# ---- apb_completer_regs ----
apb_completer_regs, clock network drawn from the DEF:
Bar = 50 um.
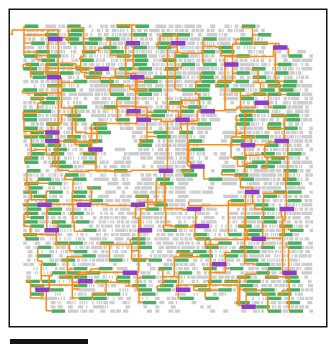

$ cat config.mk
export PLATFORM = sky130hd
export DESIGN_NAME = apb_completer_regs
export DESIGN_NICKNAME = d
export VERILOG_FILES = /design/src/rtl/apb_completer_regs.sv
export SDC_FILE = /design/constraint.sdc
export NUM_CORES = 1
export LEC_CHECK = 0
export ABC_AREA = 1
export CAP_MARGIN = 30
export CORE_MARGIN = 8
export CORE_UTILIZATION = 43
export DETAILED_ROUTE_END_ITERATION = 10
export PLACE_DENSITY_LB_ADDON = 0.25
export SYNTH_ARGS = -nofsm -noshare
export SYNTH_HDL_FRONTEND = slang
export SYNTH_SLANG_ARGS = --single-unit
$ cat constraint.sdc
create_clock -name PCLK -period 1.9 [get_ports PCLK]
set_input_delay 0.19 -clock PCLK [delete_from_list [all_inputs] [get_ports PCLK]]
set_output_delay 0.19 -clock PCLK [all_outputs]
set_load 0.1 [all_outputs]
$ cat src/rtl/apb_completer_regs.sv
// apb_completer_regs: APB completer exposing R/W config registers plus one read-only status register
module apb_completer_regs #(
    parameter int ADDR_WIDTH = 32,
    parameter int DATA_WIDTH = 32,
    parameter int NUM_REGS = 8,
    parameter int WAIT_STATES = 0,
    parameter logic [ADDR_WIDTH-1:0] BASE_ADDR = '0
) (
    input  logic                           PCLK,
    input  logic                           PRESETn,
    input  logic                           PSEL,
    input  logic                           PENABLE,
    input  logic                           PWRITE,
    input  logic [ADDR_WIDTH-1:0]          PADDR,
    input  logic [DATA_WIDTH-1:0]          PWDATA,
    output logic [DATA_WIDTH-1:0]          PRDATA,
    output logic                           PREADY,
    output logic                           PSLVERR,
    output logic [NUM_REGS*DATA_WIDTH-1:0] cfg_regs,
    input  logic [DATA_WIDTH-1:0]          status_in,
    output logic [NUM_REGS-1:0]            wr_strobe
);
    localparam int CW = (WAIT_STATES > 0) ? $clog2(WAIT_STATES + 1) : 1;
    localparam int LAST = NUM_REGS - 1;

    typedef enum logic {IDLE, ACCESS} state_t;

    state_t                  state_q, state_d;
    logic [CW-1:0]           cnt_q, cnt_d;
    logic [ADDR_WIDTH-1:0]   addr_q, addr_d;
    logic                    write_q, write_d;
    logic [DATA_WIDTH-1:0]   wdata_q, wdata_d;
    logic [DATA_WIDTH-1:0]   regs_q [NUM_REGS];
    logic [DATA_WIDTH-1:0]   regs_d [NUM_REGS];
    logic [NUM_REGS-1:0]     strobe_q, strobe_d;
    logic [ADDR_WIDTH-1:0]   idx;
    logic                    valid, ro_hit, wr_en;
    logic [DATA_WIDTH-1:0]   rd_val;

    // Decode the latched address; the top slot reads back status_in, not a register
    always_comb begin
        idx = (addr_q - BASE_ADDR) >> 2;
        valid = (addr_q >= BASE_ADDR) && (addr_q[1:0] == 2'b00) && (idx < ADDR_WIDTH'(NUM_REGS));
        ro_hit = idx == ADDR_WIDTH'(LAST);
        rd_val = ro_hit ? status_in : '0;
        for (int i = 0; i < LAST; i++)
            if (idx == ADDR_WIDTH'(i)) rd_val = regs_q[i];
    end

    assign PREADY    = (state_q == ACCESS) && PSEL && PENABLE && (cnt_q == '0);
    assign wr_en     = PREADY && write_q && valid && !ro_hit;
    assign PSLVERR   = PREADY && (!valid || (write_q && ro_hit));
    assign PRDATA    = (PREADY && !write_q && valid) ? rd_val : '0;
    assign wr_strobe = strobe_q;

    // Transfer sequencing: capture on SETUP, count down wait states, leave on completion or abort
    always_comb begin
        state_d = state_q;
        cnt_d   = cnt_q;
        addr_d  = addr_q;
        write_d = write_q;
        wdata_d = wdata_q;
        if (state_q == IDLE && PSEL && !PENABLE) begin
            state_d = ACCESS;
            cnt_d   = CW'(WAIT_STATES);
            addr_d  = PADDR;
            write_d = PWRITE;
            wdata_d = PWDATA;
        end else if (state_q == ACCESS && (!PSEL || PREADY)) begin
            state_d = IDLE;
        end else if (state_q == ACCESS && PENABLE && cnt_q != '0) begin
            cnt_d = cnt_q - 1'b1;
        end
    end

    // Register bank update and the matching one-cycle write strobe
    always_comb begin
        for (int i = 0; i < NUM_REGS; i++) begin
            strobe_d[i] = wr_en && (idx == ADDR_WIDTH'(i));
            regs_d[i]   = strobe_d[i] ? wdata_q : regs_q[i];
        end
    end

    // All state flops, cleared immediately by reset so a pending write is dropped
    always_ff @(posedge PCLK or negedge PRESETn) begin
        if (!PRESETn) begin
            state_q  <= IDLE;
            cnt_q    <= '0;
            addr_q   <= '0;
            write_q  <= 1'b0;
            wdata_q  <= '0;
            strobe_q <= '0;
            regs_q   <= '{default: '0};
        end else begin
            state_q  <= state_d;
            cnt_q    <= cnt_d;
            addr_q   <= addr_d;
            write_q  <= write_d;
            wdata_q  <= wdata_d;
            strobe_q <= strobe_d;
            regs_q   <= regs_d;
        end
    end

    for (genvar g = 0; g < NUM_REGS; g++) begin : g_cfg
        assign cfg_regs[g*DATA_WIDTH +: DATA_WIDTH] = regs_q[g];
    end
endmodule

# ---- sw_debouncer_flat ----
**config.mk**
```make
export PLATFORM = sky130hd
export DESIGN_NAME = sw_debouncer_flat
export DESIGN_NICKNAME = d
export VERILOG_FILES = /design/src/rtl/daq_pkg.sv /design/src/rtl/sw_debouncer_if.sv /design/src/rtl/sw_debounce_bit.sv /design/src/rtl/sw_debouncer.sv /design/src/flat_wrapper.sv
export SDC_FILE = /design/constraint.sdc
export NUM_CORES = 1
export LEC_CHECK = 0
export CORE_MARGIN = 10
export CORE_UTILIZATION = 40
export CTS_CLUSTER_SIZE = 12
export DETAILED_ROUTE_END_ITERATION = 8
export PLACE_DENSITY = 0.64
export SETUP_SLACK_MARGIN = 0.3
export SLEW_MARGIN = 15
export SYNTH_ARGS = -nofsm -noshare
export SYNTH_HDL_FRONTEND = slang
export SYNTH_SLANG_ARGS = --single-unit
```
**constraint.sdc**
```tcl
create_clock -name clk_clk -period 1.9 [get_ports clk_clk]
set_clock_uncertainty 0.05 [all_clocks]
set_input_delay 0.38 -clock clk_clk [delete_from_list [all_inputs] [get_ports clk_clk]]
set_output_delay 0.38 -clock clk_clk [all_outputs]
set_load 0.1 [all_outputs]
```
**src/rtl/daq_pkg.sv**
```systemverilog
// Shared DAQ constants and the per-bit debounce state encoding.
package daq_pkg;

  localparam int unsigned DAQ_CLK_HZ             = 50_000_000;
  localparam int unsigned DAQ_SW_DEBOUNCE_CYCLES = 500_000;

  typedef enum logic {
    DB_STABLE   = 1'b0,
    DB_SETTLING = 1'b1
  } db_state_e;

endpackage

```
**src/rtl/sw_debouncer_if.sv**
```systemverilog
// Switch conditioning bus: raw pins in, debounced level and change strobes out.
interface sw_debouncer_if #(
  parameter int unsigned WIDTH = 4
);

  logic [WIDTH-1:0] sw_raw;
  logic [WIDTH-1:0] sw_debounced;
  logic [WIDTH-1:0] sw_changed;
  logic             sw_any_change;

  modport master (
    output sw_raw,
    input  sw_debounced,
    input  sw_changed,
    input  sw_any_change
  );

  modport slave (
    input  sw_raw,
    output sw_debounced,
    output sw_changed,
    output sw_any_change
  );

endinterface

```
**src/rtl/sw_debounce_bit.sv**
```systemverilog
// One switch bit: synchroniser chain, settle counter and STABLE/SETTLING FSM.
module sw_debounce_bit
  import daq_pkg::*;
#(
  parameter int unsigned SYNC_STAGES   = 2,
  parameter int unsigned STABLE_CYCLES = DAQ_SW_DEBOUNCE_CYCLES,
  parameter logic        RESET_VALUE   = 1'b0
) (
  input  logic i_clk,
  input  logic i_rst_n,
  input  logic i_raw,
  output logic o_level,
  output logic o_changed,
  output logic o_fire
);

  localparam int unsigned    CW      = $clog2(STABLE_CYCLES + 1);
  localparam logic [CW-1:0]  CNT_MAX = CW'(STABLE_CYCLES);

  logic [SYNC_STAGES-1:0] r_sync;
  logic [CW-1:0]          r_cnt;
  db_state_e              r_state;
  logic                   r_level;
  logic                   r_changed;
  logic                   w_s;
  logic                   w_fire;

  always_ff @(posedge i_clk or negedge i_rst_n) begin
    if (!i_rst_n) begin
      r_sync <= {SYNC_STAGES{RESET_VALUE}};
    end else begin
      r_sync <= {r_sync[SYNC_STAGES-2:0], i_raw};
    end
  end

  assign w_s = r_sync[SYNC_STAGES-1];

  // Same-cycle view of the acceptance decision, so the top can register the
  // any-change flag alongside the per-bit strobe.
  assign w_fire = (r_state == DB_SETTLING) && (w_s != r_level) && (r_cnt == CNT_MAX);

  always_ff @(posedge i_clk or negedge i_rst_n) begin
    if (!i_rst_n) begin
      r_state   <= DB_STABLE;
      r_cnt     <= '0;
      r_level   <= RESET_VALUE;
      r_changed <= 1'b0;
    end else begin
      r_changed <= 1'b0;
      case (r_state)
        DB_STABLE: begin
          if (w_s != r_level) begin
            r_state <= DB_SETTLING;
            r_cnt   <= CW'(1);
          end else begin
            r_cnt <= '0;
          end
        end
        DB_SETTLING: begin
          if (w_s == r_level) begin
            r_state <= DB_STABLE;
            r_cnt   <= '0;
          end else if (r_cnt == CNT_MAX) begin
            r_state   <= DB_STABLE;
            r_cnt     <= '0;
            r_level   <= w_s;
            r_changed <= 1'b1;
          end else begin
            r_cnt <= r_cnt + CW'(1);
          end
        end
        default: begin
          r_state <= DB_STABLE;
          r_cnt   <= '0;
        end
      endcase
    end
  end

  assign o_level   = r_level;
  assign o_changed = r_changed;
  assign o_fire    = w_fire;

endmodule

```
**src/rtl/sw_debouncer.sv**
```systemverilog
// Slide-switch conditioner for the HPS switch PIO: per-bit sync + debounce,
// clean level, per-bit change strobe and a registered any-change flag.
module sw_debouncer
  import daq_pkg::*;
#(
  parameter int unsigned      WIDTH         = 4,
  parameter int unsigned      SYNC_STAGES   = 2,
  parameter int unsigned      STABLE_CYCLES = DAQ_SW_DEBOUNCE_CYCLES,
  parameter logic [WIDTH-1:0] RESET_VALUE   = '0
) (
  input  logic           clk_clk,
  input  logic           reset_reset_n,
  sw_debouncer_if.slave  sw_io
);

  logic [WIDTH-1:0] w_level;
  logic [WIDTH-1:0] w_changed;
  logic [WIDTH-1:0] w_fire;
  logic             r_any_change;

  for (genvar gi = 0; gi < WIDTH; gi++) begin : g_bit
    sw_debounce_bit #(
      .SYNC_STAGES   (SYNC_STAGES),
      .STABLE_CYCLES (STABLE_CYCLES),
      .RESET_VALUE   (RESET_VALUE[gi])
    ) u_bit (
      .i_clk     (clk_clk),
      .i_rst_n   (reset_reset_n),
      .i_raw     (sw_io.sw_raw[gi]),
      .o_level   (w_level[gi]),
      .o_changed (w_changed[gi]),
      .o_fire    (w_fire[gi])
    );
  end

  always_ff @(posedge clk_clk or negedge reset_reset_n) begin
    if (!reset_reset_n) begin
      r_any_change <= 1'b0;
    end else begin
      r_any_change <= |w_fire;
    end
  end

  assign sw_io.sw_debounced  = w_level;
  assign sw_io.sw_changed    = w_changed;
  assign sw_io.sw_any_change = r_any_change;

endmodule
```
**src/flat_wrapper.sv**
```systemverilog
// flat-port wrapper written by rule: the top's interface ports become plain ports
module sw_debouncer_flat import daq_pkg::*;
#(
  parameter int unsigned      WIDTH         = 4,
  parameter int unsigned      SYNC_STAGES   = 2,
  parameter int unsigned      STABLE_CYCLES = DAQ_SW_DEBOUNCE_CYCLES,
  parameter logic [WIDTH-1:0] RESET_VALUE   = '0
)
  (clk_clk, reset_reset_n, sw_io_sw_raw, sw_io_sw_debounced, sw_io_sw_changed, sw_io_sw_any_change);
  sw_debouncer_if #(.WIDTH(WIDTH)) sw_io_i ();
  input  logic clk_clk;
  input  logic reset_reset_n;
  input wire logic [$bits(sw_io_i.sw_raw)-1:0] sw_io_sw_raw;
  output wire logic [$bits(sw_io_i.sw_debounced)-1:0] sw_io_sw_debounced;
  output wire logic [$bits(sw_io_i.sw_changed)-1:0] sw_io_sw_changed;
  output wire logic [$bits(sw_io_i.sw_any_change)-1:0] sw_io_sw_any_change;
  assign sw_io_i.sw_raw = sw_io_sw_raw;
  assign sw_io_sw_debounced = sw_io_i.sw_debounced;
  assign sw_io_sw_changed = sw_io_i.sw_changed;
  assign sw_io_sw_any_change = sw_io_i.sw_any_change;
  sw_debouncer #(.WIDTH(WIDTH), .SYNC_STAGES(SYNC_STAGES), .STABLE_CYCLES(STABLE_CYCLES), .RESET_VALUE(RESET_VALUE)) u_core (.clk_clk(clk_clk), .reset_reset_n(reset_reset_n), .sw_io(sw_io_i));
endmodule
```
# ---- bcd_updown_counter_flat ----
===== src/rtl/bcd_updown_counter_if.sv =====
// ---------------------------------------------------------------------------
// bcd_updown_counter_if
// Bundles the control inputs and the registered count outputs of the BCD
// up/down counter. The master side (stimulus or an upstream block) drives the
// controls. The slave side (the counter itself) drives the count, carry and
// zero flag.
// ---------------------------------------------------------------------------
interface bcd_updown_counter_if #(
  parameter int DIGITS = 4
);

  logic                  en;
  logic                  d;
  logic                  load;
  logic [4*DIGITS-1:0]   load_val;
  logic [4*DIGITS-1:0]   q;
  logic                  c;
  logic                  zero;

  modport master (
    output en,
    output d,
    output load,
    output load_val,
    input  q,
    input  c,
    input  zero
  );

  modport slave (
    input  en,
    input  d,
    input  load,
    input  load_val,
    output q,
    output c,
    output zero
  );

endinterface


===== src/rtl/bcd_updown_counter.sv =====
// ---------------------------------------------------------------------------
// bcd_updown_counter
// Multi-decade BCD up/down counter with the following features:
//   - count enable
//   - synchronous parallel load, which has priority over counting
//   - registered zero flag
//   - registered one-cycle carry/borrow pulse on wrap, for cascading
//
// Cascading: connect c of the lower stage to en of the upper stage, and share
// d between them. The upper stage then steps one cycle after the lower stage
// wraps.
//
// Optional feature macro: BCD_COUNTER_SATURATE_EN
//   - Defined: the count pins at all-9s (counting up) or at 0 (counting down).
//     c pulses on every enabled step that tries to pass the limit.
//   - Undefined: the count wraps around.
// ---------------------------------------------------------------------------
module bcd_updown_counter #(
  parameter int DIGITS     = 4,
  parameter bit LOAD_CLAMP = 1'b1
) (
  input  logic                 clk,
  input  logic                 reset_n,
  bcd_updown_counter_if.slave  bus
);

  localparam int W = 4 * DIGITS;

  logic [W-1:0]    q_r;
  logic [W-1:0]    q_next;
  logic [W-1:0]    load_clean;
  logic [W-1:0]    count_val;
  logic            c_r;
  logic            c_next;
  logic            zero_r;
  logic            zero_next;
  logic [DIGITS-1:0] up_step;
  logic [DIGITS-1:0] dn_step;
  logic            run_up;
  logic            run_dn;
  logic            all_nines;
  logic            all_zeros;
  logic            at_limit;

  // Sanitise the load value per decade, so that no invalid BCD digit can ever
  // enter the count register.
  always_comb begin
    load_clean = '0;
    for (int i = 0; i < DIGITS; i++) begin
      if (bus.load_val[4*i +: 4] > 4'd9) begin
        load_clean[4*i +: 4] = LOAD_CLAMP ? 4'd9 : 4'd0;
      end else begin
        load_clean[4*i +: 4] = bus.load_val[4*i +: 4];
      end
    end
  end

  // Ripple enables: a decade steps only when every lower decade sits at its
  // rollover digit (9 when counting up, 0 when counting down).
  always_comb begin
    up_step = '0;
    dn_step = '0;
    run_up  = 1'b1;
    run_dn  = 1'b1;
    for (int i = 0; i < DIGITS; i++) begin
      up_step[i] = run_up;
      dn_step[i] = run_dn;
      run_up     = run_up & (q_r[4*i +: 4] == 4'd9);
      run_dn     = run_dn & (q_r[4*i +: 4] == 4'd0);
    end
    all_nines = run_up;
    all_zeros = run_dn;
  end

  // Compute the stepped count, and the limit condition that produces c.
  always_comb begin
    count_val = q_r;
    at_limit  = bus.d ? all_zeros : all_nines;
    for (int i = 0; i < DIGITS; i++) begin
      if (!bus.d) begin
        if (up_step[i]) begin
          count_val[4*i +: 4] = (q_r[4*i +: 4] == 4'd9) ? 4'd0
                                                        : q_r[4*i +: 4] + 4'd1;
        end
      end else begin
        if (dn_step[i]) begin
          count_val[4*i +: 4] = (q_r[4*i +: 4] == 4'd0) ? 4'd9
                                                        : q_r[4*i +: 4] - 4'd1;
        end
      end
    end
`ifdef BCD_COUNTER_SATURATE_EN
    if (at_limit) begin
      count_val = q_r;
    end
`endif
  end

  // Next-state selection: load wins over count, and count wins over hold.
  always_comb begin
    q_next    = q_r;
    c_next    = 1'b0;
    zero_next = zero_r;
    if (bus.load) begin
      q_next    = load_clean;
      zero_next = (load_clean == '0);
    end else if (bus.en) begin
      q_next    = count_val;
      c_next    = at_limit;
      zero_next = (count_val == '0);
    end
  end

  // State register. Asynchronous reset clears the count and drops any pending
  // carry pulse.
  always_ff @(posedge clk or negedge reset_n) begin
    if (!reset_n) begin
      q_r    <= '0;
      c_r    <= 1'b0;
      zero_r <= 1'b1;
    end else begin
      q_r    <= q_next;
      c_r    <= c_next;
      zero_r <= zero_next;
    end
  end

  assign bus.q    = q_r;
  assign bus.c    = c_r;
  assign bus.zero = zero_r;

endmodule


===== src/flat_wrapper.sv =====
// flat-port wrapper written by rule: the top's interface ports become plain ports
module bcd_updown_counter_flat 
#(
  parameter int DIGITS     = 4,
  parameter bit LOAD_CLAMP = 1'b1
)
  (clk, reset_n, bus_en, bus_d, bus_load, bus_load_val, bus_q, bus_c, bus_zero);
  bcd_updown_counter_if #(.DIGITS(DIGITS)) bus_i ();
  input  logic clk;
  input  logic reset_n;
  input wire logic [$bits(bus_i.en)-1:0] bus_en;
  input wire logic [$bits(bus_i.d)-1:0] bus_d;
  input wire logic [$bits(bus_i.load)-1:0] bus_load;
  input wire logic [$bits(bus_i.load_val)-1:0] bus_load_val;
  output wire logic [$bits(bus_i.q)-1:0] bus_q;
  output wire logic [$bits(bus_i.c)-1:0] bus_c;
  output wire logic [$bits(bus_i.zero)-1:0] bus_zero;
  assign bus_i.en = bus_en;
  assign bus_i.d = bus_d;
  assign bus_i.load = bus_load;
  assign bus_i.load_val = bus_load_val;
  assign bus_q = bus_i.q;
  assign bus_c = bus_i.c;
  assign bus_zero = bus_i.zero;
  bcd_updown_counter #(.DIGITS(DIGITS), .LOAD_CLAMP(LOAD_CLAMP)) u_core (.clk(clk), .reset_n(reset_n), .bus(bus_i));
endmodule

===== config.mk =====
export PLATFORM = sky130hd
export DESIGN_NAME = bcd_updown_counter_flat
export DESIGN_NICKNAME = d
export VERILOG_FILES = /design/src/rtl/bcd_updown_counter_if.sv /design/src/rtl/bcd_updown_counter.sv /design/src/flat_wrapper.sv
export SDC_FILE = /design/constraint.sdc
export NUM_CORES = 1
export LEC_CHECK = 0
export CAP_MARGIN = 10
export CELL_PAD_IN_SITES_DETAIL_PLACEMENT = 0
export CELL_PAD_IN_SITES_GLOBAL_PLACEMENT = 1
export CORE_MARGIN = 3
export CORE_UTILIZATION = 34
export DETAILED_ROUTE_END_ITERATION = 8
export PLACE_DENSITY_LB_ADDON = 0.1
export SYNTH_ARGS = -nofsm -noshare
export SYNTH_HDL_FRONTEND = slang
export SYNTH_SLANG_ARGS = --single-unit

===== constraint.sdc =====
create_clock -name clk -period 2.5 [get_ports clk]
set_input_delay 0.5 -clock clk [delete_from_list [all_inputs] [get_ports clk]]
set_output_delay 0.5 -clock clk [all_outputs]
set_load 0.02 [all_outputs]


## Gallery

Placement by cell class.
image #1
Bar = 50 um.
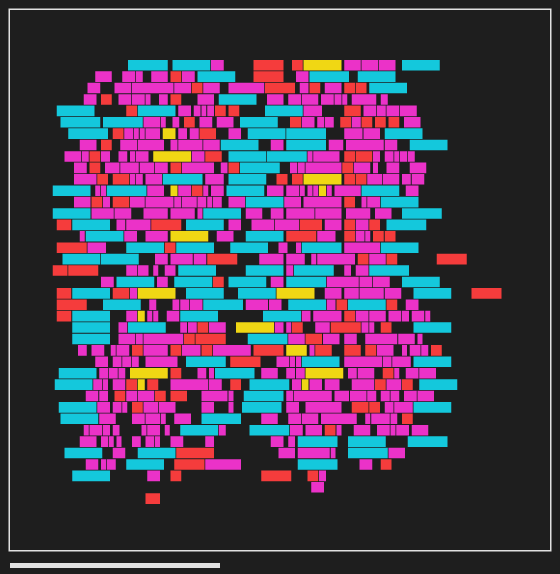
image #2
Bar = 50 um.
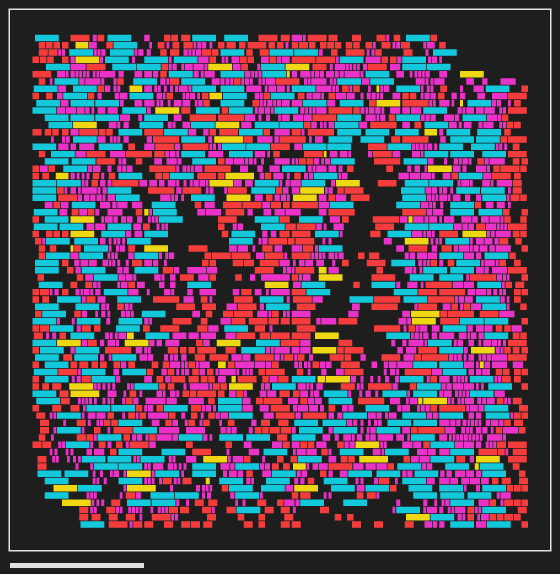
image #3
Bar = 20 um.
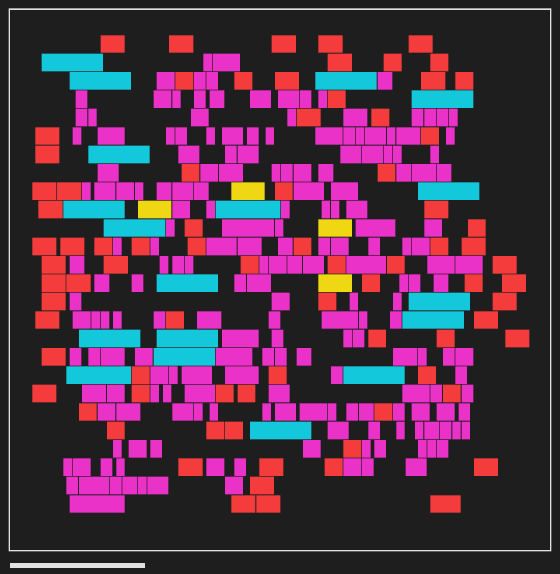
The one with the most sequential cells is image #2.
| from | picture |
|---|---|
| apb_completer_regs | image #2 |
| bcd_updown_counter_flat | image #3 |
| sw_debouncer_flat | image #1 |

Key to image #2:
[flops] cyan | cells: 331
[combinational and other logic] magenta | cells: 1336
[clock drivers and dummy loads] yellow | cells: 68
[other buffers and delay cells] red | cells: 623

bcd_updown_counter_flat, clock routing:
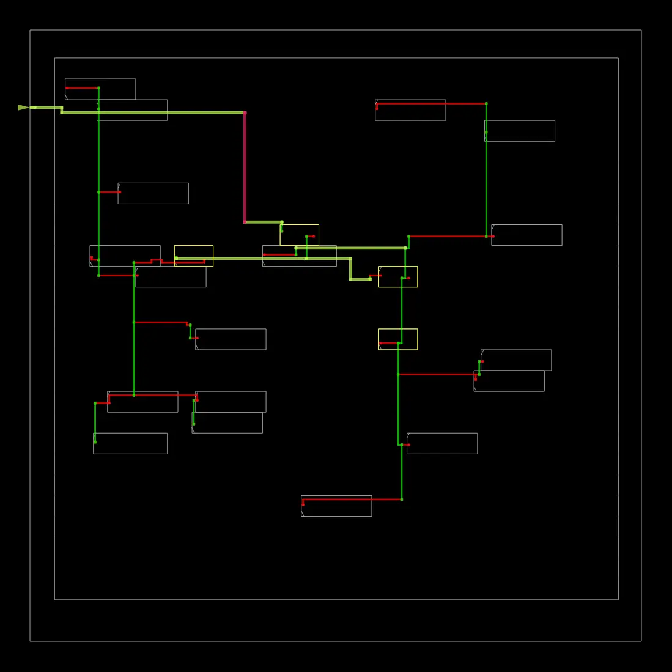
clkbuf count: 4
Clock Latency Late Sink: 0.26 ns
Sink Count: 18
Worst Clk Skew: 0.00847 ns
total CTS buffers: 3

==> flow_summary_export.csv, bcd_updown_counter_flat <==
group,metric,value,unit
global_route,grt_use_total,18.9,%
place,hpwl,4530,um
route,viasPerCell,5.31,
critical_path,worst_setup_path_start_kind,"register",
critical_path,path_class,"register to register",
logic_synthesis,ys_sh_aoi,24.4,%
outcome,outcome,"completed",
sta,worst_pin_slew,0.445,ns
global_route,use_met3,3.39,%
global_route,grt_most_used_layer,"met2",
critical_path,critPathCapture,"u_core.bus.zero",
logic_synthesis,mux_share,7.90,%
critical_path,cp-end-kind,"register",
cts,hold_buffers,0,
cts,clockBufferDepth,2,
sta,slew_headroom,70.3,%
sta,finalClockPeriodUsage,93.9,%
cts,cts_root_buf,"clkbuf_8",
logic_synthesis,simple_gate_area_share,29.2,%
sta,max_freq,426,MHz
min_path,min_path_type,"primary input to async pin",
route,wl_met3,301,um
logic_synthesis,synthMostInstantiatedCell,"nor2_1",
critical_path,critPathTopFamily,"simple AND/OR/NAND/NOR gates",
floorplanning,core_area,0.00520,mm^2
finish,antennaDiodeCount,0,
logic_synthesis,edf_count,0,
-- bcd_updown_counter_flat: sequential cells by signal (all words and copies together) (netlist names) --
name / cells
u_core.bus.zero: 1
u_core.bus.q: 16
u_core.bus.c: 1
-- bcd_updown_counter_flat: cell type report --
| cell class | instances | area, um^2 | share of cell area (%) |
|---|---|---|---|
| Clock buffer | 4 | 55.1 | 2.11 |
| Inverter | 10 | 37.5 | 1.44 |
| Multi-Input combinational cell | 189 | 1280 | 49.2 |
| Sequential cell | 18 | 453 | 17.4 |
| Tap cell | 70 | 87.6 | 3.36 |
| Timing Repair Buffer | 79 | 691 | 26.5 |
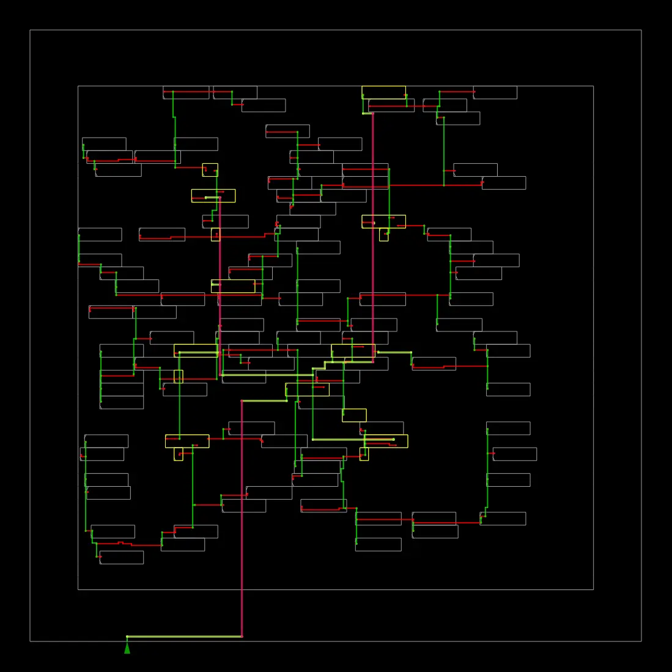
sw_debouncer_flat: clock routing
clkbuf count: 10
sequential cell count: 97
total CTS buffers: 9
Clock Latency Late Sink: 0.35 ns

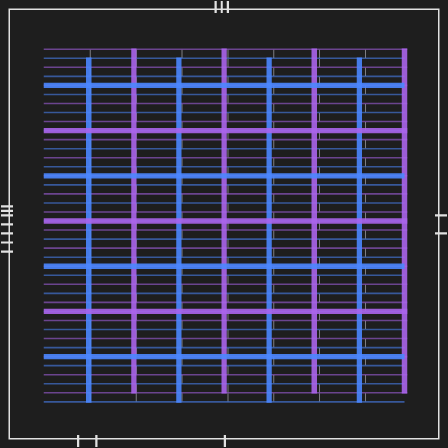
sw_debouncer_flat: floorplan with the power grid
Pins as bars on the die edge. Tap cells in grey.
[VDD] purple
[VSS] blue
met4 straps: 8
rows: 39
Worst VDD drop: 0.460 mV
height of the chip: 129 um

==> flow_summary_export.csv, sw_debouncer_flat <==
group,metric,value,unit
logic_synthesis,async_reset_ff_share,100,%
critical_path,cp_num_cells,8,
finish,logic_area,0.00316,mm^2
sta,worst_pin_slew,0.448,ns
global_route,grt_pass1_wl,18200,um
finish,antennaDiodeCount,0,
logic_synthesis,syn_avg_cell_area,10.1,um^2
logic_synthesis,ys_area,0.00473,mm^2
cts,postCtsSetupRepairBufs,40,
critical_path,worstPathMaxFanout,7,
outcome,outcome,"completed",
min_path,holdPathStages,0,
critical_path,crit_chain,"inv_2 -> ha_4 -> nor4b_4 -> nand3_2 -> o311ai_4 -> buf_6 -> clkbuf_16 -> nor2_2",
route,route.met2.wl,6550,um
floorplanning,rows,39,
floorplanning,io_pins,15,
logic_synthesis,top_cells_by_count,"dfrtp_1 (97), nor2_1 (66), xnor2_1 (46), nand3_1 (28), inv_1 (26)",
logic_synthesis,syn_area,0.00473,mm^2
route,viasPerCell,5.50,
sta,rsz0062_at_grt,"yes",
finish,final-clk-cell-share,3.76,%
global_route,use_met3,1.77,%
critical_path,reg2reg_depth,8,
logic_synthesis,synthMostInstantiatedCell,"dfrtp_1",
route,route.detailed.drc,0,
sta,tns,0,ns
run,warning_count,33,
global_route,grt_overflow,0,
global_route,antenna_found_initial,0,
global_route,grt_max_degree,36,
## sw_debouncer_flat: state kept, by name, indices dropped and copies added, names as in the netlist
name,count
u_core.g_bit.u_bit.r_cnt,76
u_core.sw_io.sw_any_change,1
u_core.g_bit.u_bit.o_changed,4
u_core.g_bit.u_bit.r_sync,8
u_core.g_bit.u_bit.o_level,4
u_core.g_bit.u_bit.r_state,4
## sw_debouncer_flat: power by group
part / internal (W) / switching [W] / total [W]
registers: 0.00211 / 0.0000598 / 0.00217
clock network: 0.000914 / 0.000790 / 0.00170
logic: 0.000265 / 0.000300 / 0.000565
total: 0.00329 / 0.00115 / 0.00444
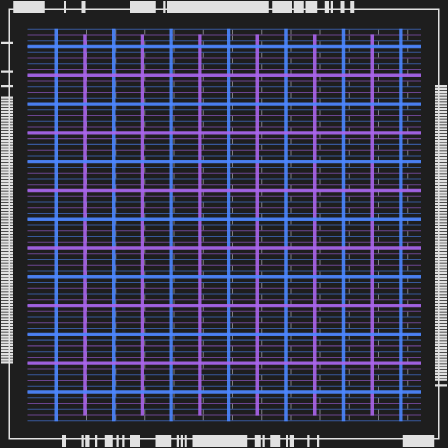
apb_completer_regs: floorplan with the power grid
Pins as bars on the die edge. Tap cells in grey.
[VDD] purple
[VSS] blue
signal pins: 399
met4 straps: 13
height of the chip: 202 um
Die X: 202 um
Worst VDD drop: 0.823 mV
Core Region: 0.0344 mm^2

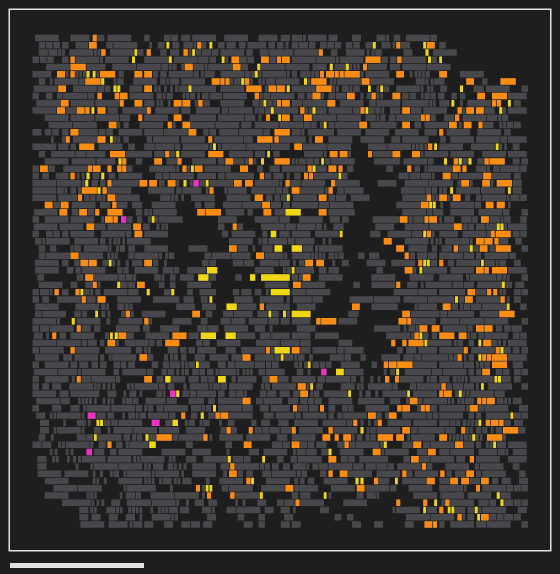
apb_completer_regs: gate families picked out
Bar = 50 um.
[AND and OR gates] magenta | cells: 7 | most used: or2_2
[inverting AOI/OAI gates] orange | cells: 369 | most used: o21ai_2 | where: spread over the die
[inverters] yellow | cells: 157 | most used: inv_1 | where: spread over the die
Comb/total area: 29.9%
Non-Filler Instances: 2815

## Picture notes: 'clock network drawn from the DEF' of apb_completer_regs
[clock wires] orange | length: 4360 um
[flip-flops] green | count: 331
[clock drivers] purple | count: 37
routed clock nets: 38
flops lie: spread over the die
Clk pwr share: 46.6%
Clock Latency Late Sink: 0.53 ns
Worst Clk Skew: 0.0217 ns
Clk. pwr: 0.00800 W

==> flow_summary_export.csv, apb_completer_regs <==
group,metric,value,unit
outcome,outcome,"finished, violations left",
outcome,failed_checks,"setup timing",
route,wl_per_cell,25.2,um
logic_synthesis,syn_avg_cell_area,8.32,um^2
logic_synthesis,syn_area,0.0149,mm^2
logic_synthesis,ys_sh_adder,0,%
sta,layout_setup_ws,-1.11,ns
global_route,grt_most_used_layer,"met2",
pwr,pg_comb,0.00167,W
sta,tns,-191.06,ns
logic_synthesis,mappedNetlistNets,1894,
critical_path,reg2reg_depth,15,
cts,postCtsSetupRepairBufs,60,
critical_path,cp-end-kind,"output pin",
pwr,power,0.0172,W
route,wl_met1,25500,um
finish,flops,331,
critical_path,crit_buf_inv,4,
critical_path,reg2reg_slack,-0.79,ns
sta,period_needed,3.01,ns
logic_synthesis,ys_sh_aoi,12.8,%
finish,buffer_area_share,27.8,%
critical_path,crit_start,"addr_q[15]",
critical_path,arrival,2.82,ns
logic_synthesis,synthMostInstantiatedCell,"nand2_1",
floorplanning,rows,68,
sta,setup_viol_count_final,264,
finish,antennaDiodeCount,2,
[apb_completer_regs: cell usage in the layout, fill, tap and decap left out, types with 37 or more instances in the layout]
master / Yosys / final
nand2_2: 2 / 151
o21ai_2: 12 / 172
nand2_1: 653 / 387
clkdlybuf4s50_1: 0 / 99
o21ai_1: 201 / 82
clkbuf_16: 0 / 48
nand2_4: 0 / 116
nor2_1: 47 / 37
o21ai_0: 110 / 67
buf_12: 0 / 99
dfrtp_1: 331 / 331
buf_4: 8 / 339
inv_1: 141 / 132

# ---- booth_result_fifo ----
booth_result_fifo, gate families picked out:
Bar = 50 um.
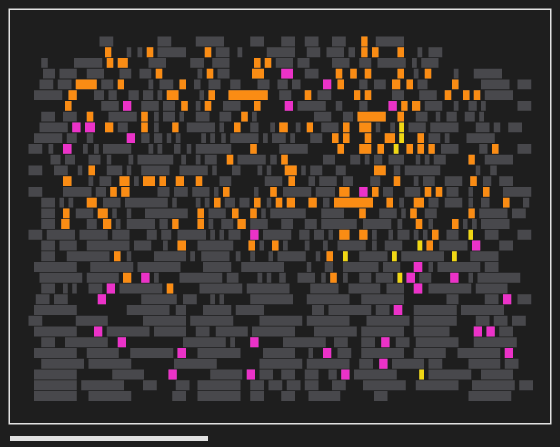

### src/rtl/booth_result_fifo.sv
// booth_result_fifo
// Captures one product per rising edge of the multiplier's done level and
// buffers it in a first-word-fall-through FIFO. The block also keeps a signed
// running sum of every captured product.
//
// Handshake (consumer side): the head entry is on m_data whenever m_valid=1.
// A word is transferred on a clk edge where m_valid=1 and m_ready=1. m_valid
// does not depend combinationally on m_ready, and m_data stays stable until
// that word is transferred. The producer side has no backpressure: a capture
// that finds the FIFO full with no pop in the same cycle is dropped, and the
// sticky overflow flag is set.
module booth_result_fifo #(
    parameter int DEPTH = 4,
    parameter int WIDTH = 16,
    parameter int ACC_W = 32
) (
    input  logic                     clk,
    input  logic                     reset,
    input  logic                     done,
    input  logic [WIDTH-1:0]         product,
    output logic                     m_valid,
    input  logic                     m_ready,
    output logic [WIDTH-1:0]         m_data,
    output logic [$clog2(DEPTH):0]   level,
    output logic                     full,
    output logic                     empty,
    output logic                     overflow,
    input  logic                     ovf_clr,
    output logic [ACC_W-1:0]         acc,
    input  logic                     acc_clr
);

    localparam int AW = $clog2(DEPTH);
    localparam int LW = AW + 1;

    logic [WIDTH-1:0] mem [DEPTH];
    logic [AW-1:0]    wr_ptr;
    logic [AW-1:0]    rd_ptr;
    logic [LW-1:0]    level_q;
    logic             done_d;
    logic             overflow_q;
    logic [ACC_W-1:0] acc_q;

    logic             cap;
    logic             pop;
    logic             push;
    logic             drop;
    logic [ACC_W-1:0] prod_ext;

    // Status and handshake decode, all derived from the registered occupancy
    assign full     = (level_q == LW'(DEPTH));
    assign empty    = (level_q == '0);
    assign m_valid  = ~empty;
    assign level    = level_q;
    assign overflow = overflow_q;
    assign acc      = acc_q;

    assign cap      = done & ~done_d;
    assign pop      = m_valid & m_ready;
    // A pop in the same cycle frees the slot, so a full FIFO still accepts
    assign push     = cap & (~full | pop);
    assign drop     = cap & full & ~pop;
    assign prod_ext = ACC_W'($signed(product));

    // FWFT head: show the oldest entry, forced to 0 while empty
    always_comb begin
        m_data = '0;
        if (!empty) begin
            m_data = mem[rd_ptr];
        end
    end

    // Edge detector register. It keeps sampling during reset so that a done
    // level still high at reset release is not taken for a new edge.
    always_ff @(posedge clk) begin
        done_d <= done;
    end

    // Storage array, written on every accepted capture
    always_ff @(posedge clk) begin
        if (push) begin
            mem[wr_ptr] <= product;
        end
    end

    // Pointers and occupancy counter
    always_ff @(posedge clk) begin
        if (reset) begin
            wr_ptr  <= '0;
            rd_ptr  <= '0;
            level_q <= '0;
        end else begin
            if (push) begin
                wr_ptr <= wr_ptr + AW'(1);
            end
            if (pop) begin
                rd_ptr <= rd_ptr + AW'(1);
            end
            case ({push, pop})
                2'b10:   level_q <= level_q + LW'(1);
                2'b01:   level_q <= level_q - LW'(1);
                default: level_q <= level_q;
            endcase
        end
    end

    // Sticky overflow: a drop in the same cycle wins over a clear
    always_ff @(posedge clk) begin
        if (reset) begin
            overflow_q <= 1'b0;
        end else if (drop) begin
            overflow_q <= 1'b1;
        end else if (ovf_clr) begin
            overflow_q <= 1'b0;
        end
    end

    // Running sum over all captures, including dropped ones; wraps modulo 2^ACC_W
    always_ff @(posedge clk) begin
        if (reset) begin
            acc_q <= '0;
        end else if (cap) begin
            if (acc_clr) begin
                acc_q <= prod_ext;
            end else begin
                acc_q <= acc_q + prod_ext;
            end
        end else if (acc_clr) begin
            acc_q <= '0;
        end
    end

endmodule
### config.mk
export PLATFORM = sky130hd
export DESIGN_NAME = booth_result_fifo
export DESIGN_NICKNAME = d
export VERILOG_FILES = /design/src/rtl/booth_result_fifo.sv
export SDC_FILE = /design/constraint.sdc
export NUM_CORES = 1
export LEC_CHECK = 0
export CELL_PAD_IN_SITES_DETAIL_PLACEMENT = 1
export CELL_PAD_IN_SITES_GLOBAL_PLACEMENT = 1
export CORE_ASPECT_RATIO = 0.75
export CORE_MARGIN = 4
export CORE_UTILIZATION = 47
export DETAILED_ROUTE_END_ITERATION = 7
export GPL_TIMING_DRIVEN = 0
export PLACE_DENSITY_LB_ADDON = 0.1
export SLEW_MARGIN = 20
export SYNTH_ARGS = -nofsm -noshare
export SYNTH_HDL_FRONTEND = slang
export SYNTH_SLANG_ARGS = --single-unit
### constraint.sdc
create_clock -name clk -period 10.42 [get_ports clk]
set_input_delay 3.126 -clock clk [delete_from_list [all_inputs] [get_ports clk]]
set_output_delay 3.126 -clock clk [all_outputs]
set_load 0.02 [all_outputs]
# ---- ethernet_tx_scheduler ----
$ cat config.mk
export PLATFORM = sky130hd
export DESIGN_NAME = ethernet_tx_scheduler
export DESIGN_NICKNAME = d
export VERILOG_FILES = /design/src/rtl/ethernet_pkg.sv /design/src/rtl/round_robin_arbiter.sv /design/src/rtl/ethernet_tx_scheduler.sv
export SDC_FILE = /design/constraint.sdc
export NUM_CORES = 1
export LEC_CHECK = 0
export CORE_ASPECT_RATIO = 1.2
export CORE_MARGIN = 2
export CORE_UTILIZATION = 40
export DETAILED_ROUTE_END_ITERATION = 16
export PLACE_DENSITY = 0.85
export REMOVE_ABC_BUFFERS = 1
export SETUP_SLACK_MARGIN = 0.3
export SYNTH_ARGS = -nofsm -noshare
export SYNTH_HDL_FRONTEND = slang
export SYNTH_SLANG_ARGS = --single-unit
$ cat constraint.sdc
create_clock -name clk_i -period 2.3 [get_ports clk_i]
set_input_delay 0.345 -clock clk_i [delete_from_list [all_inputs] [get_ports clk_i]]
set_output_delay 0.345 -clock clk_i [all_outputs]
set_load 0.02 [all_outputs]
$ cat src/rtl/ethernet_pkg.sv
// Shared types and constants for the Ethernet transmit scheduler.
// Latency: n/a (declarations only).
// Backpressure: n/a.
package ethernet_pkg;

   // Default inter-frame gap in scheduler clock cycles, and the largest legal payload.
   localparam int ETH_MIN_IFG     = 48;
   localparam int ETH_MAX_PAYLOAD = 1500;

   typedef enum logic [2:0] {
      IDLE,
      ARBITRATE,
      START,
      WAIT_DESC,
      STREAM,
      WAIT_IDLE,
      GAP
   } tx_state_e;

endpackage

$ cat src/rtl/round_robin_arbiter.sv
// Two-way arbiter: the requester named by prio wins if it is requesting, else the other one.
// Latency: combinational.
// Backpressure: none; grant is all-zero when nobody requests.
// Ports: request (per-requester level), prio (index holding priority), grant (one-hot winner).
module round_robin_arbiter (
   input  logic [1:0] request,
   input  logic       prio,
   output logic [1:0] grant
);

   always_comb begin
      grant = 2'b00;
      if (request[prio]) begin
         grant[prio] = 1'b1;
      end else if (request[~prio]) begin
         grant[~prio] = 1'b1;
      end
   end

endmodule

$ cat src/rtl/ethernet_tx_scheduler.sv
// Shares one transmit MAC between two frame requesters with round-robin priority and an inter-frame gap.
// Latency: request to mac_transmit_o in 2 cycles (IDLE->ARBITRATE->START); payload bytes pass through combinationally.
// Backpressure: a byte pops only when the MAC reads and the granted source is valid; otherwise the stream stalls.
// Ports: request_i/dest_address_i/length_i/data_i/data_valid_i in from requesters; data_read_o/grant_o/done_o/reject_o
//        back to them; mac_* is the descriptor plus byte-stream handshake with the MAC.
module ethernet_tx_scheduler
   import ethernet_pkg::*;
#(
   parameter int IFG_CYCLES = ETH_MIN_IFG,
   parameter int MAX_LENGTH = ETH_MAX_PAYLOAD
) (
   input  logic             clk_i,
   input  logic             rst_n_i,
   input  logic [1:0]       request_i,
   input  logic [1:0][47:0] dest_address_i,
   input  logic [1:0][15:0] length_i,
   input  logic [1:0][7:0]  data_i,
   input  logic [1:0]       data_valid_i,
   output logic [1:0]       data_read_o,
   output logic [1:0]       grant_o,
   output logic [1:0]       done_o,
   output logic [1:0]       reject_o,
   output logic             mac_transmit_o,
   output logic [47:0]      mac_dest_address_o,
   output logic [15:0]      mac_payload_length_o,
   input  logic             mac_read_descriptor_i,
   input  logic             mac_read_data_i,
   output logic             mac_data_ready_o,
   output logic [7:0]       mac_payload_data_o,
   input  logic             mac_tx_idle_i
);

   localparam logic [15:0] MAX_LEN  = 16'(MAX_LENGTH);
   // GAP is held while the counter runs 0..GAP_LAST, i.e. IFG_CYCLES cycles in total.
   localparam logic [15:0] GAP_LAST = (IFG_CYCLES > 0) ? 16'(IFG_CYCLES - 1) : 16'd0;

   tx_state_e   state_q, state_d;
   logic        prio_q, prio_d;
   logic        gidx_q, gidx_d;
   logic [1:0]  grant_q, grant_d;
   logic [47:0] dest_q, dest_d;
   logic [15:0] len_q, len_d;
   logic [15:0] remain_q, remain_d;
   logic [15:0] gap_q, gap_d;

   logic [1:0]  arb_grant;
   logic        win_idx;
   logic        len_bad;
   logic        pop;

   round_robin_arbiter u_arb (
      .request (request_i),
      .prio    (prio_q),
      .grant   (arb_grant)
   );

   assign win_idx = arb_grant[1];
   assign len_bad = (length_i[win_idx] == 16'd0) || (length_i[win_idx] > MAX_LEN);
   // A read strobe against an empty source is a stall: no pop, no count.
   assign pop     = (state_q == STREAM) && mac_read_data_i && data_valid_i[gidx_q];

   // Descriptor is shown to the MAC from the latched copy for the whole ownership window.
   assign grant_o              = grant_q;
   assign mac_dest_address_o   = (grant_q != 2'b00) ? dest_q : 48'd0;
   assign mac_payload_length_o = (grant_q != 2'b00) ? len_q  : 16'd0;

   always_comb begin
      state_d            = state_q;
      prio_d             = prio_q;
      gidx_d             = gidx_q;
      grant_d            = grant_q;
      dest_d             = dest_q;
      len_d              = len_q;
      remain_d           = remain_q;
      gap_d              = gap_q;
      reject_o           = 2'b00;
      done_o             = 2'b00;
      data_read_o        = 2'b00;
      mac_transmit_o     = 1'b0;
      mac_data_ready_o   = 1'b0;
      mac_payload_data_o = 8'd0;

      case (state_q)
         IDLE: begin
            if ((request_i != 2'b00) && mac_tx_idle_i) begin
               state_d = ARBITRATE;
            end
         end
         ARBITRATE: begin
            if (arb_grant == 2'b00) begin
               // Request withdrawn before it could be served.
               state_d = IDLE;
            end else if (len_bad) begin
               reject_o = arb_grant;
               prio_d   = ~win_idx;
               state_d  = IDLE;
            end else begin
               gidx_d   = win_idx;
               grant_d  = arb_grant;
               dest_d   = dest_address_i[win_idx];
               len_d    = length_i[win_idx];
               remain_d = length_i[win_idx];
               state_d  = START;
            end
         end
         START: begin
            mac_transmit_o = 1'b1;
            state_d        = WAIT_DESC;
         end
         WAIT_DESC: begin
            if (mac_read_descriptor_i) begin
               state_d = STREAM;
            end
         end
         STREAM: begin
            mac_payload_data_o  = data_i[gidx_q];
            mac_data_ready_o    = data_valid_i[gidx_q];
            data_read_o[gidx_q] = pop;
            if (pop) begin
               remain_d = remain_q - 16'd1;
               if (remain_q == 16'd1) begin
                  state_d = WAIT_IDLE;
               end
            end
         end
         WAIT_IDLE: begin
            if (mac_tx_idle_i) begin
               done_o[gidx_q] = 1'b1;
               gap_d          = 16'd0;
               state_d        = GAP;
            end
         end
         GAP: begin
            if (gap_q >= GAP_LAST) begin
               grant_d = 2'b00;
               prio_d  = ~prio_q;
               state_d = IDLE;
            end else begin
               gap_d = gap_q + 16'd1;
            end
         end
         default: begin
            state_d = IDLE;
         end
      endcase
   end

   always_ff @(posedge clk_i or negedge rst_n_i) begin
      if (!rst_n_i) begin
         state_q  <= IDLE;
         prio_q   <= 1'b0;
         gidx_q   <= 1'b0;
         grant_q  <= 2'b00;
         dest_q   <= 48'd0;
         len_q    <= 16'd0;
         remain_q <= 16'd0;
         gap_q    <= 16'd0;
      end else begin
         state_q  <= state_d;
         prio_q   <= prio_d;
         gidx_q   <= gidx_d;
         grant_q  <= grant_d;
         dest_q   <= dest_d;
         len_q    <= len_d;
         remain_q <= remain_d;
         gap_q    <= gap_d;
      end
   end

endmodule

# ---- regfile_sequencer_flat ----
--- config.mk ---
export PLATFORM = sky130hd
export DESIGN_NAME = regfile_sequencer_flat
export DESIGN_NICKNAME = d
export VERILOG_FILES = /design/src/rtl/seq_pkg.sv /design/src/rtl/regfile_sequencer_if.sv /design/src/rtl/seq_instr_decode.sv /design/src/rtl/regfile_sequencer.sv /design/src/flat_wrapper.sv
export SDC_FILE = /design/constraint.sdc
export NUM_CORES = 1
export LEC_CHECK = 0
export CAP_MARGIN = 10
export CORE_ASPECT_RATIO = 1.2
export CORE_UTILIZATION = 39
export DETAILED_ROUTE_END_ITERATION = 16
export GPL_TIMING_DRIVEN = 1
export PLACE_DENSITY = 0.76
export SYNTH_ARGS = -nofsm -noshare
export SYNTH_HDL_FRONTEND = slang
export SYNTH_HIERARCHICAL = 1
export SYNTH_SLANG_ARGS = --single-unit
--- constraint.sdc ---
create_clock -name clk -period 1.9 [get_ports clk]
set_input_delay 0.38 -clock clk [delete_from_list [all_inputs] [get_ports clk]]
set_output_delay 0.38 -clock clk [all_outputs]
set_load 0.005 [all_outputs]
--- src/rtl/seq_pkg.sv ---
// Shared types and instruction field layout for the regfile sequencer.
// Optional single-step support is enabled with SEQ_SINGLE_STEP_EN.
package seq_pkg;

  typedef enum logic [2:0] {
    S_IDLE,
    S_FETCH,
    S_WAIT_MEM,
    S_EXEC,
    S_WRITEBACK,
`ifdef SEQ_SINGLE_STEP_EN
    S_HALTED,
    S_STEP_WAIT
`else
    S_HALTED
`endif
  } seq_state_e;

  localparam int unsigned OPC_W       = 4;
  localparam int unsigned REG_FIELD_W = 3;

  localparam int unsigned OPC_MSB = 15;
  localparam int unsigned OPC_LSB = 12;
  localparam int unsigned RD_MSB  = 11;
  localparam int unsigned RD_LSB  = 9;
  localparam int unsigned RS1_MSB = 8;
  localparam int unsigned RS1_LSB = 6;
  localparam int unsigned RS2_MSB = 5;
  localparam int unsigned RS2_LSB = 3;

  localparam logic [OPC_W-1:0] HALT_OPCODE = 4'hF;

endpackage

--- src/rtl/regfile_sequencer_if.sv ---
// Bus bundle between the sequencer and the instruction memory, register
// file and execution unit. master = sequencer side, slave = environment side.
interface regfile_sequencer_if #(
  parameter int DataWidth  = 16,
  parameter int IndexWidth = 3
) ();

  logic                  memReqValid;
  logic [DataWidth-1:0]  memReqAddr;
  logic                  memRspValid;
  logic [DataWidth-1:0]  memRspData;
  logic [IndexWidth-1:0] rfReadAddr1;
  logic [IndexWidth-1:0] rfReadAddr2;
  logic [IndexWidth-1:0] rfWriteAddr;
  logic                  rfWriteEnable;
  logic                  rfCountEnable;
  logic                  exStart;
  logic [3:0]            exOpcode;
  logic                  exDone;
  logic                  exWriteback;

  modport master (
    output memReqValid, memReqAddr,
    output rfReadAddr1, rfReadAddr2, rfWriteAddr, rfWriteEnable, rfCountEnable,
    output exStart, exOpcode,
    input  memRspValid, memRspData, exDone, exWriteback
  );

  modport slave (
    input  memReqValid, memReqAddr,
    input  rfReadAddr1, rfReadAddr2, rfWriteAddr, rfWriteEnable, rfCountEnable,
    input  exStart, exOpcode,
    output memRspValid, memRspData, exDone, exWriteback
  );

endinterface

--- src/rtl/seq_instr_decode.sv ---
// Combinational instruction slicer: opcode, rd, rs1, rs2 and halt flag.
module seq_instr_decode
  import seq_pkg::*;
#(
  parameter int               DataWidth  = 16,
  parameter logic [OPC_W-1:0] HaltOpcode = HALT_OPCODE
) (
  input  logic [DataWidth-1:0]   instr,
  output logic [OPC_W-1:0]       opcode,
  output logic [REG_FIELD_W-1:0] rd,
  output logic [REG_FIELD_W-1:0] rs1,
  output logic [REG_FIELD_W-1:0] rs2,
  output logic                   halt
);

  logic unused_low_bits;

  always_comb begin
    opcode          = instr[OPC_MSB:OPC_LSB];
    rd              = instr[RD_MSB:RD_LSB];
    rs1             = instr[RS1_MSB:RS1_LSB];
    rs2             = instr[RS2_MSB:RS2_LSB];
    halt            = (instr[OPC_MSB:OPC_LSB] == HaltOpcode);
    unused_low_bits = ^instr[RS2_LSB-1:0];
  end

endmodule

--- src/rtl/regfile_sequencer.sv ---
// Multi-cycle fetch/execute controller for the register file control side.
// Define SEQ_SINGLE_STEP_EN to add the step input and STEP_WAIT state.
module regfile_sequencer
  import seq_pkg::*;
#(
  parameter int               DataWidth  = 16,
  parameter int               NumRegs    = 8,
  parameter int               IndexWidth = $clog2(NumRegs),
  parameter logic [OPC_W-1:0] HaltOpcode = HALT_OPCODE
) (
  input  logic                 clk,
  input  logic                 rst,
  input  logic                 run,
  input  logic [DataWidth-1:0] programCounter,
`ifdef SEQ_SINGLE_STEP_EN
  input  logic                 step,
`endif
  regfile_sequencer_if.master  bus,
  output logic                 retired,
  output logic                 halted
);

  seq_state_e state;
  logic [DataWidth-1:0]   ir;
  logic [DataWidth-1:0]   dec_word;
  logic [OPC_W-1:0]       dec_opcode;
  logic [REG_FIELD_W-1:0] dec_rd;
  logic [REG_FIELD_W-1:0] dec_rs1;
  logic [REG_FIELD_W-1:0] dec_rs2;
  logic                   dec_halt;

  // One decoder serves both the halt check on the incoming word (WAIT_MEM)
  // and the field outputs from the instruction register (all other states).
  always_comb begin
    dec_word = (state == S_WAIT_MEM) ? bus.memRspData : ir;
  end

  seq_instr_decode #(
    .DataWidth  (DataWidth),
    .HaltOpcode (HaltOpcode)
  ) u_decode (
    .instr  (dec_word),
    .opcode (dec_opcode),
    .rd     (dec_rd),
    .rs1    (dec_rs1),
    .rs2    (dec_rs2),
    .halt   (dec_halt)
  );

  always_comb begin
    bus.exOpcode    = dec_opcode;
    bus.rfWriteAddr = IndexWidth'(dec_rd);
    bus.rfReadAddr1 = IndexWidth'(dec_rs1);
    bus.rfReadAddr2 = IndexWidth'(dec_rs2);
  end

`ifdef SEQ_SINGLE_STEP_EN
  logic step_q;
  logic step_rise;

  always_comb begin
    step_rise = step & ~step_q;
  end
`endif

  always_ff @(posedge clk or posedge rst) begin
    if (rst) begin
      state             <= S_IDLE;
      ir                <= '0;
      bus.memReqValid   <= 1'b0;
      bus.memReqAddr    <= '0;
      bus.rfWriteEnable <= 1'b0;
      bus.rfCountEnable <= 1'b0;
      bus.exStart       <= 1'b0;
      retired           <= 1'b0;
      halted            <= 1'b0;
`ifdef SEQ_SINGLE_STEP_EN
      step_q            <= 1'b0;
`endif
    end else begin
      bus.memReqValid   <= 1'b0;
      bus.rfWriteEnable <= 1'b0;
      bus.rfCountEnable <= 1'b0;
      bus.exStart       <= 1'b0;
      retired           <= 1'b0;
`ifdef SEQ_SINGLE_STEP_EN
      step_q            <= step;
`endif
      case (state)
        S_IDLE: begin
          if (run) begin
            state           <= S_FETCH;
            bus.memReqValid <= 1'b1;
            bus.memReqAddr  <= programCounter;
          end
        end
        S_FETCH: begin
          state <= S_WAIT_MEM;
        end
        S_WAIT_MEM: begin
          if (bus.memRspValid) begin
            ir <= bus.memRspData;
            if (dec_halt) begin
              state   <= S_HALTED;
              retired <= 1'b1;
              halted  <= 1'b1;
            end else begin
              state       <= S_EXEC;
              bus.exStart <= 1'b1;
            end
          end
        end
        S_EXEC: begin
          if (bus.exDone) begin
            state             <= S_WRITEBACK;
            bus.rfWriteEnable <= bus.exWriteback;
            bus.rfCountEnable <= 1'b1;
            retired           <= 1'b1;
          end
        end
        S_WRITEBACK: begin
          if (!run) begin
            state <= S_IDLE;
          end else begin
`ifdef SEQ_SINGLE_STEP_EN
            state <= S_STEP_WAIT;
`else
            state           <= S_FETCH;
            bus.memReqValid <= 1'b1;
            bus.memReqAddr  <= programCounter;
`endif
          end
        end
`ifdef SEQ_SINGLE_STEP_EN
        S_STEP_WAIT: begin
          if (!run) begin
            state <= S_IDLE;
          end else if (step_rise) begin
            state           <= S_FETCH;
            bus.memReqValid <= 1'b1;
            bus.memReqAddr  <= programCounter;
          end
        end
`endif
        S_HALTED: begin
          state <= S_HALTED;
        end
        default: begin
          state <= S_IDLE;
        end
      endcase
    end
  end

endmodule

--- src/flat_wrapper.sv ---
// flat-port wrapper written by rule: the top's interface ports become plain ports
module regfile_sequencer_flat import seq_pkg::*;
#(
  parameter int               DataWidth  = 16,
  parameter int               NumRegs    = 8,
  parameter int               IndexWidth = $clog2(NumRegs),
  parameter logic [OPC_W-1:0] HaltOpcode = HALT_OPCODE
)
  (clk, rst, run, programCounter, retired, halted, bus_memReqValid, bus_memReqAddr, bus_rfReadAddr1, bus_rfReadAddr2, bus_rfWriteAddr, bus_rfWriteEnable, bus_rfCountEnable, bus_exStart, bus_exOpcode, bus_memRspValid, bus_memRspData, bus_exDone, bus_exWriteback);
  regfile_sequencer_if #(.DataWidth(DataWidth), .IndexWidth(IndexWidth)) bus_i ();
  input  logic clk;
  input  logic rst;
  input  logic run;
  input  logic [DataWidth-1:0] programCounter;
  output logic retired;
  output logic halted;
  output wire logic [$bits(bus_i.memReqValid)-1:0] bus_memReqValid;
  output wire logic [$bits(bus_i.memReqAddr)-1:0] bus_memReqAddr;
  output wire logic [$bits(bus_i.rfReadAddr1)-1:0] bus_rfReadAddr1;
  output wire logic [$bits(bus_i.rfReadAddr2)-1:0] bus_rfReadAddr2;
  output wire logic [$bits(bus_i.rfWriteAddr)-1:0] bus_rfWriteAddr;
  output wire logic [$bits(bus_i.rfWriteEnable)-1:0] bus_rfWriteEnable;
  output wire logic [$bits(bus_i.rfCountEnable)-1:0] bus_rfCountEnable;
  output wire logic [$bits(bus_i.exStart)-1:0] bus_exStart;
  output wire logic [$bits(bus_i.exOpcode)-1:0] bus_exOpcode;
  input wire logic [$bits(bus_i.memRspValid)-1:0] bus_memRspValid;
  input wire logic [$bits(bus_i.memRspData)-1:0] bus_memRspData;
  input wire logic [$bits(bus_i.exDone)-1:0] bus_exDone;
  input wire logic [$bits(bus_i.exWriteback)-1:0] bus_exWriteback;
  assign bus_memReqValid = bus_i.memReqValid;
  assign bus_memReqAddr = bus_i.memReqAddr;
  assign bus_rfReadAddr1 = bus_i.rfReadAddr1;
  assign bus_rfReadAddr2 = bus_i.rfReadAddr2;
  assign bus_rfWriteAddr = bus_i.rfWriteAddr;
  assign bus_rfWriteEnable = bus_i.rfWriteEnable;
  assign bus_rfCountEnable = bus_i.rfCountEnable;
  assign bus_exStart = bus_i.exStart;
  assign bus_exOpcode = bus_i.exOpcode;
  assign bus_i.memRspValid = bus_memRspValid;
  assign bus_i.memRspData = bus_memRspData;
  assign bus_i.exDone = bus_exDone;
  assign bus_i.exWriteback = bus_exWriteback;
  regfile_sequencer #(.DataWidth(DataWidth), .NumRegs(NumRegs), .IndexWidth(IndexWidth), .HaltOpcode(HaltOpcode)) u_core (.clk(clk), .rst(rst), .run(run), .programCounter(programCounter), .bus(bus_i), .retired(retired), .halted(halted));
endmodule

==> notes/layouts.md <==
Pictures saved along the way, in no particular order.

Placement by cell class.
picture 1
Bar = 20 um.
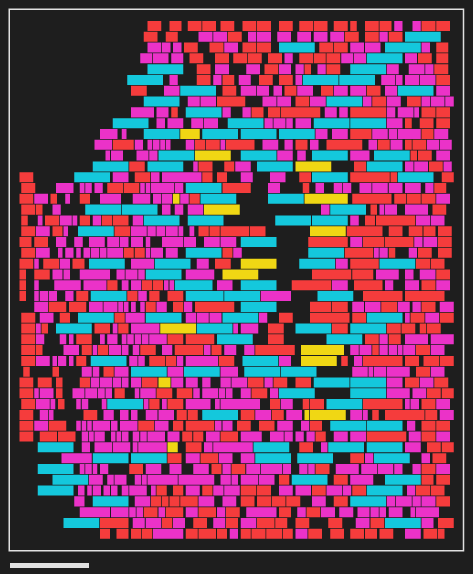
picture 2
Bar = 20 um.
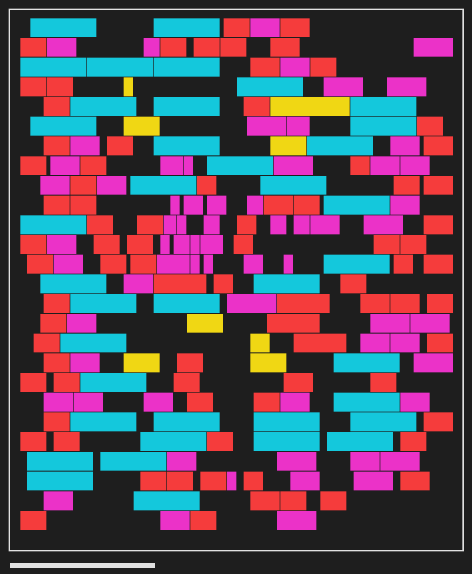
picture 3
Bar = 50 um.
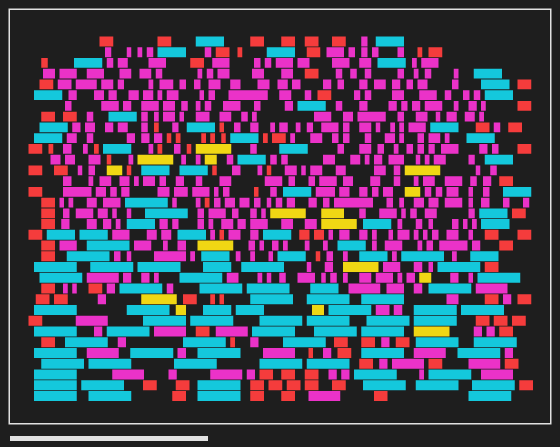
The one with the smallest die is picture 2.
booth_result_fifo: picture 3
regfile_sequencer_flat: picture 2
ethernet_tx_scheduler: picture 1

booth_result_fifo, clock network drawn from the DEF:
Bar = 50 um.
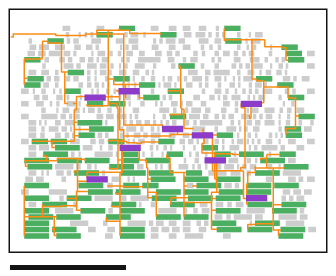
[flip-flops] green | count: 107
[clock drivers] purple | count: 9
[clock wires] orange | length: 1300 um
flops lie: spread over the die
Clk pwr share: 26.5%
Clock Latency Late Sink: 0.36 ns
Worst Clk Skew: 0.0129 ns
Clk. pwr: 0.000344 W

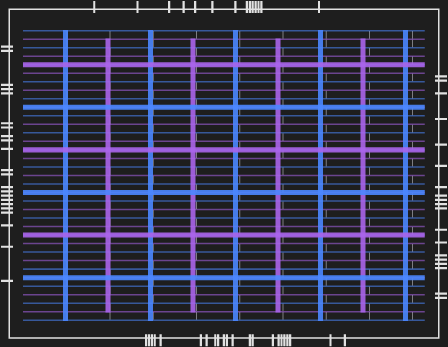
booth_result_fifo: floorplan with the power grid
Pins as bars on the die edge. Tap cells in grey.
[VSS] blue
[VDD] purple
tap cells: 162
rows: 34
Core Region: 0.0119 mm^2
Worst VDD drop: 0.111 mV
Die X: 137 um
height of the chip: 105 um

Notes on 'gate families picked out' of booth_result_fifo above:
[inverting AOI/OAI gates] orange | cells: 129 | most used: a21oi_1
[inverters] yellow | cells: 10 | most used: inv_1
[AND and OR gates] magenta | cells: 34 | most used: and2_1 | where: spread over the die
Comb/total area: 41.1%
Non-Filler Instances: 795
dominant logic cell type in the layout: clkdlybuf4s50_1

==> flow_summary_export.csv, booth_result_fifo <==
group,metric,value,unit
critical_path,critPathTopFamily,"AND-OR/OR-AND gates",
critical_path,cp_num_cells,12,
pwr,p_per_area,184,mW/mm^2
pwr,maxPowerGroup,"sequential cells",
place,pre_cts_slack,3.26,ns
sta,drv_slew,0,
sta,finalClockPeriodUsage,63.2,%
global_route,met1_usage,34.5,%
logic_synthesis,syn_area,0.00584,mm^2
min_path,holdPathStages,2,
logic_synthesis,yosysWarnings,0,
sta,tns,0,ns
logic_synthesis,syn_avg_cell_area,10.7,um^2
logic_synthesis,async_reset_ff_share,0,%
cts,path_clk_slew,0.08,ns
logic_synthesis,synthMostInstantiatedCell,"a21oi_1",
pwr,sequentialPower,0.000488,W
place,place_area,0.00678,mm^2
cts,postCtsResizedCells,0,
route,wl_per_cell,21.2,um
run,maxCapViolCount,0,
route,drtIter0Drc,369,
outcome,outcome,"completed",
cts,hold_buffers,0,
critical_path,cp-end-kind,"register",
run,warning_count,29,
sta,rsz0062_at_grt,"no",
logic_synthesis,ys_types,52,
floorplanning,io_pins,77,
finish,antennaDiodeCount,0,
global_route,use_met3,4.79,%
sta,slew_headroom,38.5,%
critical_path,reg2reg_slack,6.84,ns
[booth_result_fifo: final cells by class]
| type | instances | area [um^2] |
|---|---|---|
| Fill cell | 1270 | 4800 |
| Multi-Input combinational cell | 398 | 2900 |
| Sequential cell | 107 | 2780 |
| Timing Repair Buffer | 74 | 736 |
| Clock buffer | 9 | 225 |
| Tap cell | 162 | 203 |
| Buffer | 28 | 113 |
| Clock inverter | 7 | 72.6 |
| Inverter | 10 | 37.5 |
[booth_result_fifo: state kept, by name, summed over array words and instances (netlist names), named ones only]
signal and cells:
acc 32, mem 64, overflow 1, wr_ptr 2, done_d 1, level 3, rd_ptr 2
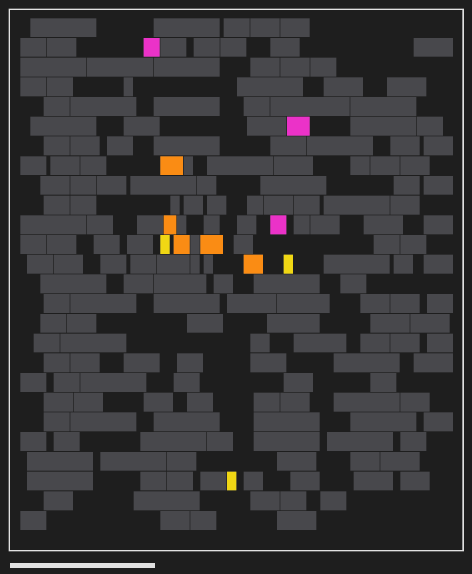
regfile_sequencer_flat: gate families picked out
Bar = 20 um.
[AND and OR gates] magenta | cells: 3 | most used: and2_1
[inverting AOI/OAI gates] orange | cells: 5
[inverters] yellow | cells: 3 | most used: inv_1
Non-Filler Instances: 249
Comb/total area: 25.1%
dominant logic cell type in the layout: clkdlybuf4s50_1

==> flow_summary_export.csv, regfile_sequencer_flat <==
group,metric,value,unit
floorplanning,io_pins,73,
finish,nets,230,
pwr,power_frac_clock,40.2,%
place,gp_congestion,0.676,
outcome,failed_checks,"setup timing",
sta,holdWs,0.469,ns
global_route,met1_usage,16.8,%
cts,cts_tree,"built",
min_path,min_to,"u_core/halted",
critical_path,reg2reg_depth,9,
route,wl_per_cell,15.3,um
finish,final_area,0.00266,mm^2
pwr,p_seq_share,50.7,%
critical_path,arrival,1.61,ns
sta,period_needed,1.99,ns
route,route.detailed.drc,0,
floorplanning,chip_area,0.00465,mm^2
logic_synthesis,syn_area,0.00171,mm^2
pwr,netSwitchingFraction,19.6,%
critical_path,worstPathMaxFanout,7,
cts,cts_root_buf,"clkbuf_8",
min_path,min_path_type,"register to register",
sta,worst_pin_slew,0.478,ns
global_route,grt_pass1_wl,6020,um
sta,layout_setup_ws,-0.0895,ns
pwr,comb_power_share,9.1,%
sta,setup_viol_count_final,17,
route,drt-total-wl,3810,um
critical_path,critical_path.reg2reg.startpoint,"u_core/state[0]",
min_path,holdPathStages,2,
pwr,power,0.00165,W
route,route.met2.wl,2090,um
global_route,grt_util_met2,33.8,%
finish,postLayoutCoreUtil,62.9,%
sta,clock_skew,0.0104,ns
sta,max_freq,503,MHz
critical_path,cp_num_cells,5,
critical_path,worst_setup_path_start_kind,"register",
finish,antennaDiodeCount,0,
route,first_pass_iters,4,
global_route,grt_overflow,0,
route,vias,1171,
critical_path,crit_start,"u_core/state[0]",
critical_path,crit_buf_inv,3,
sta,slew_headroom,68.1,%
sta,drv_slew,0,
route,maxUsedRoutingLayer,"met4",
pwr,vdd_drop_max,0.577,mV
run,maxCapViolCount,0,
place,portBuffers,69,
sta,finalClockPeriodUsage,105,%
critical_path,crit_path_top_delay_cell,"dfrtp_1",
cts,cts.sinks,38,
pwr,pg_comb,0.000149,W
place,hpwl,2720,um
route,postRouteAntennaNets,0,
pwr,p_per_area,619,mW/mm^2
critical_path,cpPeakStageDelay,0.42,ns
logic_synthesis,mappedNetlistNets,161,
cts,clockBufferDepth,2,
outcome,outcome,"finished, violations left",
==> regfile_sequencer_flat: sequential cells by signal, indices dropped and copies added (netlist names) <==
signal,flops
u_core/bus.rfCountEnable,1
u_core/retired,1
u_core/ir,13
u_core/bus.rfWriteEnable,1
u_core/bus.exStart,1
u_core/bus.memReqValid,1
u_core/halted,1
u_core/bus.memReqAddr,16
u_core/state,3
==> regfile_sequencer_flat: layout make-up <==
cell class	count	area, um^2
clock buffer	6	72.6
timing repair buffer	81	851
inverter	3	11.3
clock inverter	2	37.5
sequential	38	951
multi-input combinational	63	667
fill	340	1570
tap	56	70.1
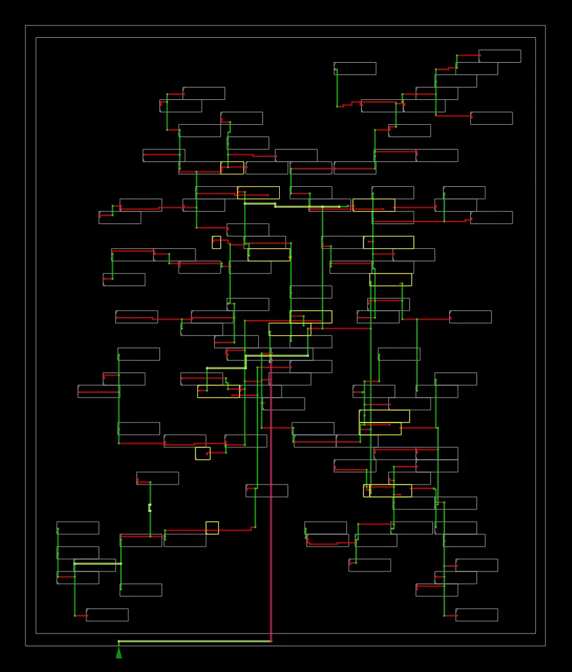
ethernet_tx_scheduler: clock routing
Sink Count: 103
Clock Latency Late Sink: 0.34 ns
total CTS buffers: 9
sequential cell count: 103
clkbuf count: 11

==> flow_summary_export.csv, ethernet_tx_scheduler <==
group,metric,value,unit
pwr,p_seq_share,28.3,%
cts,cts_tree,"built",
sta,slew_headroom,56.8,%
logic_synthesis,top_cells_by_count,"dfrtp_1 (103), nor2_1 (97), a21oi_1 (72), nor2b_1 (72), mux2i_1 (66)",
critical_path,cp_num_cells,8,
route,route.detailed.drc,0,
critical_path,cp-end-kind,"output pin",
finish,top_register,"dest_q",
pwr,netSwitchingFraction,42.7,%
cts,clockBufferDepth,2,
finish,buffer_area_share,34.0,%
finish,final_cells,1141,
route,wl_met3,1630,um
floorplanning,core_area,0.0143,mm^2
outcome,failed_checks,"setup timing",
sta,final_hold_viol_count,0,
global_route,first_global_vias,6589,
route,wl_per_cell,22.0,um
critical_path,regToRegEndpoint,"remain_q[9]",
sta,setup_viol_count_final,29,
global_route,grt_max_degree,104,
finish,layout_top_cell,"clkdlybuf4s50_1",
logic_synthesis,syn_avg_cell_area,9.12,um^2
finish,drive_gt1_share,36.5,%
cts,postCtsResizedCells,381,
outcome,outcome,"finished, violations left",
logic_synthesis,simple_gate_area_share,24.3,%
finish,seq-cell-share,23.4,%
floorplanning,initCoreUtil,40.6,%
critical_path,cpPeakStageDelay,0.55,ns
finish,inverters,4,
sta,layout_setup_ws,-0.0633,ns
floorplanning,chipHeight,136,um
==> ethernet_tx_scheduler: stage by stage <==
step                total power, W  cell area (um^2)  TNS [ns]  utilization [%]
floorplan                  0.00595              5610   -324.71                -
global placement           0.00820              8700    -38.38             60.9
detailed placement         0.00837              8700    -42.58             60.9
CTS                         0.0111             10600     -1.06             74.0
global route                0.0126             11000     -3.97             77.3
finish                      0.0120             11000    -0.572             77.3
==> ethernet_tx_scheduler: kinds of logic after synthesis <==
logic type      after synthesis
xor+xnor                      3
compound gates              134
simple gates                273
flops                       103
fa+ha+maj                     3
buf+inv                      47
mux                          73

# ---- axis_frame_source ----
axis_frame_source, clock network drawn from the DEF:
Bar = 100 um.
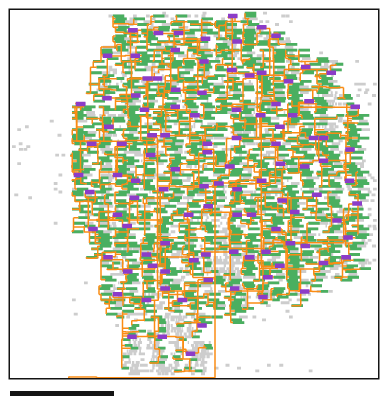

`config.mk`:
```
export PLATFORM = sky130hd
export DESIGN_NAME = axis_frame_source
export DESIGN_NICKNAME = d
export VERILOG_FILES = /design/src/rtl/axis_frame_source.sv
export SDC_FILE = /design/constraint.sdc
export NUM_CORES = 1
export LEC_CHECK = 0
export CAP_MARGIN = 20
export CORE_UTILIZATION = 35
export DETAILED_ROUTE_END_ITERATION = 7
export SYNTH_ARGS = -nofsm -noshare
export SYNTH_HDL_FRONTEND = slang
export SYNTH_SLANG_ARGS = --single-unit
```
`constraint.sdc`:
```
create_clock -name s00_axis_aclk -period 16.64 [get_ports s00_axis_aclk]
set_clock_uncertainty 0.05 [all_clocks]
set_input_delay 2.496 -clock s00_axis_aclk [delete_from_list [all_inputs] [get_ports s00_axis_aclk]]
set_output_delay 2.496 -clock s00_axis_aclk [all_outputs]
set_load 0.05 [all_outputs]
```
`src/rtl/axis_frame_source.sv`:
```
// AXI-Stream master: buffers samples in a FIFO and sends FRAME_LEN-beat frames with tlast.
// Define AXIS_FRAME_SOURCE_PAD_EN to send zero beats on underrun instead of stalling.
module axis_frame_source #(
  parameter int C_M00_AXIS_TDATA_WIDTH = 64,
  parameter int FIFO_DEPTH             = 16,
  parameter int FRAME_LEN              = 256
) (
  input  logic                                s00_axis_aclk,
  input  logic                                s00_axis_areset,
  input  logic                                wr_valid,
  input  logic [C_M00_AXIS_TDATA_WIDTH-1:0]   wr_data,
  output logic                                wr_ready,
  input  logic                                start,
  output logic                                busy,
  output logic                                frame_done,
  output logic [15:0]                         underrun_count,
  output logic [$clog2(FIFO_DEPTH):0]         fifo_level,
  input  logic                                m00_axis_tready,
  output logic                                m00_axis_tvalid,
  output logic                                m00_axis_tlast,
  output logic [C_M00_AXIS_TDATA_WIDTH-1:0]   m00_axis_tdata,
  output logic [C_M00_AXIS_TDATA_WIDTH/8-1:0] m00_axis_tstrb
);
  // state  | meaning
  // IDLE   | waiting for start; FIFO may fill, nothing is transmitted
  // ACTIVE | loading and sending beats until the tlast handshake
  localparam int DW = C_M00_AXIS_TDATA_WIDTH;
  localparam int AW = $clog2(FIFO_DEPTH);
  localparam int CW = $clog2(FRAME_LEN + 1);
  localparam logic [AW:0] LVL_FULL = (AW + 1)'(FIFO_DEPTH);

  typedef enum logic {IDLE, ACTIVE} state_t;

  state_t              state_q, state_d;
  logic [DW-1:0]       mem_q [FIFO_DEPTH];
  logic [AW-1:0]       wr_ptr_q, wr_ptr_d, rd_ptr_q, rd_ptr_d;
  logic [AW:0]         level_q, level_d;
  logic [CW-1:0]       beats_left_q, beats_left_d;
  logic                tvalid_q, tvalid_d, tlast_q, tlast_d;
  logic [DW-1:0]       tdata_q, tdata_d;
  logic                frame_done_q, frame_done_d;
  logic [15:0]         underrun_q, underrun_d;
  logic                slot_free, hs, want, fifo_empty, push, pop, underrun, load;

  assign wr_ready        = (level_q != LVL_FULL);
  assign busy            = (state_q == ACTIVE);
  assign frame_done      = frame_done_q;
  assign underrun_count  = underrun_q;
  assign fifo_level      = level_q;
  assign m00_axis_tvalid = tvalid_q;
  assign m00_axis_tlast  = tlast_q;
  assign m00_axis_tdata  = tdata_q;
  assign m00_axis_tstrb  = {(DW/8){tvalid_q}};

  always_comb begin
    slot_free  = !tvalid_q || m00_axis_tready;
    hs         = tvalid_q && m00_axis_tready;
    want       = (state_q == ACTIVE) && slot_free && (beats_left_q != '0);
    fifo_empty = (level_q == '0);
    push       = wr_valid && wr_ready;
    pop        = want && !fifo_empty;
    underrun   = want && fifo_empty;
`ifdef AXIS_FRAME_SOURCE_PAD_EN
    load       = want;
`else
    load       = pop;
`endif

    state_d      = state_q;
    wr_ptr_d     = wr_ptr_q;
    rd_ptr_d     = rd_ptr_q;
    level_d      = level_q;
    beats_left_d = beats_left_q;
    tvalid_d     = tvalid_q;
    tlast_d      = tlast_q;
    tdata_d      = tdata_q;
    frame_done_d = 1'b0;
    underrun_d   = underrun_q;

    if (hs) begin
      tvalid_d = 1'b0;
      tlast_d  = 1'b0;
    end
    // A zero beat is only ever loaded in pad mode, where load can fire with an empty FIFO
    if (load) begin
      tvalid_d     = 1'b1;
      tlast_d      = (beats_left_q == CW'(1));
      tdata_d      = pop ? mem_q[rd_ptr_q] : '0;
      beats_left_d = beats_left_q - 1'b1;
    end

    case (state_q)
      IDLE: begin
        if (start) begin
          state_d      = ACTIVE;
          beats_left_d = CW'(FRAME_LEN);
        end
      end
      ACTIVE: begin
        if (hs && tlast_q) begin
          state_d      = IDLE;
          frame_done_d = 1'b1;
        end
      end
      default: state_d = IDLE;
    endcase

    if (underrun && (underrun_q != 16'hFFFF)) underrun_d = underrun_q + 16'd1;

    if (push) wr_ptr_d = wr_ptr_q + 1'b1;
    if (pop)  rd_ptr_d = rd_ptr_q + 1'b1;
    case ({push, pop})
      2'b10:   level_d = level_q + 1'b1;
      2'b01:   level_d = level_q - 1'b1;
      default: level_d = level_q;
    endcase
  end

  always_ff @(posedge s00_axis_aclk) begin
    if (s00_axis_areset) begin
      state_q      <= IDLE;
      wr_ptr_q     <= '0;
      rd_ptr_q     <= '0;
      level_q      <= '0;
      beats_left_q <= '0;
      tvalid_q     <= 1'b0;
      tlast_q      <= 1'b0;
      tdata_q      <= '0;
      frame_done_q <= 1'b0;
      underrun_q   <= '0;
    end else begin
      state_q      <= state_d;
      wr_ptr_q     <= wr_ptr_d;
      rd_ptr_q     <= rd_ptr_d;
      level_q      <= level_d;
      beats_left_q <= beats_left_d;
      tvalid_q     <= tvalid_d;
      tlast_q      <= tlast_d;
      tdata_q      <= tdata_d;
      frame_done_q <= frame_done_d;
      underrun_q   <= underrun_d;
    end
  end

  always_ff @(posedge s00_axis_aclk) begin
    if (push) mem_q[wr_ptr_q] <= wr_data;
  end

endmodule

```
# ---- health_manager_flat ----
<file path="config.mk">
export PLATFORM = sky130hd
export DESIGN_NAME = health_manager_flat
export DESIGN_NICKNAME = d
export VERILOG_FILES = /design/src/rtl/health_pkg.sv /design/src/rtl/health_manager_if.sv /design/src/rtl/health_manager_player_health.sv /design/src/rtl/health_manager.sv /design/src/flat_wrapper.sv
export SDC_FILE = /design/constraint.sdc
export NUM_CORES = 1
export LEC_CHECK = 0
export CAP_MARGIN = 20
export CORE_MARGIN = 1
export CORE_UTILIZATION = 45
export DETAILED_ROUTE_END_ITERATION = 16
export HOLD_SLACK_MARGIN = 0.02
export SLEW_MARGIN = 20
export SYNTH_ARGS = -nofsm -noshare
export SYNTH_HDL_FRONTEND = slang
export SYNTH_SLANG_ARGS = --single-unit
</file>
<file path="constraint.sdc">
create_clock -name clk -period 3.54 [get_ports clk]
set_input_delay 1.062 -clock clk [delete_from_list [all_inputs] [get_ports clk]]
set_output_delay 1.062 -clock clk [all_outputs]
set_load 0.1 [all_outputs]
</file>
<file path="src/rtl/health_pkg.sv">
`default_nettype none
// ============================================================================
// Module   : health_pkg
// Brief    : Shared round-state, attack-code and winner encodings.
// Revision : 1.0 - initial release
// ============================================================================
package health_pkg;

    localparam int c_STATE_W = 3;

    typedef enum logic [c_STATE_W-1:0] {
        ST_IDLE       = 3'd0,
        ST_FIGHT      = 3'd1,
        ST_KO_WAIT    = 3'd2,
        ST_KO_HOLD    = 3'd3,
        ST_ROUND_OVER = 3'd4
    } state_t;

    localparam logic [1:0] ATK_NONE    = 2'b00;
    localparam logic [1:0] ATK_PUNCH   = 2'b01;
    localparam logic [1:0] ATK_KICK    = 2'b10;
    localparam logic [1:0] ATK_SPECIAL = 2'b11;

    localparam logic [1:0] WIN_NONE  = 2'b00;
    localparam logic [1:0] WIN_LEFT  = 2'b01;
    localparam logic [1:0] WIN_RIGHT = 2'b10;
    localparam logic [1:0] WIN_DRAW  = 2'b11;

endpackage
`default_nettype wire

</file>
<file path="src/rtl/health_manager_if.sv">
`default_nettype none
// ============================================================================
// Module   : health_manager_if
// Brief    : Hit events, status-bar feedback and round status bundle.
// Revision : 1.0 - initial release
// ============================================================================
interface health_manager_if;
    logic       round_start;
    logic       hit_l;
    logic [1:0] atk_l;
    logic       block_l;
    logic       hit_r;
    logic [1:0] atk_r;
    logic       block_r;
    logic [8:0] final_health_l;
    logic [8:0] final_health_r;
    logic [8:0] curr_health_l;
    logic [8:0] curr_health_r;
    logic       fight_active;
    logic       ko_active;
    logic       round_over;
    logic [1:0] winner;

    modport master (
        output round_start, hit_l, atk_l, block_l, hit_r, atk_r, block_r,
               final_health_l, final_health_r,
        input  curr_health_l, curr_health_r, fight_active, ko_active,
               round_over, winner
    );

    modport slave (
        input  round_start, hit_l, atk_l, block_l, hit_r, atk_r, block_r,
               final_health_l, final_health_r,
        output curr_health_l, curr_health_r, fight_active, ko_active,
               round_over, winner
    );
endinterface
`default_nettype wire

</file>
<file path="src/rtl/health_manager_player_health.sv">
`default_nettype none
// ============================================================================
// Module   : player_health
// Brief    : One player's health register, damage lookup and iframe timer.
// Revision : 1.0 - initial release
// ============================================================================
module player_health #(
    parameter logic [8:0]  MAX_HEALTH    = 9'd300,
    parameter logic [8:0]  DMG_PUNCH     = 9'd10,
    parameter logic [8:0]  DMG_KICK      = 9'd15,
    parameter logic [8:0]  DMG_SPECIAL   = 9'd30,
    parameter logic [23:0] IFRAME_CYCLES = 24'd5_000_000
) (
    input  wire logic       clk,
    input  wire logic       reset_n,
    input  wire logic       hit,
    input  wire logic [1:0] atk,
    input  wire logic       block,
    input  wire logic       enable,
    input  wire logic       reload,
    output logic      [8:0] health,
    output logic            is_zero
);
    import health_pkg::*;

    logic [8:0]  r_health;
    logic [23:0] r_iframe;
    logic [8:0]  w_dmg_raw;
    logic [8:0]  w_dmg;
    logic [8:0]  w_health_sub;
    logic        w_hit_ok;

    always_comb begin
        w_dmg_raw = '0;
        case (atk)
            ATK_PUNCH:   w_dmg_raw = DMG_PUNCH;
            ATK_KICK:    w_dmg_raw = DMG_KICK;
            ATK_SPECIAL: w_dmg_raw = DMG_SPECIAL;
            default:     w_dmg_raw = '0;
        endcase
    end

    assign w_dmg        = block ? (w_dmg_raw >> 1) : w_dmg_raw;
    assign w_hit_ok     = enable && hit && (atk != ATK_NONE) && (r_iframe == '0);
    // Saturate at zero rather than wrapping into a large health value
    assign w_health_sub = (r_health > w_dmg) ? (r_health - w_dmg) : '0;

    always_ff @(posedge clk or negedge reset_n) begin
        if (!reset_n) begin
            r_health <= MAX_HEALTH;
            r_iframe <= '0;
        end else if (reload) begin
            r_health <= MAX_HEALTH;
            r_iframe <= '0;
        end else if (w_hit_ok) begin
            r_health <= w_health_sub;
            r_iframe <= IFRAME_CYCLES - 24'd1;
        end else if (r_iframe != '0) begin
            r_iframe <= r_iframe - 24'd1;
        end
    end

    assign health  = r_health;
    assign is_zero = (r_health == '0);

endmodule
`default_nettype wire

</file>
<file path="src/rtl/health_manager.sv">
`default_nettype none
// ============================================================================
// Module   : health_manager
// Brief    : Round sequencer (fight / KO / round over) over two health trackers.
// Revision : 1.0 - initial release
// ============================================================================
module health_manager #(
    parameter logic [8:0]  MAX_HEALTH     = 9'd300,
    parameter logic [8:0]  DMG_PUNCH      = 9'd10,
    parameter logic [8:0]  DMG_KICK       = 9'd15,
    parameter logic [8:0]  DMG_SPECIAL    = 9'd30,
    parameter logic [23:0] IFRAME_CYCLES  = 24'd5_000_000,
    parameter logic [27:0] KO_HOLD_CYCLES = 28'd200_000_000
) (
    input wire logic          clk,
    input wire logic          reset_n,
    health_manager_if.slave   hm
);
    import health_pkg::*;

    state_t      r_state;
    state_t      w_state_next;
    logic [27:0] r_hold_cnt;
    logic [1:0]  r_winner;
    logic [8:0]  w_health_l;
    logic [8:0]  w_health_r;
    logic        w_zero_l;
    logic        w_zero_r;
    logic        w_fight;
    logic        w_reload;
    logic        w_ko_release;
    logic        w_hold_done;

    assign w_fight      = (r_state == ST_FIGHT);
    assign w_reload     = hm.round_start &&
                          ((r_state == ST_IDLE) || (r_state == ST_ROUND_OVER));
    // Only players that were knocked out must see their animated bar drain
    assign w_ko_release = (!w_zero_l || (hm.final_health_l == '0)) &&
                          (!w_zero_r || (hm.final_health_r == '0));
    assign w_hold_done  = (r_hold_cnt == KO_HOLD_CYCLES - 28'd1);

    player_health #(
        .MAX_HEALTH(MAX_HEALTH), .DMG_PUNCH(DMG_PUNCH), .DMG_KICK(DMG_KICK),
        .DMG_SPECIAL(DMG_SPECIAL), .IFRAME_CYCLES(IFRAME_CYCLES)
    ) u_player_l (
        .clk(clk), .reset_n(reset_n), .hit(hm.hit_l), .atk(hm.atk_l),
        .block(hm.block_l), .enable(w_fight), .reload(w_reload),
        .health(w_health_l), .is_zero(w_zero_l)
    );

    player_health #(
        .MAX_HEALTH(MAX_HEALTH), .DMG_PUNCH(DMG_PUNCH), .DMG_KICK(DMG_KICK),
        .DMG_SPECIAL(DMG_SPECIAL), .IFRAME_CYCLES(IFRAME_CYCLES)
    ) u_player_r (
        .clk(clk), .reset_n(reset_n), .hit(hm.hit_r), .atk(hm.atk_r),
        .block(hm.block_r), .enable(w_fight), .reload(w_reload),
        .health(w_health_r), .is_zero(w_zero_r)
    );

    always_ff @(posedge clk or negedge reset_n) begin
        if (!reset_n) begin
            r_state <= ST_IDLE;
        end else begin
            r_state <= w_state_next;
        end
    end

    always_comb begin
        w_state_next = r_state;
        case (r_state)
            ST_IDLE:       if (hm.round_start)       w_state_next = ST_FIGHT;
            ST_FIGHT:      if (w_zero_l || w_zero_r) w_state_next = ST_KO_WAIT;
            ST_KO_WAIT:    if (w_ko_release)         w_state_next = ST_KO_HOLD;
            ST_KO_HOLD:    if (w_hold_done)          w_state_next = ST_ROUND_OVER;
            ST_ROUND_OVER: if (hm.round_start)       w_state_next = ST_FIGHT;
            default:                                 w_state_next = ST_IDLE;
        endcase
    end

    always_ff @(posedge clk or negedge reset_n) begin
        if (!reset_n) begin
            r_hold_cnt <= '0;
        end else if ((r_state == ST_KO_HOLD) && !w_hold_done) begin
            r_hold_cnt <= r_hold_cnt + 28'd1;
        end else begin
            r_hold_cnt <= '0;
        end
    end

    // {left_dead, right_dead} maps straight onto the winner code
    always_ff @(posedge clk or negedge reset_n) begin
        if (!reset_n) begin
            r_winner <= WIN_NONE;
        end else if (w_reload) begin
            r_winner <= WIN_NONE;
        end else if (w_fight && (w_zero_l || w_zero_r)) begin
            r_winner <= {w_zero_l, w_zero_r};
        end
    end

    assign hm.curr_health_l = w_health_l;
    assign hm.curr_health_r = w_health_r;
    assign hm.fight_active  = w_fight;
    assign hm.ko_active     = (r_state == ST_KO_WAIT) || (r_state == ST_KO_HOLD);
    assign hm.round_over    = (r_state == ST_ROUND_OVER);
    assign hm.winner        = r_winner;

endmodule
`default_nettype wire
</file>
<file path="src/flat_wrapper.sv">
// flat-port wrapper written by rule: the top's interface ports become plain ports
module health_manager_flat import health_pkg::*;
#(
    parameter logic [8:0]  MAX_HEALTH     = 9'd300,
    parameter logic [8:0]  DMG_PUNCH      = 9'd10,
    parameter logic [8:0]  DMG_KICK       = 9'd15,
    parameter logic [8:0]  DMG_SPECIAL    = 9'd30,
    parameter logic [23:0] IFRAME_CYCLES  = 24'd5_000_000,
    parameter logic [27:0] KO_HOLD_CYCLES = 28'd200_000_000
)
  (clk, reset_n, hm_round_start, hm_hit_l, hm_atk_l, hm_block_l, hm_hit_r, hm_atk_r, hm_block_r, hm_final_health_l, hm_final_health_r, hm_curr_health_l, hm_curr_health_r, hm_fight_active, hm_ko_active, hm_round_over, hm_winner);
  health_manager_if hm_i ();
  input wire logic clk;
  input wire logic reset_n;
  input wire logic [$bits(hm_i.round_start)-1:0] hm_round_start;
  input wire logic [$bits(hm_i.hit_l)-1:0] hm_hit_l;
  input wire logic [$bits(hm_i.atk_l)-1:0] hm_atk_l;
  input wire logic [$bits(hm_i.block_l)-1:0] hm_block_l;
  input wire logic [$bits(hm_i.hit_r)-1:0] hm_hit_r;
  input wire logic [$bits(hm_i.atk_r)-1:0] hm_atk_r;
  input wire logic [$bits(hm_i.block_r)-1:0] hm_block_r;
  input wire logic [$bits(hm_i.final_health_l)-1:0] hm_final_health_l;
  input wire logic [$bits(hm_i.final_health_r)-1:0] hm_final_health_r;
  output wire logic [$bits(hm_i.curr_health_l)-1:0] hm_curr_health_l;
  output wire logic [$bits(hm_i.curr_health_r)-1:0] hm_curr_health_r;
  output wire logic [$bits(hm_i.fight_active)-1:0] hm_fight_active;
  output wire logic [$bits(hm_i.ko_active)-1:0] hm_ko_active;
  output wire logic [$bits(hm_i.round_over)-1:0] hm_round_over;
  output wire logic [$bits(hm_i.winner)-1:0] hm_winner;
  assign hm_i.round_start = hm_round_start;
  assign hm_i.hit_l = hm_hit_l;
  assign hm_i.atk_l = hm_atk_l;
  assign hm_i.block_l = hm_block_l;
  assign hm_i.hit_r = hm_hit_r;
  assign hm_i.atk_r = hm_atk_r;
  assign hm_i.block_r = hm_block_r;
  assign hm_i.final_health_l = hm_final_health_l;
  assign hm_i.final_health_r = hm_final_health_r;
  assign hm_curr_health_l = hm_i.curr_health_l;
  assign hm_curr_health_r = hm_i.curr_health_r;
  assign hm_fight_active = hm_i.fight_active;
  assign hm_ko_active = hm_i.ko_active;
  assign hm_round_over = hm_i.round_over;
  assign hm_winner = hm_i.winner;
  health_manager #(.MAX_HEALTH(MAX_HEALTH), .DMG_PUNCH(DMG_PUNCH), .DMG_KICK(DMG_KICK), .DMG_SPECIAL(DMG_SPECIAL), .IFRAME_CYCLES(IFRAME_CYCLES), .KO_HOLD_CYCLES(KO_HOLD_CYCLES)) u_core (.clk(clk), .reset_n(reset_n), .hm(hm_i));
endmodule
</file>
# ---- store_buffer ----
## config.mk

```make
export PLATFORM = sky130hd
export DESIGN_NAME = store_buffer
export DESIGN_NICKNAME = d
export VERILOG_FILES = /design/src/rtl/store_buffer.sv
export SDC_FILE = /design/constraint.sdc
export NUM_CORES = 1
export LEC_CHECK = 0
export ABC_AREA = 1
export CELL_PAD_IN_SITES_DETAIL_PLACEMENT = 0
export CELL_PAD_IN_SITES_GLOBAL_PLACEMENT = 1
export CORE_MARGIN = 2
export CORE_UTILIZATION = 44
export CTS_CLUSTER_SIZE = 24
export DETAILED_ROUTE_END_ITERATION = 10
export PLACE_DENSITY = 0.85
export SLEW_MARGIN = 0
export SYNTH_ARGS = -nofsm -noshare
export SYNTH_HDL_FRONTEND = slang
export SYNTH_SLANG_ARGS = --single-unit
export TNS_END_PERCENT = 1
```

## constraint.sdc

```tcl
create_clock -name clk -period 10.64 [get_ports clk]
set_clock_uncertainty 0.15 [all_clocks]
set_input_delay 2.66 -clock clk [delete_from_list [all_inputs] [get_ports clk]]
set_output_delay 2.66 -clock clk [all_outputs]
set_load 0.01 [all_outputs]
```

## src/rtl/store_buffer.sv

```systemverilog
// store_buffer: in-order store write buffer in front of a single-port data memory.
// Optional feature macro STB_FWD_EN: an lw hitting a buffered sw at the same address is forwarded.
module store_buffer #(
    parameter int DATA_WIDTH = 32,
    parameter int ADDR_WIDTH = 32,
    parameter int DEPTH      = 4
) (
    input  logic                  clk,
    input  logic                  rst_n,
    input  logic                  req_valid,
    input  logic [2:0]            AddrMode,
    input  logic [ADDR_WIDTH-1:0] A,
    input  logic [DATA_WIDTH-1:0] WD,
    output logic [DATA_WIDTH-1:0] RD,
    output logic                  stall,
    output logic                  empty,
    output logic [2:0]            mem_AddrMode,
    output logic [ADDR_WIDTH-1:0] mem_A,
    output logic [DATA_WIDTH-1:0] mem_WD,
    input  logic [DATA_WIDTH-1:0] mem_RD
);
    localparam int         PW      = $clog2(DEPTH);
    localparam logic [2:0] MODE_LW = 3'b010;
    localparam logic [2:0] MODE_SW = 3'b111;

    logic [2:0]            mode_q [DEPTH];
    logic [2:0]            mode_d [DEPTH];
    logic [ADDR_WIDTH-1:0] addr_q [DEPTH];
    logic [ADDR_WIDTH-1:0] addr_d [DEPTH];
    logic [DATA_WIDTH-1:0] data_q [DEPTH];
    logic [DATA_WIDTH-1:0] data_d [DEPTH];
    logic [PW-1:0]         head_q, head_d, tail_q, tail_d;
    logic [PW:0]           count_q, count_d;

    logic                  req_store, full, hazard, fwd, take_port, enq, drain;
    logic [PW-1:0]         idx;
`ifdef STB_FWD_EN
    logic                  young_sw;
    logic [DATA_WIDTH-1:0] fwd_data;
`endif

    function automatic logic [ADDR_WIDTH:0] acc_size(input logic [2:0] m);
        case (m)
            3'b000, 3'b011, 3'b101: acc_size = (ADDR_WIDTH+1)'(1);
            3'b001, 3'b100, 3'b110: acc_size = (ADDR_WIDTH+1)'(2);
            default:                acc_size = (ADDR_WIDTH+1)'(4);
        endcase
    endfunction

    // Byte ranges compared one bit wider than the address so the end never wraps.
    function automatic logic overlaps(input logic [2:0] m1, input logic [ADDR_WIDTH-1:0] a1,
                                      input logic [2:0] m2, input logic [ADDR_WIDTH-1:0] a2);
        logic [ADDR_WIDTH:0] lo1, lo2;
        lo1 = {1'b0, a1};
        lo2 = {1'b0, a2};
        overlaps = (lo1 < lo2 + acc_size(m2)) && (lo2 < lo1 + acc_size(m1));
    endfunction

    // Walk oldest to youngest so the last hit is the youngest overlapping entry.
    always_comb begin
        hazard = 1'b0;
        idx    = head_q;
`ifdef STB_FWD_EN
        young_sw = 1'b0;
        fwd_data = '0;
`endif
        for (int i = 0; i < DEPTH; i++) begin
            idx = head_q + PW'(i);
            if (((PW+1)'(i) < count_q) && overlaps(AddrMode, A, mode_q[idx], addr_q[idx])) begin
                hazard = 1'b1;
`ifdef STB_FWD_EN
                young_sw = (mode_q[idx] == MODE_SW) && (addr_q[idx] == A);
                fwd_data = data_q[idx];
`endif
            end
        end
    end

    always_comb begin
        req_store = AddrMode[2] & (AddrMode[1] | AddrMode[0]);
        full      = (count_q == (PW+1)'(DEPTH));
`ifdef STB_FWD_EN
        fwd = req_valid & (AddrMode == MODE_LW) & hazard & young_sw;
        RD  = fwd ? fwd_data : mem_RD;
`else
        fwd = 1'b0;
        RD  = mem_RD;
`endif
        stall     = req_valid & (req_store ? full : (hazard & ~fwd));
        take_port = req_valid & ~stall & ~fwd;
        enq       = take_port & req_store;
        drain     = ~take_port & (count_q != '0);
        empty     = (count_q == '0);

        // An accepted store owns the port but issues nothing, leaving a harmless read.
        mem_AddrMode = MODE_LW;
        mem_A        = '0;
        mem_WD       = '0;
        if (take_port && !req_store) begin
            mem_AddrMode = AddrMode;
            mem_A        = A;
            mem_WD       = WD;
        end else if (drain) begin
            mem_AddrMode = mode_q[head_q];
            mem_A        = addr_q[head_q];
            mem_WD       = data_q[head_q];
        end
    end

    always_comb begin
        mode_d = mode_q;
        addr_d = addr_q;
        data_d = data_q;
        if (enq) begin
            mode_d[tail_q] = AddrMode;
            addr_d[tail_q] = A;
            data_d[tail_q] = WD;
        end
        head_d  = head_q + PW'(drain);
        tail_d  = tail_q + PW'(enq);
        count_d = count_q + (PW+1)'(enq) - (PW+1)'(drain);
    end

    always_ff @(posedge clk or negedge rst_n) begin
        if (!rst_n) begin
            for (int i = 0; i < DEPTH; i++) begin
                mode_q[i] <= MODE_LW;
                addr_q[i] <= '0;
                data_q[i] <= '0;
            end
            head_q  <= '0;
            tail_q  <= '0;
            count_q <= '0;
        end else begin
            mode_q  <= mode_d;
            addr_q  <= addr_d;
            data_q  <= data_d;
            head_q  <= head_d;
            tail_q  <= tail_d;
            count_q <= count_d;
        end
    end

endmodule
```


==> layout pictures side by side <==
Clock routing.
(a)
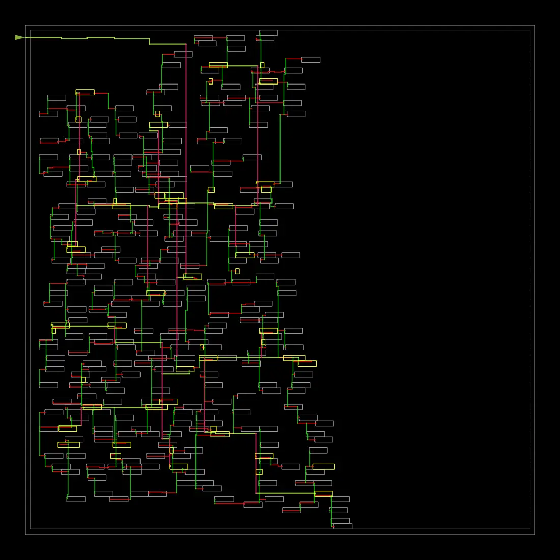
(b)
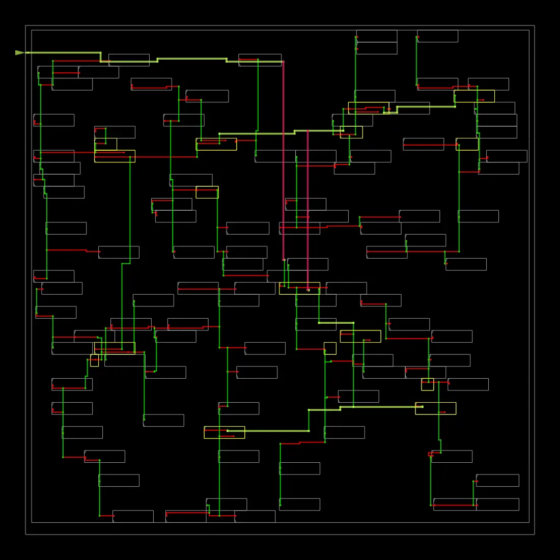
(c)
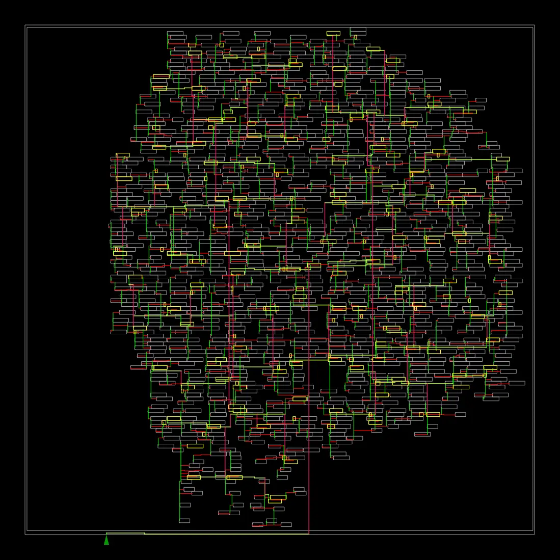
The one with the most clock buffers is (c).
(c) comes from axis_frame_source.
(a) comes from store_buffer.
(b) comes from health_manager_flat.

store_buffer, gate families picked out:
Bar = 100 um.
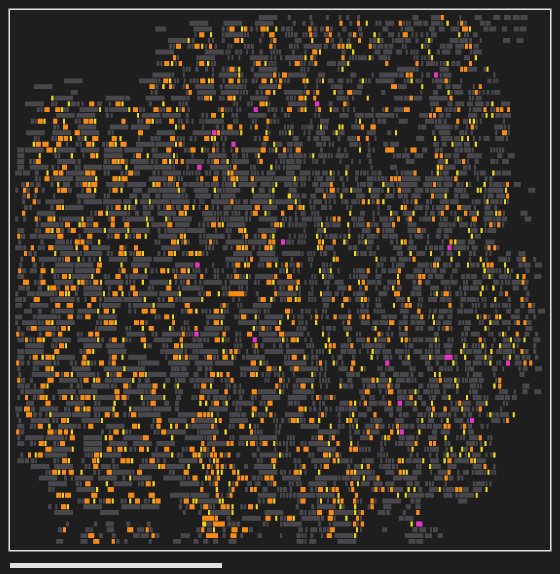
[AND and OR gates] magenta | cells: 18 | most used: or2_2
[inverters] yellow | cells: 520 | most used: inv_1 | where: spread over the die
[inverting AOI/OAI gates] orange | cells: 729 | most used: o21bai_1 | where: spread over the die
Non-Filler Instances: 5069
Comb/total area: 56.7%
dominant logic cell type in the layout: nand2_1

==> flow_summary_export.csv, store_buffer <==
group,metric,value,unit
logic_synthesis,top_cells_by_count,"nand2_1 (1118), inv_1 (513), nand3_1 (390), dfrtp_1 (271), ha_1 (268)",
sta,finalClockPeriodUsage,98.2,%
route,route.detailed.drc,0,
finish,postLayoutCoreUtil,50.3,%
run,warning_count,37,
critical_path,crit_required,7.83,ns
floorplanning,die_w,255,um
cts,clockBufferDepth,3,
global_route,grt_pass1_wl,151000,um
sta,drv_slew,0,
critical_path,worst_setup_path_start_kind,"primary input",
critical_path,arrival,7.64,ns
critical_path,regToRegEndpoint,"data_q[37]",
route,wl_per_cell,19.6,um
place,hpwl,67800,um
global_route,met1_usage,43.7,%
critical_path,crit_path_top_delay_cell,"or4_4",
critical_path,worstPathMaxFanout,7,
sta,setup_viol_count_final,0,
cts,cts.sinks,275,
global_route,grt_most_used_layer,"met2",
finish,final.fill_count,6359,
logic_synthesis,async_reset_ff_share,100,%
logic_synthesis,synthTopCellsByArea,"dfrtp_1 (24%), nand2_1 (15%), ha_1 (12%)",
place,gp_congestion,0.977,
floorplanning,chipHeight,255,um
critical_path,cp_num_cells,37,
finish,final-clk-cell-share,3.12,%
floorplanning,io_pins,203,
sta,final_hold_viol_count,0,
critical_path,cp-end-kind,"output pin",
logic_synthesis,ys_types,54,
outcome,outcome,"completed",
route,wl_met3,6600,um
min_path,holdPathStages,2,
sta,slew_headroom,26.3,%
floorplanning,chip_area,0.0651,mm^2
logic_synthesis,postSynthSeqShare,24.8,%
logic_synthesis,syn_area,0.0278,mm^2
cts,postCtsResizedCells,339,
logic_synthesis,synth-seq-cells,275,
sta,holdWs,0.333,ns
route,viasPerCell,5.49,
logic_synthesis,ys_area,0.0278,mm^2
finish,final_area,0.0316,mm^2
cts,postCtsSetupRepairBufs,23,
global_route,grt_util_met2,47.7,%
finish,seqCellArea,0.00689,mm^2
run,maxCapViolCount,0,
sta,worst_pin_slew,1.10,ns
==> store_buffer: cell families (layout without fill, tap and decap cells) <==
logic type,Yosys count,after routing,synth area share [%]
buf+inv,796,893,12.5
simple gates,1916,1916,29.7
flops,275,275,24.8
compound gates,739,739,16.5
fa+ha+maj,274,274,12.5
xor+xnor,125,125,3.94
mux,1,1,0.0361
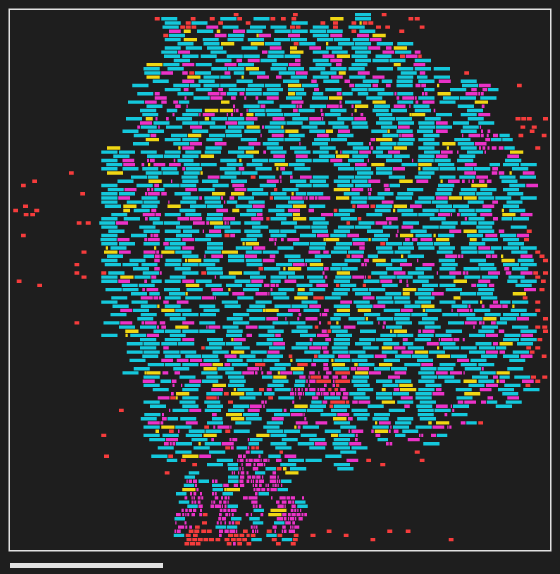
axis_frame_source: placement by cell class
Bar = 100 um.
[other buffers and delay cells] red | cells: 202
[clock drivers and dummy loads] yellow | cells: 200
[combinational and other logic] magenta | cells: 805
[flops] cyan | cells: 1130
# rows: 128
Core Region: 0.122 mm^2
sequential share of cell area: 65.5%
fin area: 0.0502 mm^2

## Picture notes: 'clock network drawn from the DEF' of axis_frame_source
[clock drivers] purple | count: 107
[clock wires] orange | length: 12700 um
[flip-flops] green | count: 1130
routed clock nets: 108
Clock Latency Late Sink: 0.69 ns

==> flow_summary_export.csv, axis_frame_source <==
group,metric,value,unit
logic_synthesis,flop_cell,"edfxtp_1",
outcome,outcome,"completed",
global_route,grt_most_used_layer,"met2",
place,gp_congestion,0.749,
route,first_pass_iters,5,
floorplanning,initCoreUtil,35.3,%
sta,layout_setup_ws,11.10,ns
route,wl_met1,40600,um
cts,clockBufferDepth,3,
logic_synthesis,synthCells,2056,
sta,finalClockPeriodUsage,33.3,%
finish,comb_share,19.1,%
global_route,grt_max_degree,162,
finish,area_dominant_class,"sequential cells",
logic_synthesis,synthXorXnorAreaFrac,0.367,%
route,wl_met3,4780,um
global_route,grt_pass1_wl,144000,um
global_route,antenna_found_initial,9,
place,pre_cts_slack,10.27,ns
route,maxUsedRoutingLayer,"met5",
sta,slew_headroom,21.7,%
logic_synthesis,simple_gate_area_share,3.10,%
run,warning_count,39,
finish,final-clk-cell-share,7.10,%
finish,drive_gt1_share,23.4,%
min_path,min_path_type,"register to register",
finish,final_cells,3965,
cts,hold_buffers,0,
sta,holdWs,0.436,ns
finish,flops,1130,
logic_synthesis,ys_area,0.0430,mm^2
place,portBuffers,166,
[axis_frame_source: worst paths after layout]
path / slack (ns) / start / to / cells past startpoint
hold / removal: 0.44 / m00_axis_tdata[55] / m00_axis_tdata[55] / 1
setup / recovery: 11.10 / wr_valid / mem_q[14][6] / 5
setup reg to reg: 12.61 / rd_ptr_q[2] / m00_axis_tdata[33] / 5
hold reg to reg: 0.44 / m00_axis_tdata[55] / m00_axis_tdata[55] / 1
[axis_frame_source: worst register-to-register path, cell delays in order (launching register included)]
cell,delay [ns]
dfxtp_4,1.05
buf_12,0.67
buf_4,1.02
mux4_2,0.50
mux2_2,0.31
a221o_1,0.32
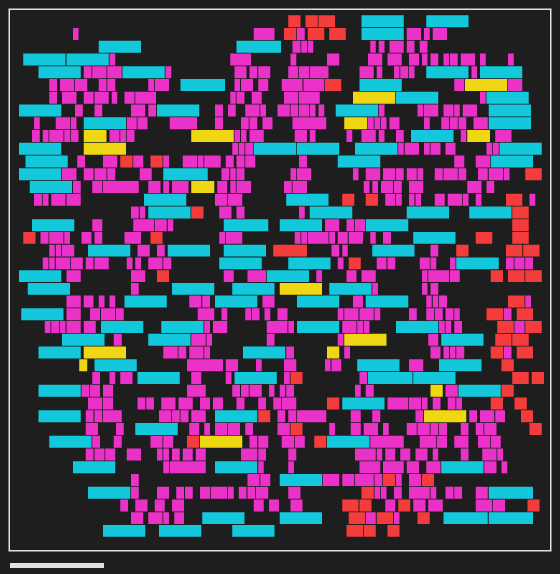
health_manager_flat: placement by cell class
Bar = 20 um.
[combinational and other logic] magenta | cells: 512
[clock drivers and dummy loads] yellow | cells: 16
[other buffers and delay cells] red | cells: 65
[flops] cyan | cells: 99
Final Util: 53.8%
fin area: 0.00676 mm^2
sequential share of cell area: 36.8%
Core Region: 0.0126 mm^2
# rows: 41

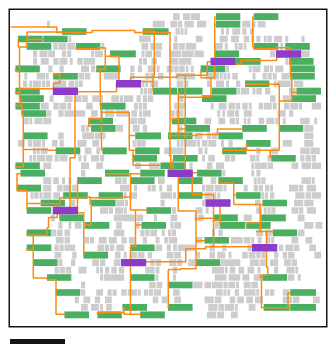
health_manager_flat: clock network drawn from the DEF
Bar = 20 um.
[clock wires] orange | length: 1380 um
[clock drivers] purple | count: 9
[flip-flops] green | count: 99
flops lie: spread over the die
routed clock nets: 10
Clock Latency Late Sink: 0.35 ns
Worst Clk Skew: 0.0101 ns

==> flow_summary_export.csv, health_manager_flat <==
group,metric,value,unit
outcome,outcome,"completed",
logic_synthesis,ys_sh_aoi,13.6,%
min_path,min_path_type,"register to register",
cts,cts_root_buf,"clkbuf_16",
cts,htreeDepth,3,
logic_synthesis,postSynthSeqShare,43.1,%
critical_path,reg2reg_depth,8,
cts,postCtsResizedCells,0,
floorplanning,chipHeight,115,um
cts,cts_tree,"built",
critical_path,crit_buf_inv,2,
logic_synthesis,synthCells,629,
logic_synthesis,synth.logic.top_family,"simple AND/OR/NAND/NOR gates",
global_route,met1_usage,27.8,%
route,route.met2.wl,6630,um
critical_path,cp-end-kind,"register",
logic_synthesis,synthXorXnorAreaFrac,8.04,%
logic_synthesis,syn_avg_cell_area,9.18,um^2
cts,hold_buffers,0,
critical_path,reg2reg_slack,0.67,ns
finish,top_regs,"u_core.r_hold_cnt: 28 flops, u_core.u_player_l.r_iframe: 24 flops, u_core.u_player_r.r_iframe: 24 flops",
sta,layout_setup_ws,0.341,ns
floorplanning,chip_area,0.0133,mm^2
sta,period_needed,3.20,ns
critical_path,crit_required,3.81,ns
critical_path,path_class,"primary input to register",
critical_path,cp_num_cells,10,
sta,slew_headroom,44.1,%
logic_synthesis,ys_sh_adder,3.51,%
logic_synthesis,yosysWarnings,0,
global_route,grt_use_total,22.1,%
floorplanning,die_w,115,um
sta,final_hold_viol_count,0,
sta,holdWs,0.491,ns
critical_path,critPathTopFamily,"simple AND/OR/NAND/NOR gates",
logic_synthesis,synthMostInstantiatedCell,"dfrtp_1",
place,place_area,0.00646,mm^2
logic_synthesis,mappedNetlistNets,673,
logic_synthesis,ys_types,69,
finish,layout_top_cell,"dfrtp_1",
## health_manager_flat: cell type report
type | instances | area share, %
multi-input combinational | 491 | 46.0
tap | 172 | 3.18
sequential | 99 | 36.8
clock inverter | 3 | 0.296
clock buffer | 13 | 4.14
inverter | 21 | 1.17
timing repair buffer | 65 | 8.40

# ---- serial_adder_arbiter_flat ----
serial_adder_arbiter_flat, placement by cell class:
Bar = 20 um.
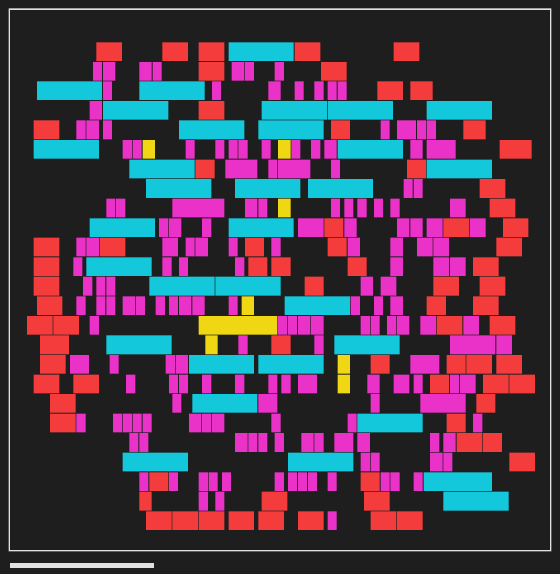
serial_adder_arbiter_flat, gate families picked out:
Bar = 20 um.
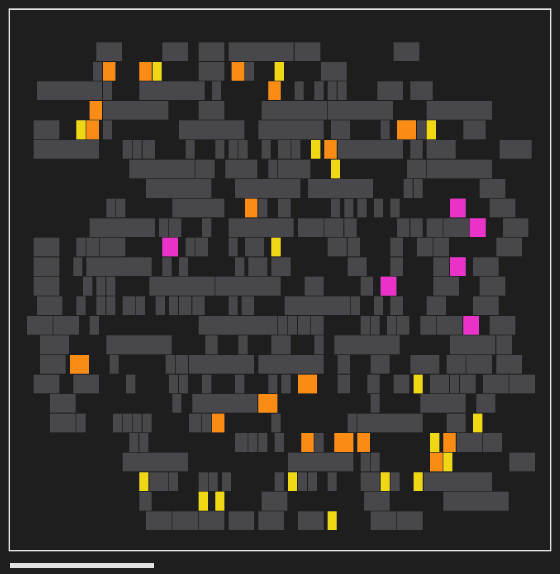
### src/rtl/serial_adder_arbiter_if.sv
// Request/response bundle for serial_adder_arbiter.
// Optional subtract controls appear when SERIAL_ADDER_SUB_EN is defined.
//
// Handshake rule for every channel: a transfer happens on a rising clock
// edge where both valid and ready are 1. The source holds valid and its
// payload stable until that edge. The sink may raise or lower ready freely.
// The request readies are derived only from valids and controller state,
// never from rsp_ready.
interface serial_adder_arbiter_if #(
    parameter int WIDTH = 8
);
    logic             req0_valid;
    logic             req0_ready;
    logic [WIDTH-1:0] req0_a;
    logic [WIDTH-1:0] req0_b;
    logic             req0_cin;
    logic             req1_valid;
    logic             req1_ready;
    logic [WIDTH-1:0] req1_a;
    logic [WIDTH-1:0] req1_b;
    logic             req1_cin;
`ifdef SERIAL_ADDER_SUB_EN
    logic             req0_sub;
    logic             req1_sub;
`endif
    logic             rsp_valid;
    logic             rsp_ready;
    logic [WIDTH-1:0] rsp_sum;
    logic             rsp_cout;
    logic             rsp_id;

    // Requesters and the response consumer
    modport master (
        output req0_valid, req0_a, req0_b, req0_cin,
        input  req0_ready,
        output req1_valid, req1_a, req1_b, req1_cin,
        input  req1_ready,
`ifdef SERIAL_ADDER_SUB_EN
        output req0_sub, req1_sub,
`endif
        input  rsp_valid, rsp_sum, rsp_cout, rsp_id,
        output rsp_ready
    );

    // The shared serial adder controller
    modport slave (
        input  req0_valid, req0_a, req0_b, req0_cin,
        output req0_ready,
        input  req1_valid, req1_a, req1_b, req1_cin,
        output req1_ready,
`ifdef SERIAL_ADDER_SUB_EN
        input  req0_sub, req1_sub,
`endif
        output rsp_valid, rsp_sum, rsp_cout, rsp_id,
        input  rsp_ready
    );
endinterface

### src/rtl/serial_adder_arbiter.sv
// Two requesters share one bit-serial full-adder slice.
// A round-robin arbiter accepts one operand set. The slice then runs LSB-first
// for WIDTH cycles, and the registered result is returned with the owner ID.
// Optional feature macro: SERIAL_ADDER_SUB_EN adds per-request subtract
// (B inverted, carry-in forced to 1, so rsp_cout=1 means no borrow).
module serial_adder_arbiter #(
    parameter int WIDTH = 8
) (
    input  logic                    clk,
    input  logic                    rst_n,
    serial_adder_arbiter_if.slave   bus,
    output logic                    busy,
    output logic [1:0]              state_dbg
);
    localparam int CNT_W = (WIDTH > 2) ? $clog2(WIDTH) : 1;
    localparam logic [CNT_W-1:0] CNT_LAST = CNT_W'(WIDTH - 1);

    typedef enum logic [1:0] {
        IDLE = 2'd0,
        CALC = 2'd1,
        RESP = 2'd2
    } state_t;

    state_t             state_q, state_d;
    logic               last_grant_q, last_grant_d;
    logic [WIDTH-1:0]   a_sr_q, a_sr_d;
    logic [WIDTH-1:0]   b_sr_q, b_sr_d;
    logic [WIDTH-1:0]   s_sr_q, s_sr_d;
    logic               carry_q, carry_d;
    logic [CNT_W-1:0]   cnt_q, cnt_d;
    logic               id_q, id_d;

    logic               grant0, grant1;
    logic               acc0, acc1;
    logic               fa_sum, fa_carry;
    logic               sub0, sub1;

`ifdef SERIAL_ADDER_SUB_EN
    assign sub0 = bus.req0_sub;
    assign sub1 = bus.req1_sub;
`else
    assign sub0 = 1'b0;
    assign sub1 = 1'b0;
`endif

    // Round-robin grant: the requester not served last wins a tie
    always_comb begin
        grant0 = bus.req0_valid & (~bus.req1_valid | last_grant_q);
        grant1 = bus.req1_valid & (~bus.req0_valid | ~last_grant_q);
        acc0   = (state_q == IDLE) & grant0;
        acc1   = (state_q == IDLE) & grant1;
    end

    // The single shared full-adder slice
    always_comb begin
        fa_sum   = a_sr_q[0] ^ b_sr_q[0] ^ carry_q;
        fa_carry = (a_sr_q[0] & b_sr_q[0]) | (a_sr_q[0] & carry_q) | (b_sr_q[0] & carry_q);
    end

    // FSM state register
    always_ff @(posedge clk or negedge rst_n) begin
        if (!rst_n) begin
            state_q <= IDLE;
        end else begin
            state_q <= state_d;
        end
    end

    // FSM next-state logic
    always_comb begin
        state_d = state_q;
        case (state_q)
            IDLE: if (acc0 | acc1) state_d = CALC;
            CALC: if (cnt_q == CNT_LAST) state_d = RESP;
            RESP: if (bus.rsp_ready) state_d = IDLE;
            default: state_d = IDLE;
        endcase
    end

    // FSM outputs; response fields come straight from registers
    always_comb begin
        bus.req0_ready = acc0;
        bus.req1_ready = acc1;
        bus.rsp_valid  = (state_q == RESP);
        bus.rsp_sum    = s_sr_q;
        bus.rsp_cout   = carry_q;
        bus.rsp_id     = id_q;
        busy           = (state_q != IDLE);
        state_dbg      = state_q;
    end

    // Datapath next values: load on accept, shift one bit per CALC cycle
    always_comb begin
        last_grant_d = last_grant_q;
        a_sr_d       = a_sr_q;
        b_sr_d       = b_sr_q;
        s_sr_d       = s_sr_q;
        carry_d      = carry_q;
        cnt_d        = cnt_q;
        id_d         = id_q;
        if (acc0) begin
            a_sr_d       = bus.req0_a;
            b_sr_d       = sub0 ? ~bus.req0_b : bus.req0_b;
            carry_d      = sub0 ? 1'b1 : bus.req0_cin;
            id_d         = 1'b0;
            last_grant_d = 1'b0;
            cnt_d        = '0;
        end else if (acc1) begin
            a_sr_d       = bus.req1_a;
            b_sr_d       = sub1 ? ~bus.req1_b : bus.req1_b;
            carry_d      = sub1 ? 1'b1 : bus.req1_cin;
            id_d         = 1'b1;
            last_grant_d = 1'b1;
            cnt_d        = '0;
        end else if (state_q == CALC) begin
            a_sr_d  = {1'b0, a_sr_q[WIDTH-1:1]};
            b_sr_d  = {1'b0, b_sr_q[WIDTH-1:1]};
            s_sr_d  = {fa_sum, s_sr_q[WIDTH-1:1]};
            carry_d = fa_carry;
            cnt_d   = cnt_q + CNT_W'(1);
        end
    end

    // Datapath registers; reset leaves req0 with first priority
    always_ff @(posedge clk or negedge rst_n) begin
        if (!rst_n) begin
            last_grant_q <= 1'b1;
            a_sr_q       <= '0;
            b_sr_q       <= '0;
            s_sr_q       <= '0;
            carry_q      <= 1'b0;
            cnt_q        <= '0;
            id_q         <= 1'b0;
        end else begin
            last_grant_q <= last_grant_d;
            a_sr_q       <= a_sr_d;
            b_sr_q       <= b_sr_d;
            s_sr_q       <= s_sr_d;
            carry_q      <= carry_d;
            cnt_q        <= cnt_d;
            id_q         <= id_d;
        end
    end
endmodule
### src/flat_wrapper.sv
// flat-port wrapper written by rule: the top's interface ports become plain ports
module serial_adder_arbiter_flat 
#(
    parameter int WIDTH = 8
)
  (clk, rst_n, busy, state_dbg, bus_req0_valid, bus_req0_a, bus_req0_b, bus_req0_cin, bus_req0_ready, bus_req1_valid, bus_req1_a, bus_req1_b, bus_req1_cin, bus_req1_ready, bus_rsp_valid, bus_rsp_sum, bus_rsp_cout, bus_rsp_id, bus_rsp_ready);
  serial_adder_arbiter_if #(.WIDTH(WIDTH)) bus_i ();
  input  logic clk;
  input  logic rst_n;
  output logic busy;
  output logic [1:0] state_dbg;
  input wire logic [$bits(bus_i.req0_valid)-1:0] bus_req0_valid;
  input wire logic [$bits(bus_i.req0_a)-1:0] bus_req0_a;
  input wire logic [$bits(bus_i.req0_b)-1:0] bus_req0_b;
  input wire logic [$bits(bus_i.req0_cin)-1:0] bus_req0_cin;
  output wire logic [$bits(bus_i.req0_ready)-1:0] bus_req0_ready;
  input wire logic [$bits(bus_i.req1_valid)-1:0] bus_req1_valid;
  input wire logic [$bits(bus_i.req1_a)-1:0] bus_req1_a;
  input wire logic [$bits(bus_i.req1_b)-1:0] bus_req1_b;
  input wire logic [$bits(bus_i.req1_cin)-1:0] bus_req1_cin;
  output wire logic [$bits(bus_i.req1_ready)-1:0] bus_req1_ready;
  output wire logic [$bits(bus_i.rsp_valid)-1:0] bus_rsp_valid;
  output wire logic [$bits(bus_i.rsp_sum)-1:0] bus_rsp_sum;
  output wire logic [$bits(bus_i.rsp_cout)-1:0] bus_rsp_cout;
  output wire logic [$bits(bus_i.rsp_id)-1:0] bus_rsp_id;
  input wire logic [$bits(bus_i.rsp_ready)-1:0] bus_rsp_ready;
  assign bus_i.req0_valid = bus_req0_valid;
  assign bus_i.req0_a = bus_req0_a;
  assign bus_i.req0_b = bus_req0_b;
  assign bus_i.req0_cin = bus_req0_cin;
  assign bus_req0_ready = bus_i.req0_ready;
  assign bus_i.req1_valid = bus_req1_valid;
  assign bus_i.req1_a = bus_req1_a;
  assign bus_i.req1_b = bus_req1_b;
  assign bus_i.req1_cin = bus_req1_cin;
  assign bus_req1_ready = bus_i.req1_ready;
  assign bus_rsp_valid = bus_i.rsp_valid;
  assign bus_rsp_sum = bus_i.rsp_sum;
  assign bus_rsp_cout = bus_i.rsp_cout;
  assign bus_rsp_id = bus_i.rsp_id;
  assign bus_i.rsp_ready = bus_rsp_ready;
  serial_adder_arbiter #(.WIDTH(WIDTH)) u_core (.clk(clk), .rst_n(rst_n), .bus(bus_i), .busy(busy), .state_dbg(state_dbg));
endmodule
### config.mk
export PLATFORM = sky130hd
export DESIGN_NAME = serial_adder_arbiter_flat
export DESIGN_NICKNAME = d
export VERILOG_FILES = /design/src/rtl/serial_adder_arbiter_if.sv /design/src/rtl/serial_adder_arbiter.sv /design/src/flat_wrapper.sv
export SDC_FILE = /design/constraint.sdc
export NUM_CORES = 1
export LEC_CHECK = 0
export ABC_AREA = 1
export CELL_PAD_IN_SITES_DETAIL_PLACEMENT = 0
export CELL_PAD_IN_SITES_GLOBAL_PLACEMENT = 1
export CORE_MARGIN = 2
export CORE_UTILIZATION = 34
export CTS_BUF_LIST = sky130_fd_sc_hd__clkbuf_2
export CTS_CLUSTER_DIAMETER = 120
export DETAILED_ROUTE_END_ITERATION = 16
export PLACE_DENSITY_LB_ADDON = 0.3
export SLEW_MARGIN = 25
export SYNTH_ARGS = -nofsm -noshare
export SYNTH_HDL_FRONTEND = slang
export SYNTH_SLANG_ARGS = --single-unit
### constraint.sdc
create_clock -name clk -period 1.8 [get_ports clk]
set_input_delay 0.36 -clock clk [delete_from_list [all_inputs] [get_ports clk]]
set_output_delay 0.36 -clock clk [all_outputs]
set_load 0.01 [all_outputs]
==> flow_summary_export.csv <==
group,metric,value,unit
logic_synthesis,mappedNetlistNets,260,
critical_path,crit_path_top_delay_cell,"dfstp_2",
sta,setup_viol_count_final,0,
route,drt-total-wl,4140,um
cts,htreeDepth,2,
logic_synthesis,postSynthSeqShare,46.6,%
sta,drv_slew,0,
critical_path,arrival,1.39,ns
floorplanning,initCoreUtil,35.7,%
logic_synthesis,syn_area,0.00172,mm^2
cts,postCtsResizedCells,9,
global_route,use_met3,4.15,%
logic_synthesis,ys_types,24,
finish,buffer_area_share,27.7,%
outcome,outcome,"completed",
route,maxUsedRoutingLayer,"met4",
pwr,maxPowerGroup,"combinational cells",
logic_synthesis,yosys-stat-cells,218,
sta,clock_skew,0.0127,ns
cts,hold_buffers,0,
cts,path_clk_slew,0.17,ns
route,route.detailed.drc,0,
logic_synthesis,synthCells,218,
cts,clockBufferDepth,2,
finish,mostFrequentLayoutCells,"nand2_1 (71), clkdlybuf4s50_1 (48), dfrtp_1 (31)",
critical_path,cp_num_cells,5,
## Picture notes: 'placement by cell class' of serial_adder_arbiter_flat
[combinational and other logic] magenta | cells: 176
[clock drivers and dummy loads] yellow | cells: 8
[flops] cyan | cells: 32
[other buffers and delay cells] red | cells: 74
fin area: 0.00248 mm^2
Final Util: 51.5%
sequential share of cell area: 32.4%
# rows: 25
Core Region: 0.00482 mm^2

## Picture notes: 'gate families picked out' of serial_adder_arbiter_flat
[AND and OR gates] magenta | cells: 6 | most used: or2_2 | where: right middle
[inverters] yellow | cells: 18 | most used: inv_1
[inverting AOI/OAI gates] orange | cells: 18 | most used: o21ai_0
Comb/total area: 31.2%
dominant logic cell type in the layout: nand2_1

state kept, by name, summed over array words and instances, names as in the netlist:
register             count
u_core.a_sr_q            8
u_core.state_dbg         2
u_core.last_grant_q      1
u_core.bus.rsp_sum       8
u_core.bus.rsp_id        1
u_core.cnt_q             3
u_core.b_sr_q            8
u_core.bus.rsp_cout      1
through the flow:
stage | std cells | total power, W | area [um^2]
floorplan | 218 | 0.00250 | 1720
global placement | 348 | 0.00324 | 2400
detailed placement | 348 | 0.00326 | 2400
CTS | 356 | 0.00374 | 2460
global route | 357 | 0.00412 | 2480
finish | 357 | 0.00372 | 2480


==> gallery <==
Gate families picked out.
shot_01.png
Bar = 20 um.
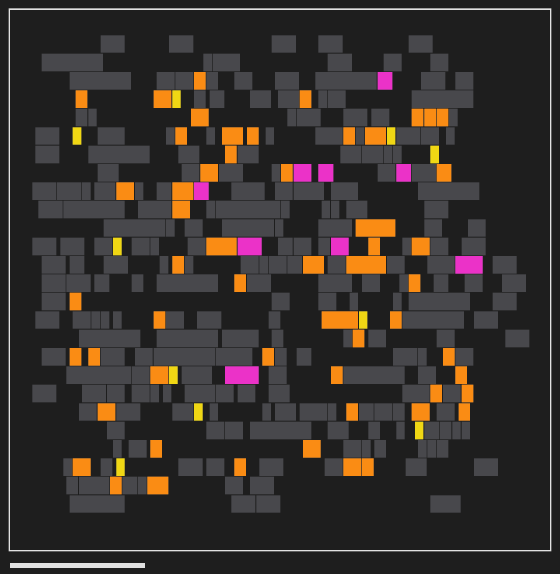
shot_02.png
Bar = 20 um.
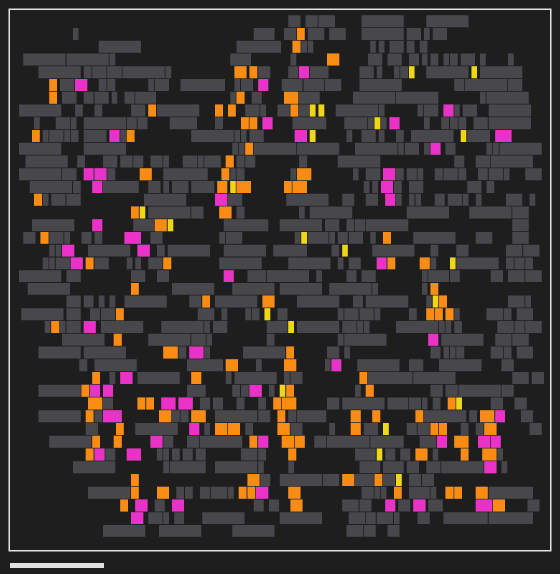
shot_03.png
Bar = 20 um.
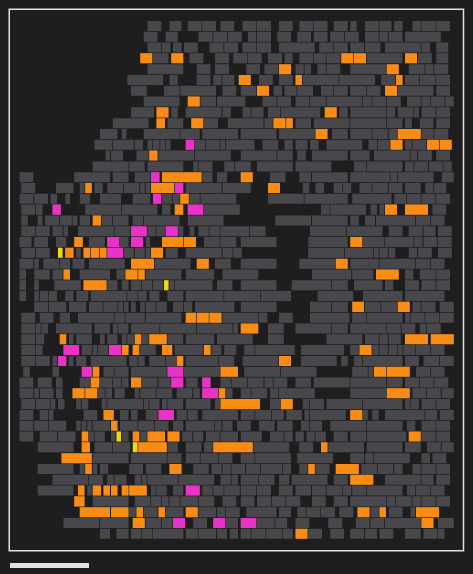
shot_04.png
Bar = 100 um.
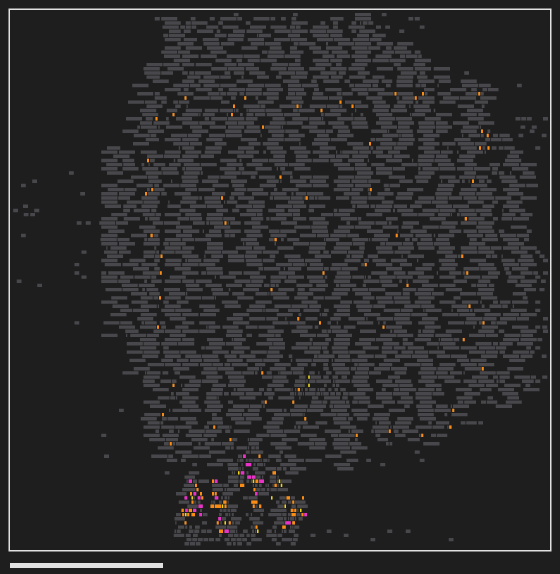
shot_05.png
Bar = 50 um.
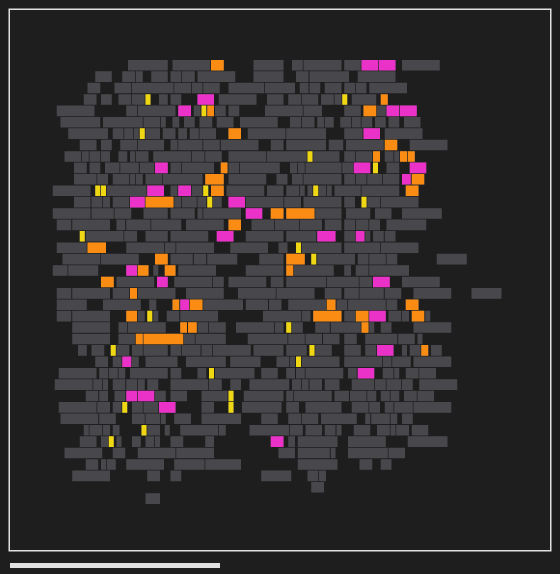
For bcd_updown_counter_flat, see shot_01.png.
For health_manager_flat, see shot_02.png.
For axis_frame_source, see shot_04.png.
For ethernet_tx_scheduler, see shot_03.png.
For sw_debouncer_flat, see shot_05.png.
Of these, largest die: shot_04.png
Of these, smallest die: shot_01.png


==> gallery <==
Clock network drawn from the DEF.
panel A
Bar = 20 um.
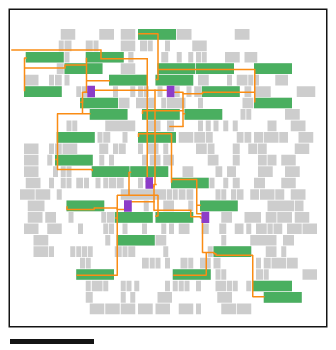
panel B
Bar = 20 um.
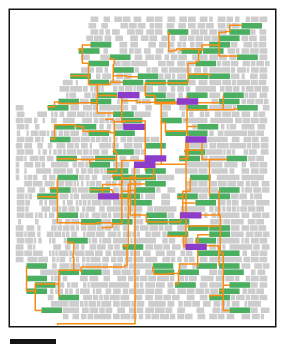
panel C
Bar = 50 um.
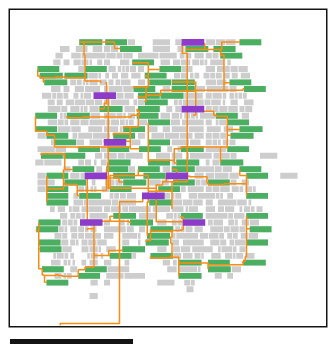
panel D
Bar = 20 um.
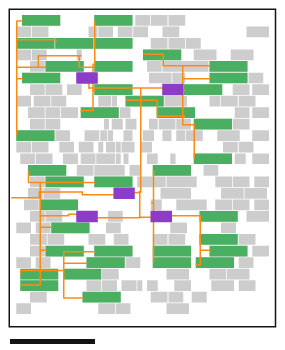
panel E
Bar = 100 um.
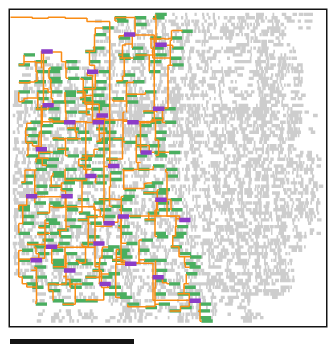
panel F
Bar = 20 um.
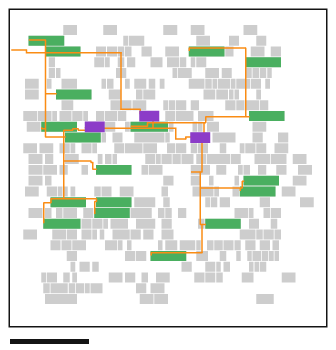
- panel F = bcd_updown_counter_flat
- panel D = regfile_sequencer_flat
- panel E = store_buffer
- panel C = sw_debouncer_flat
- panel A = serial_adder_arbiter_flat
- panel B = ethernet_tx_scheduler
Of these, most sequential cells: panel E
Of these, smallest die: panel D

Power figures rest on the tool's default switching activity, not on a simulated workload.
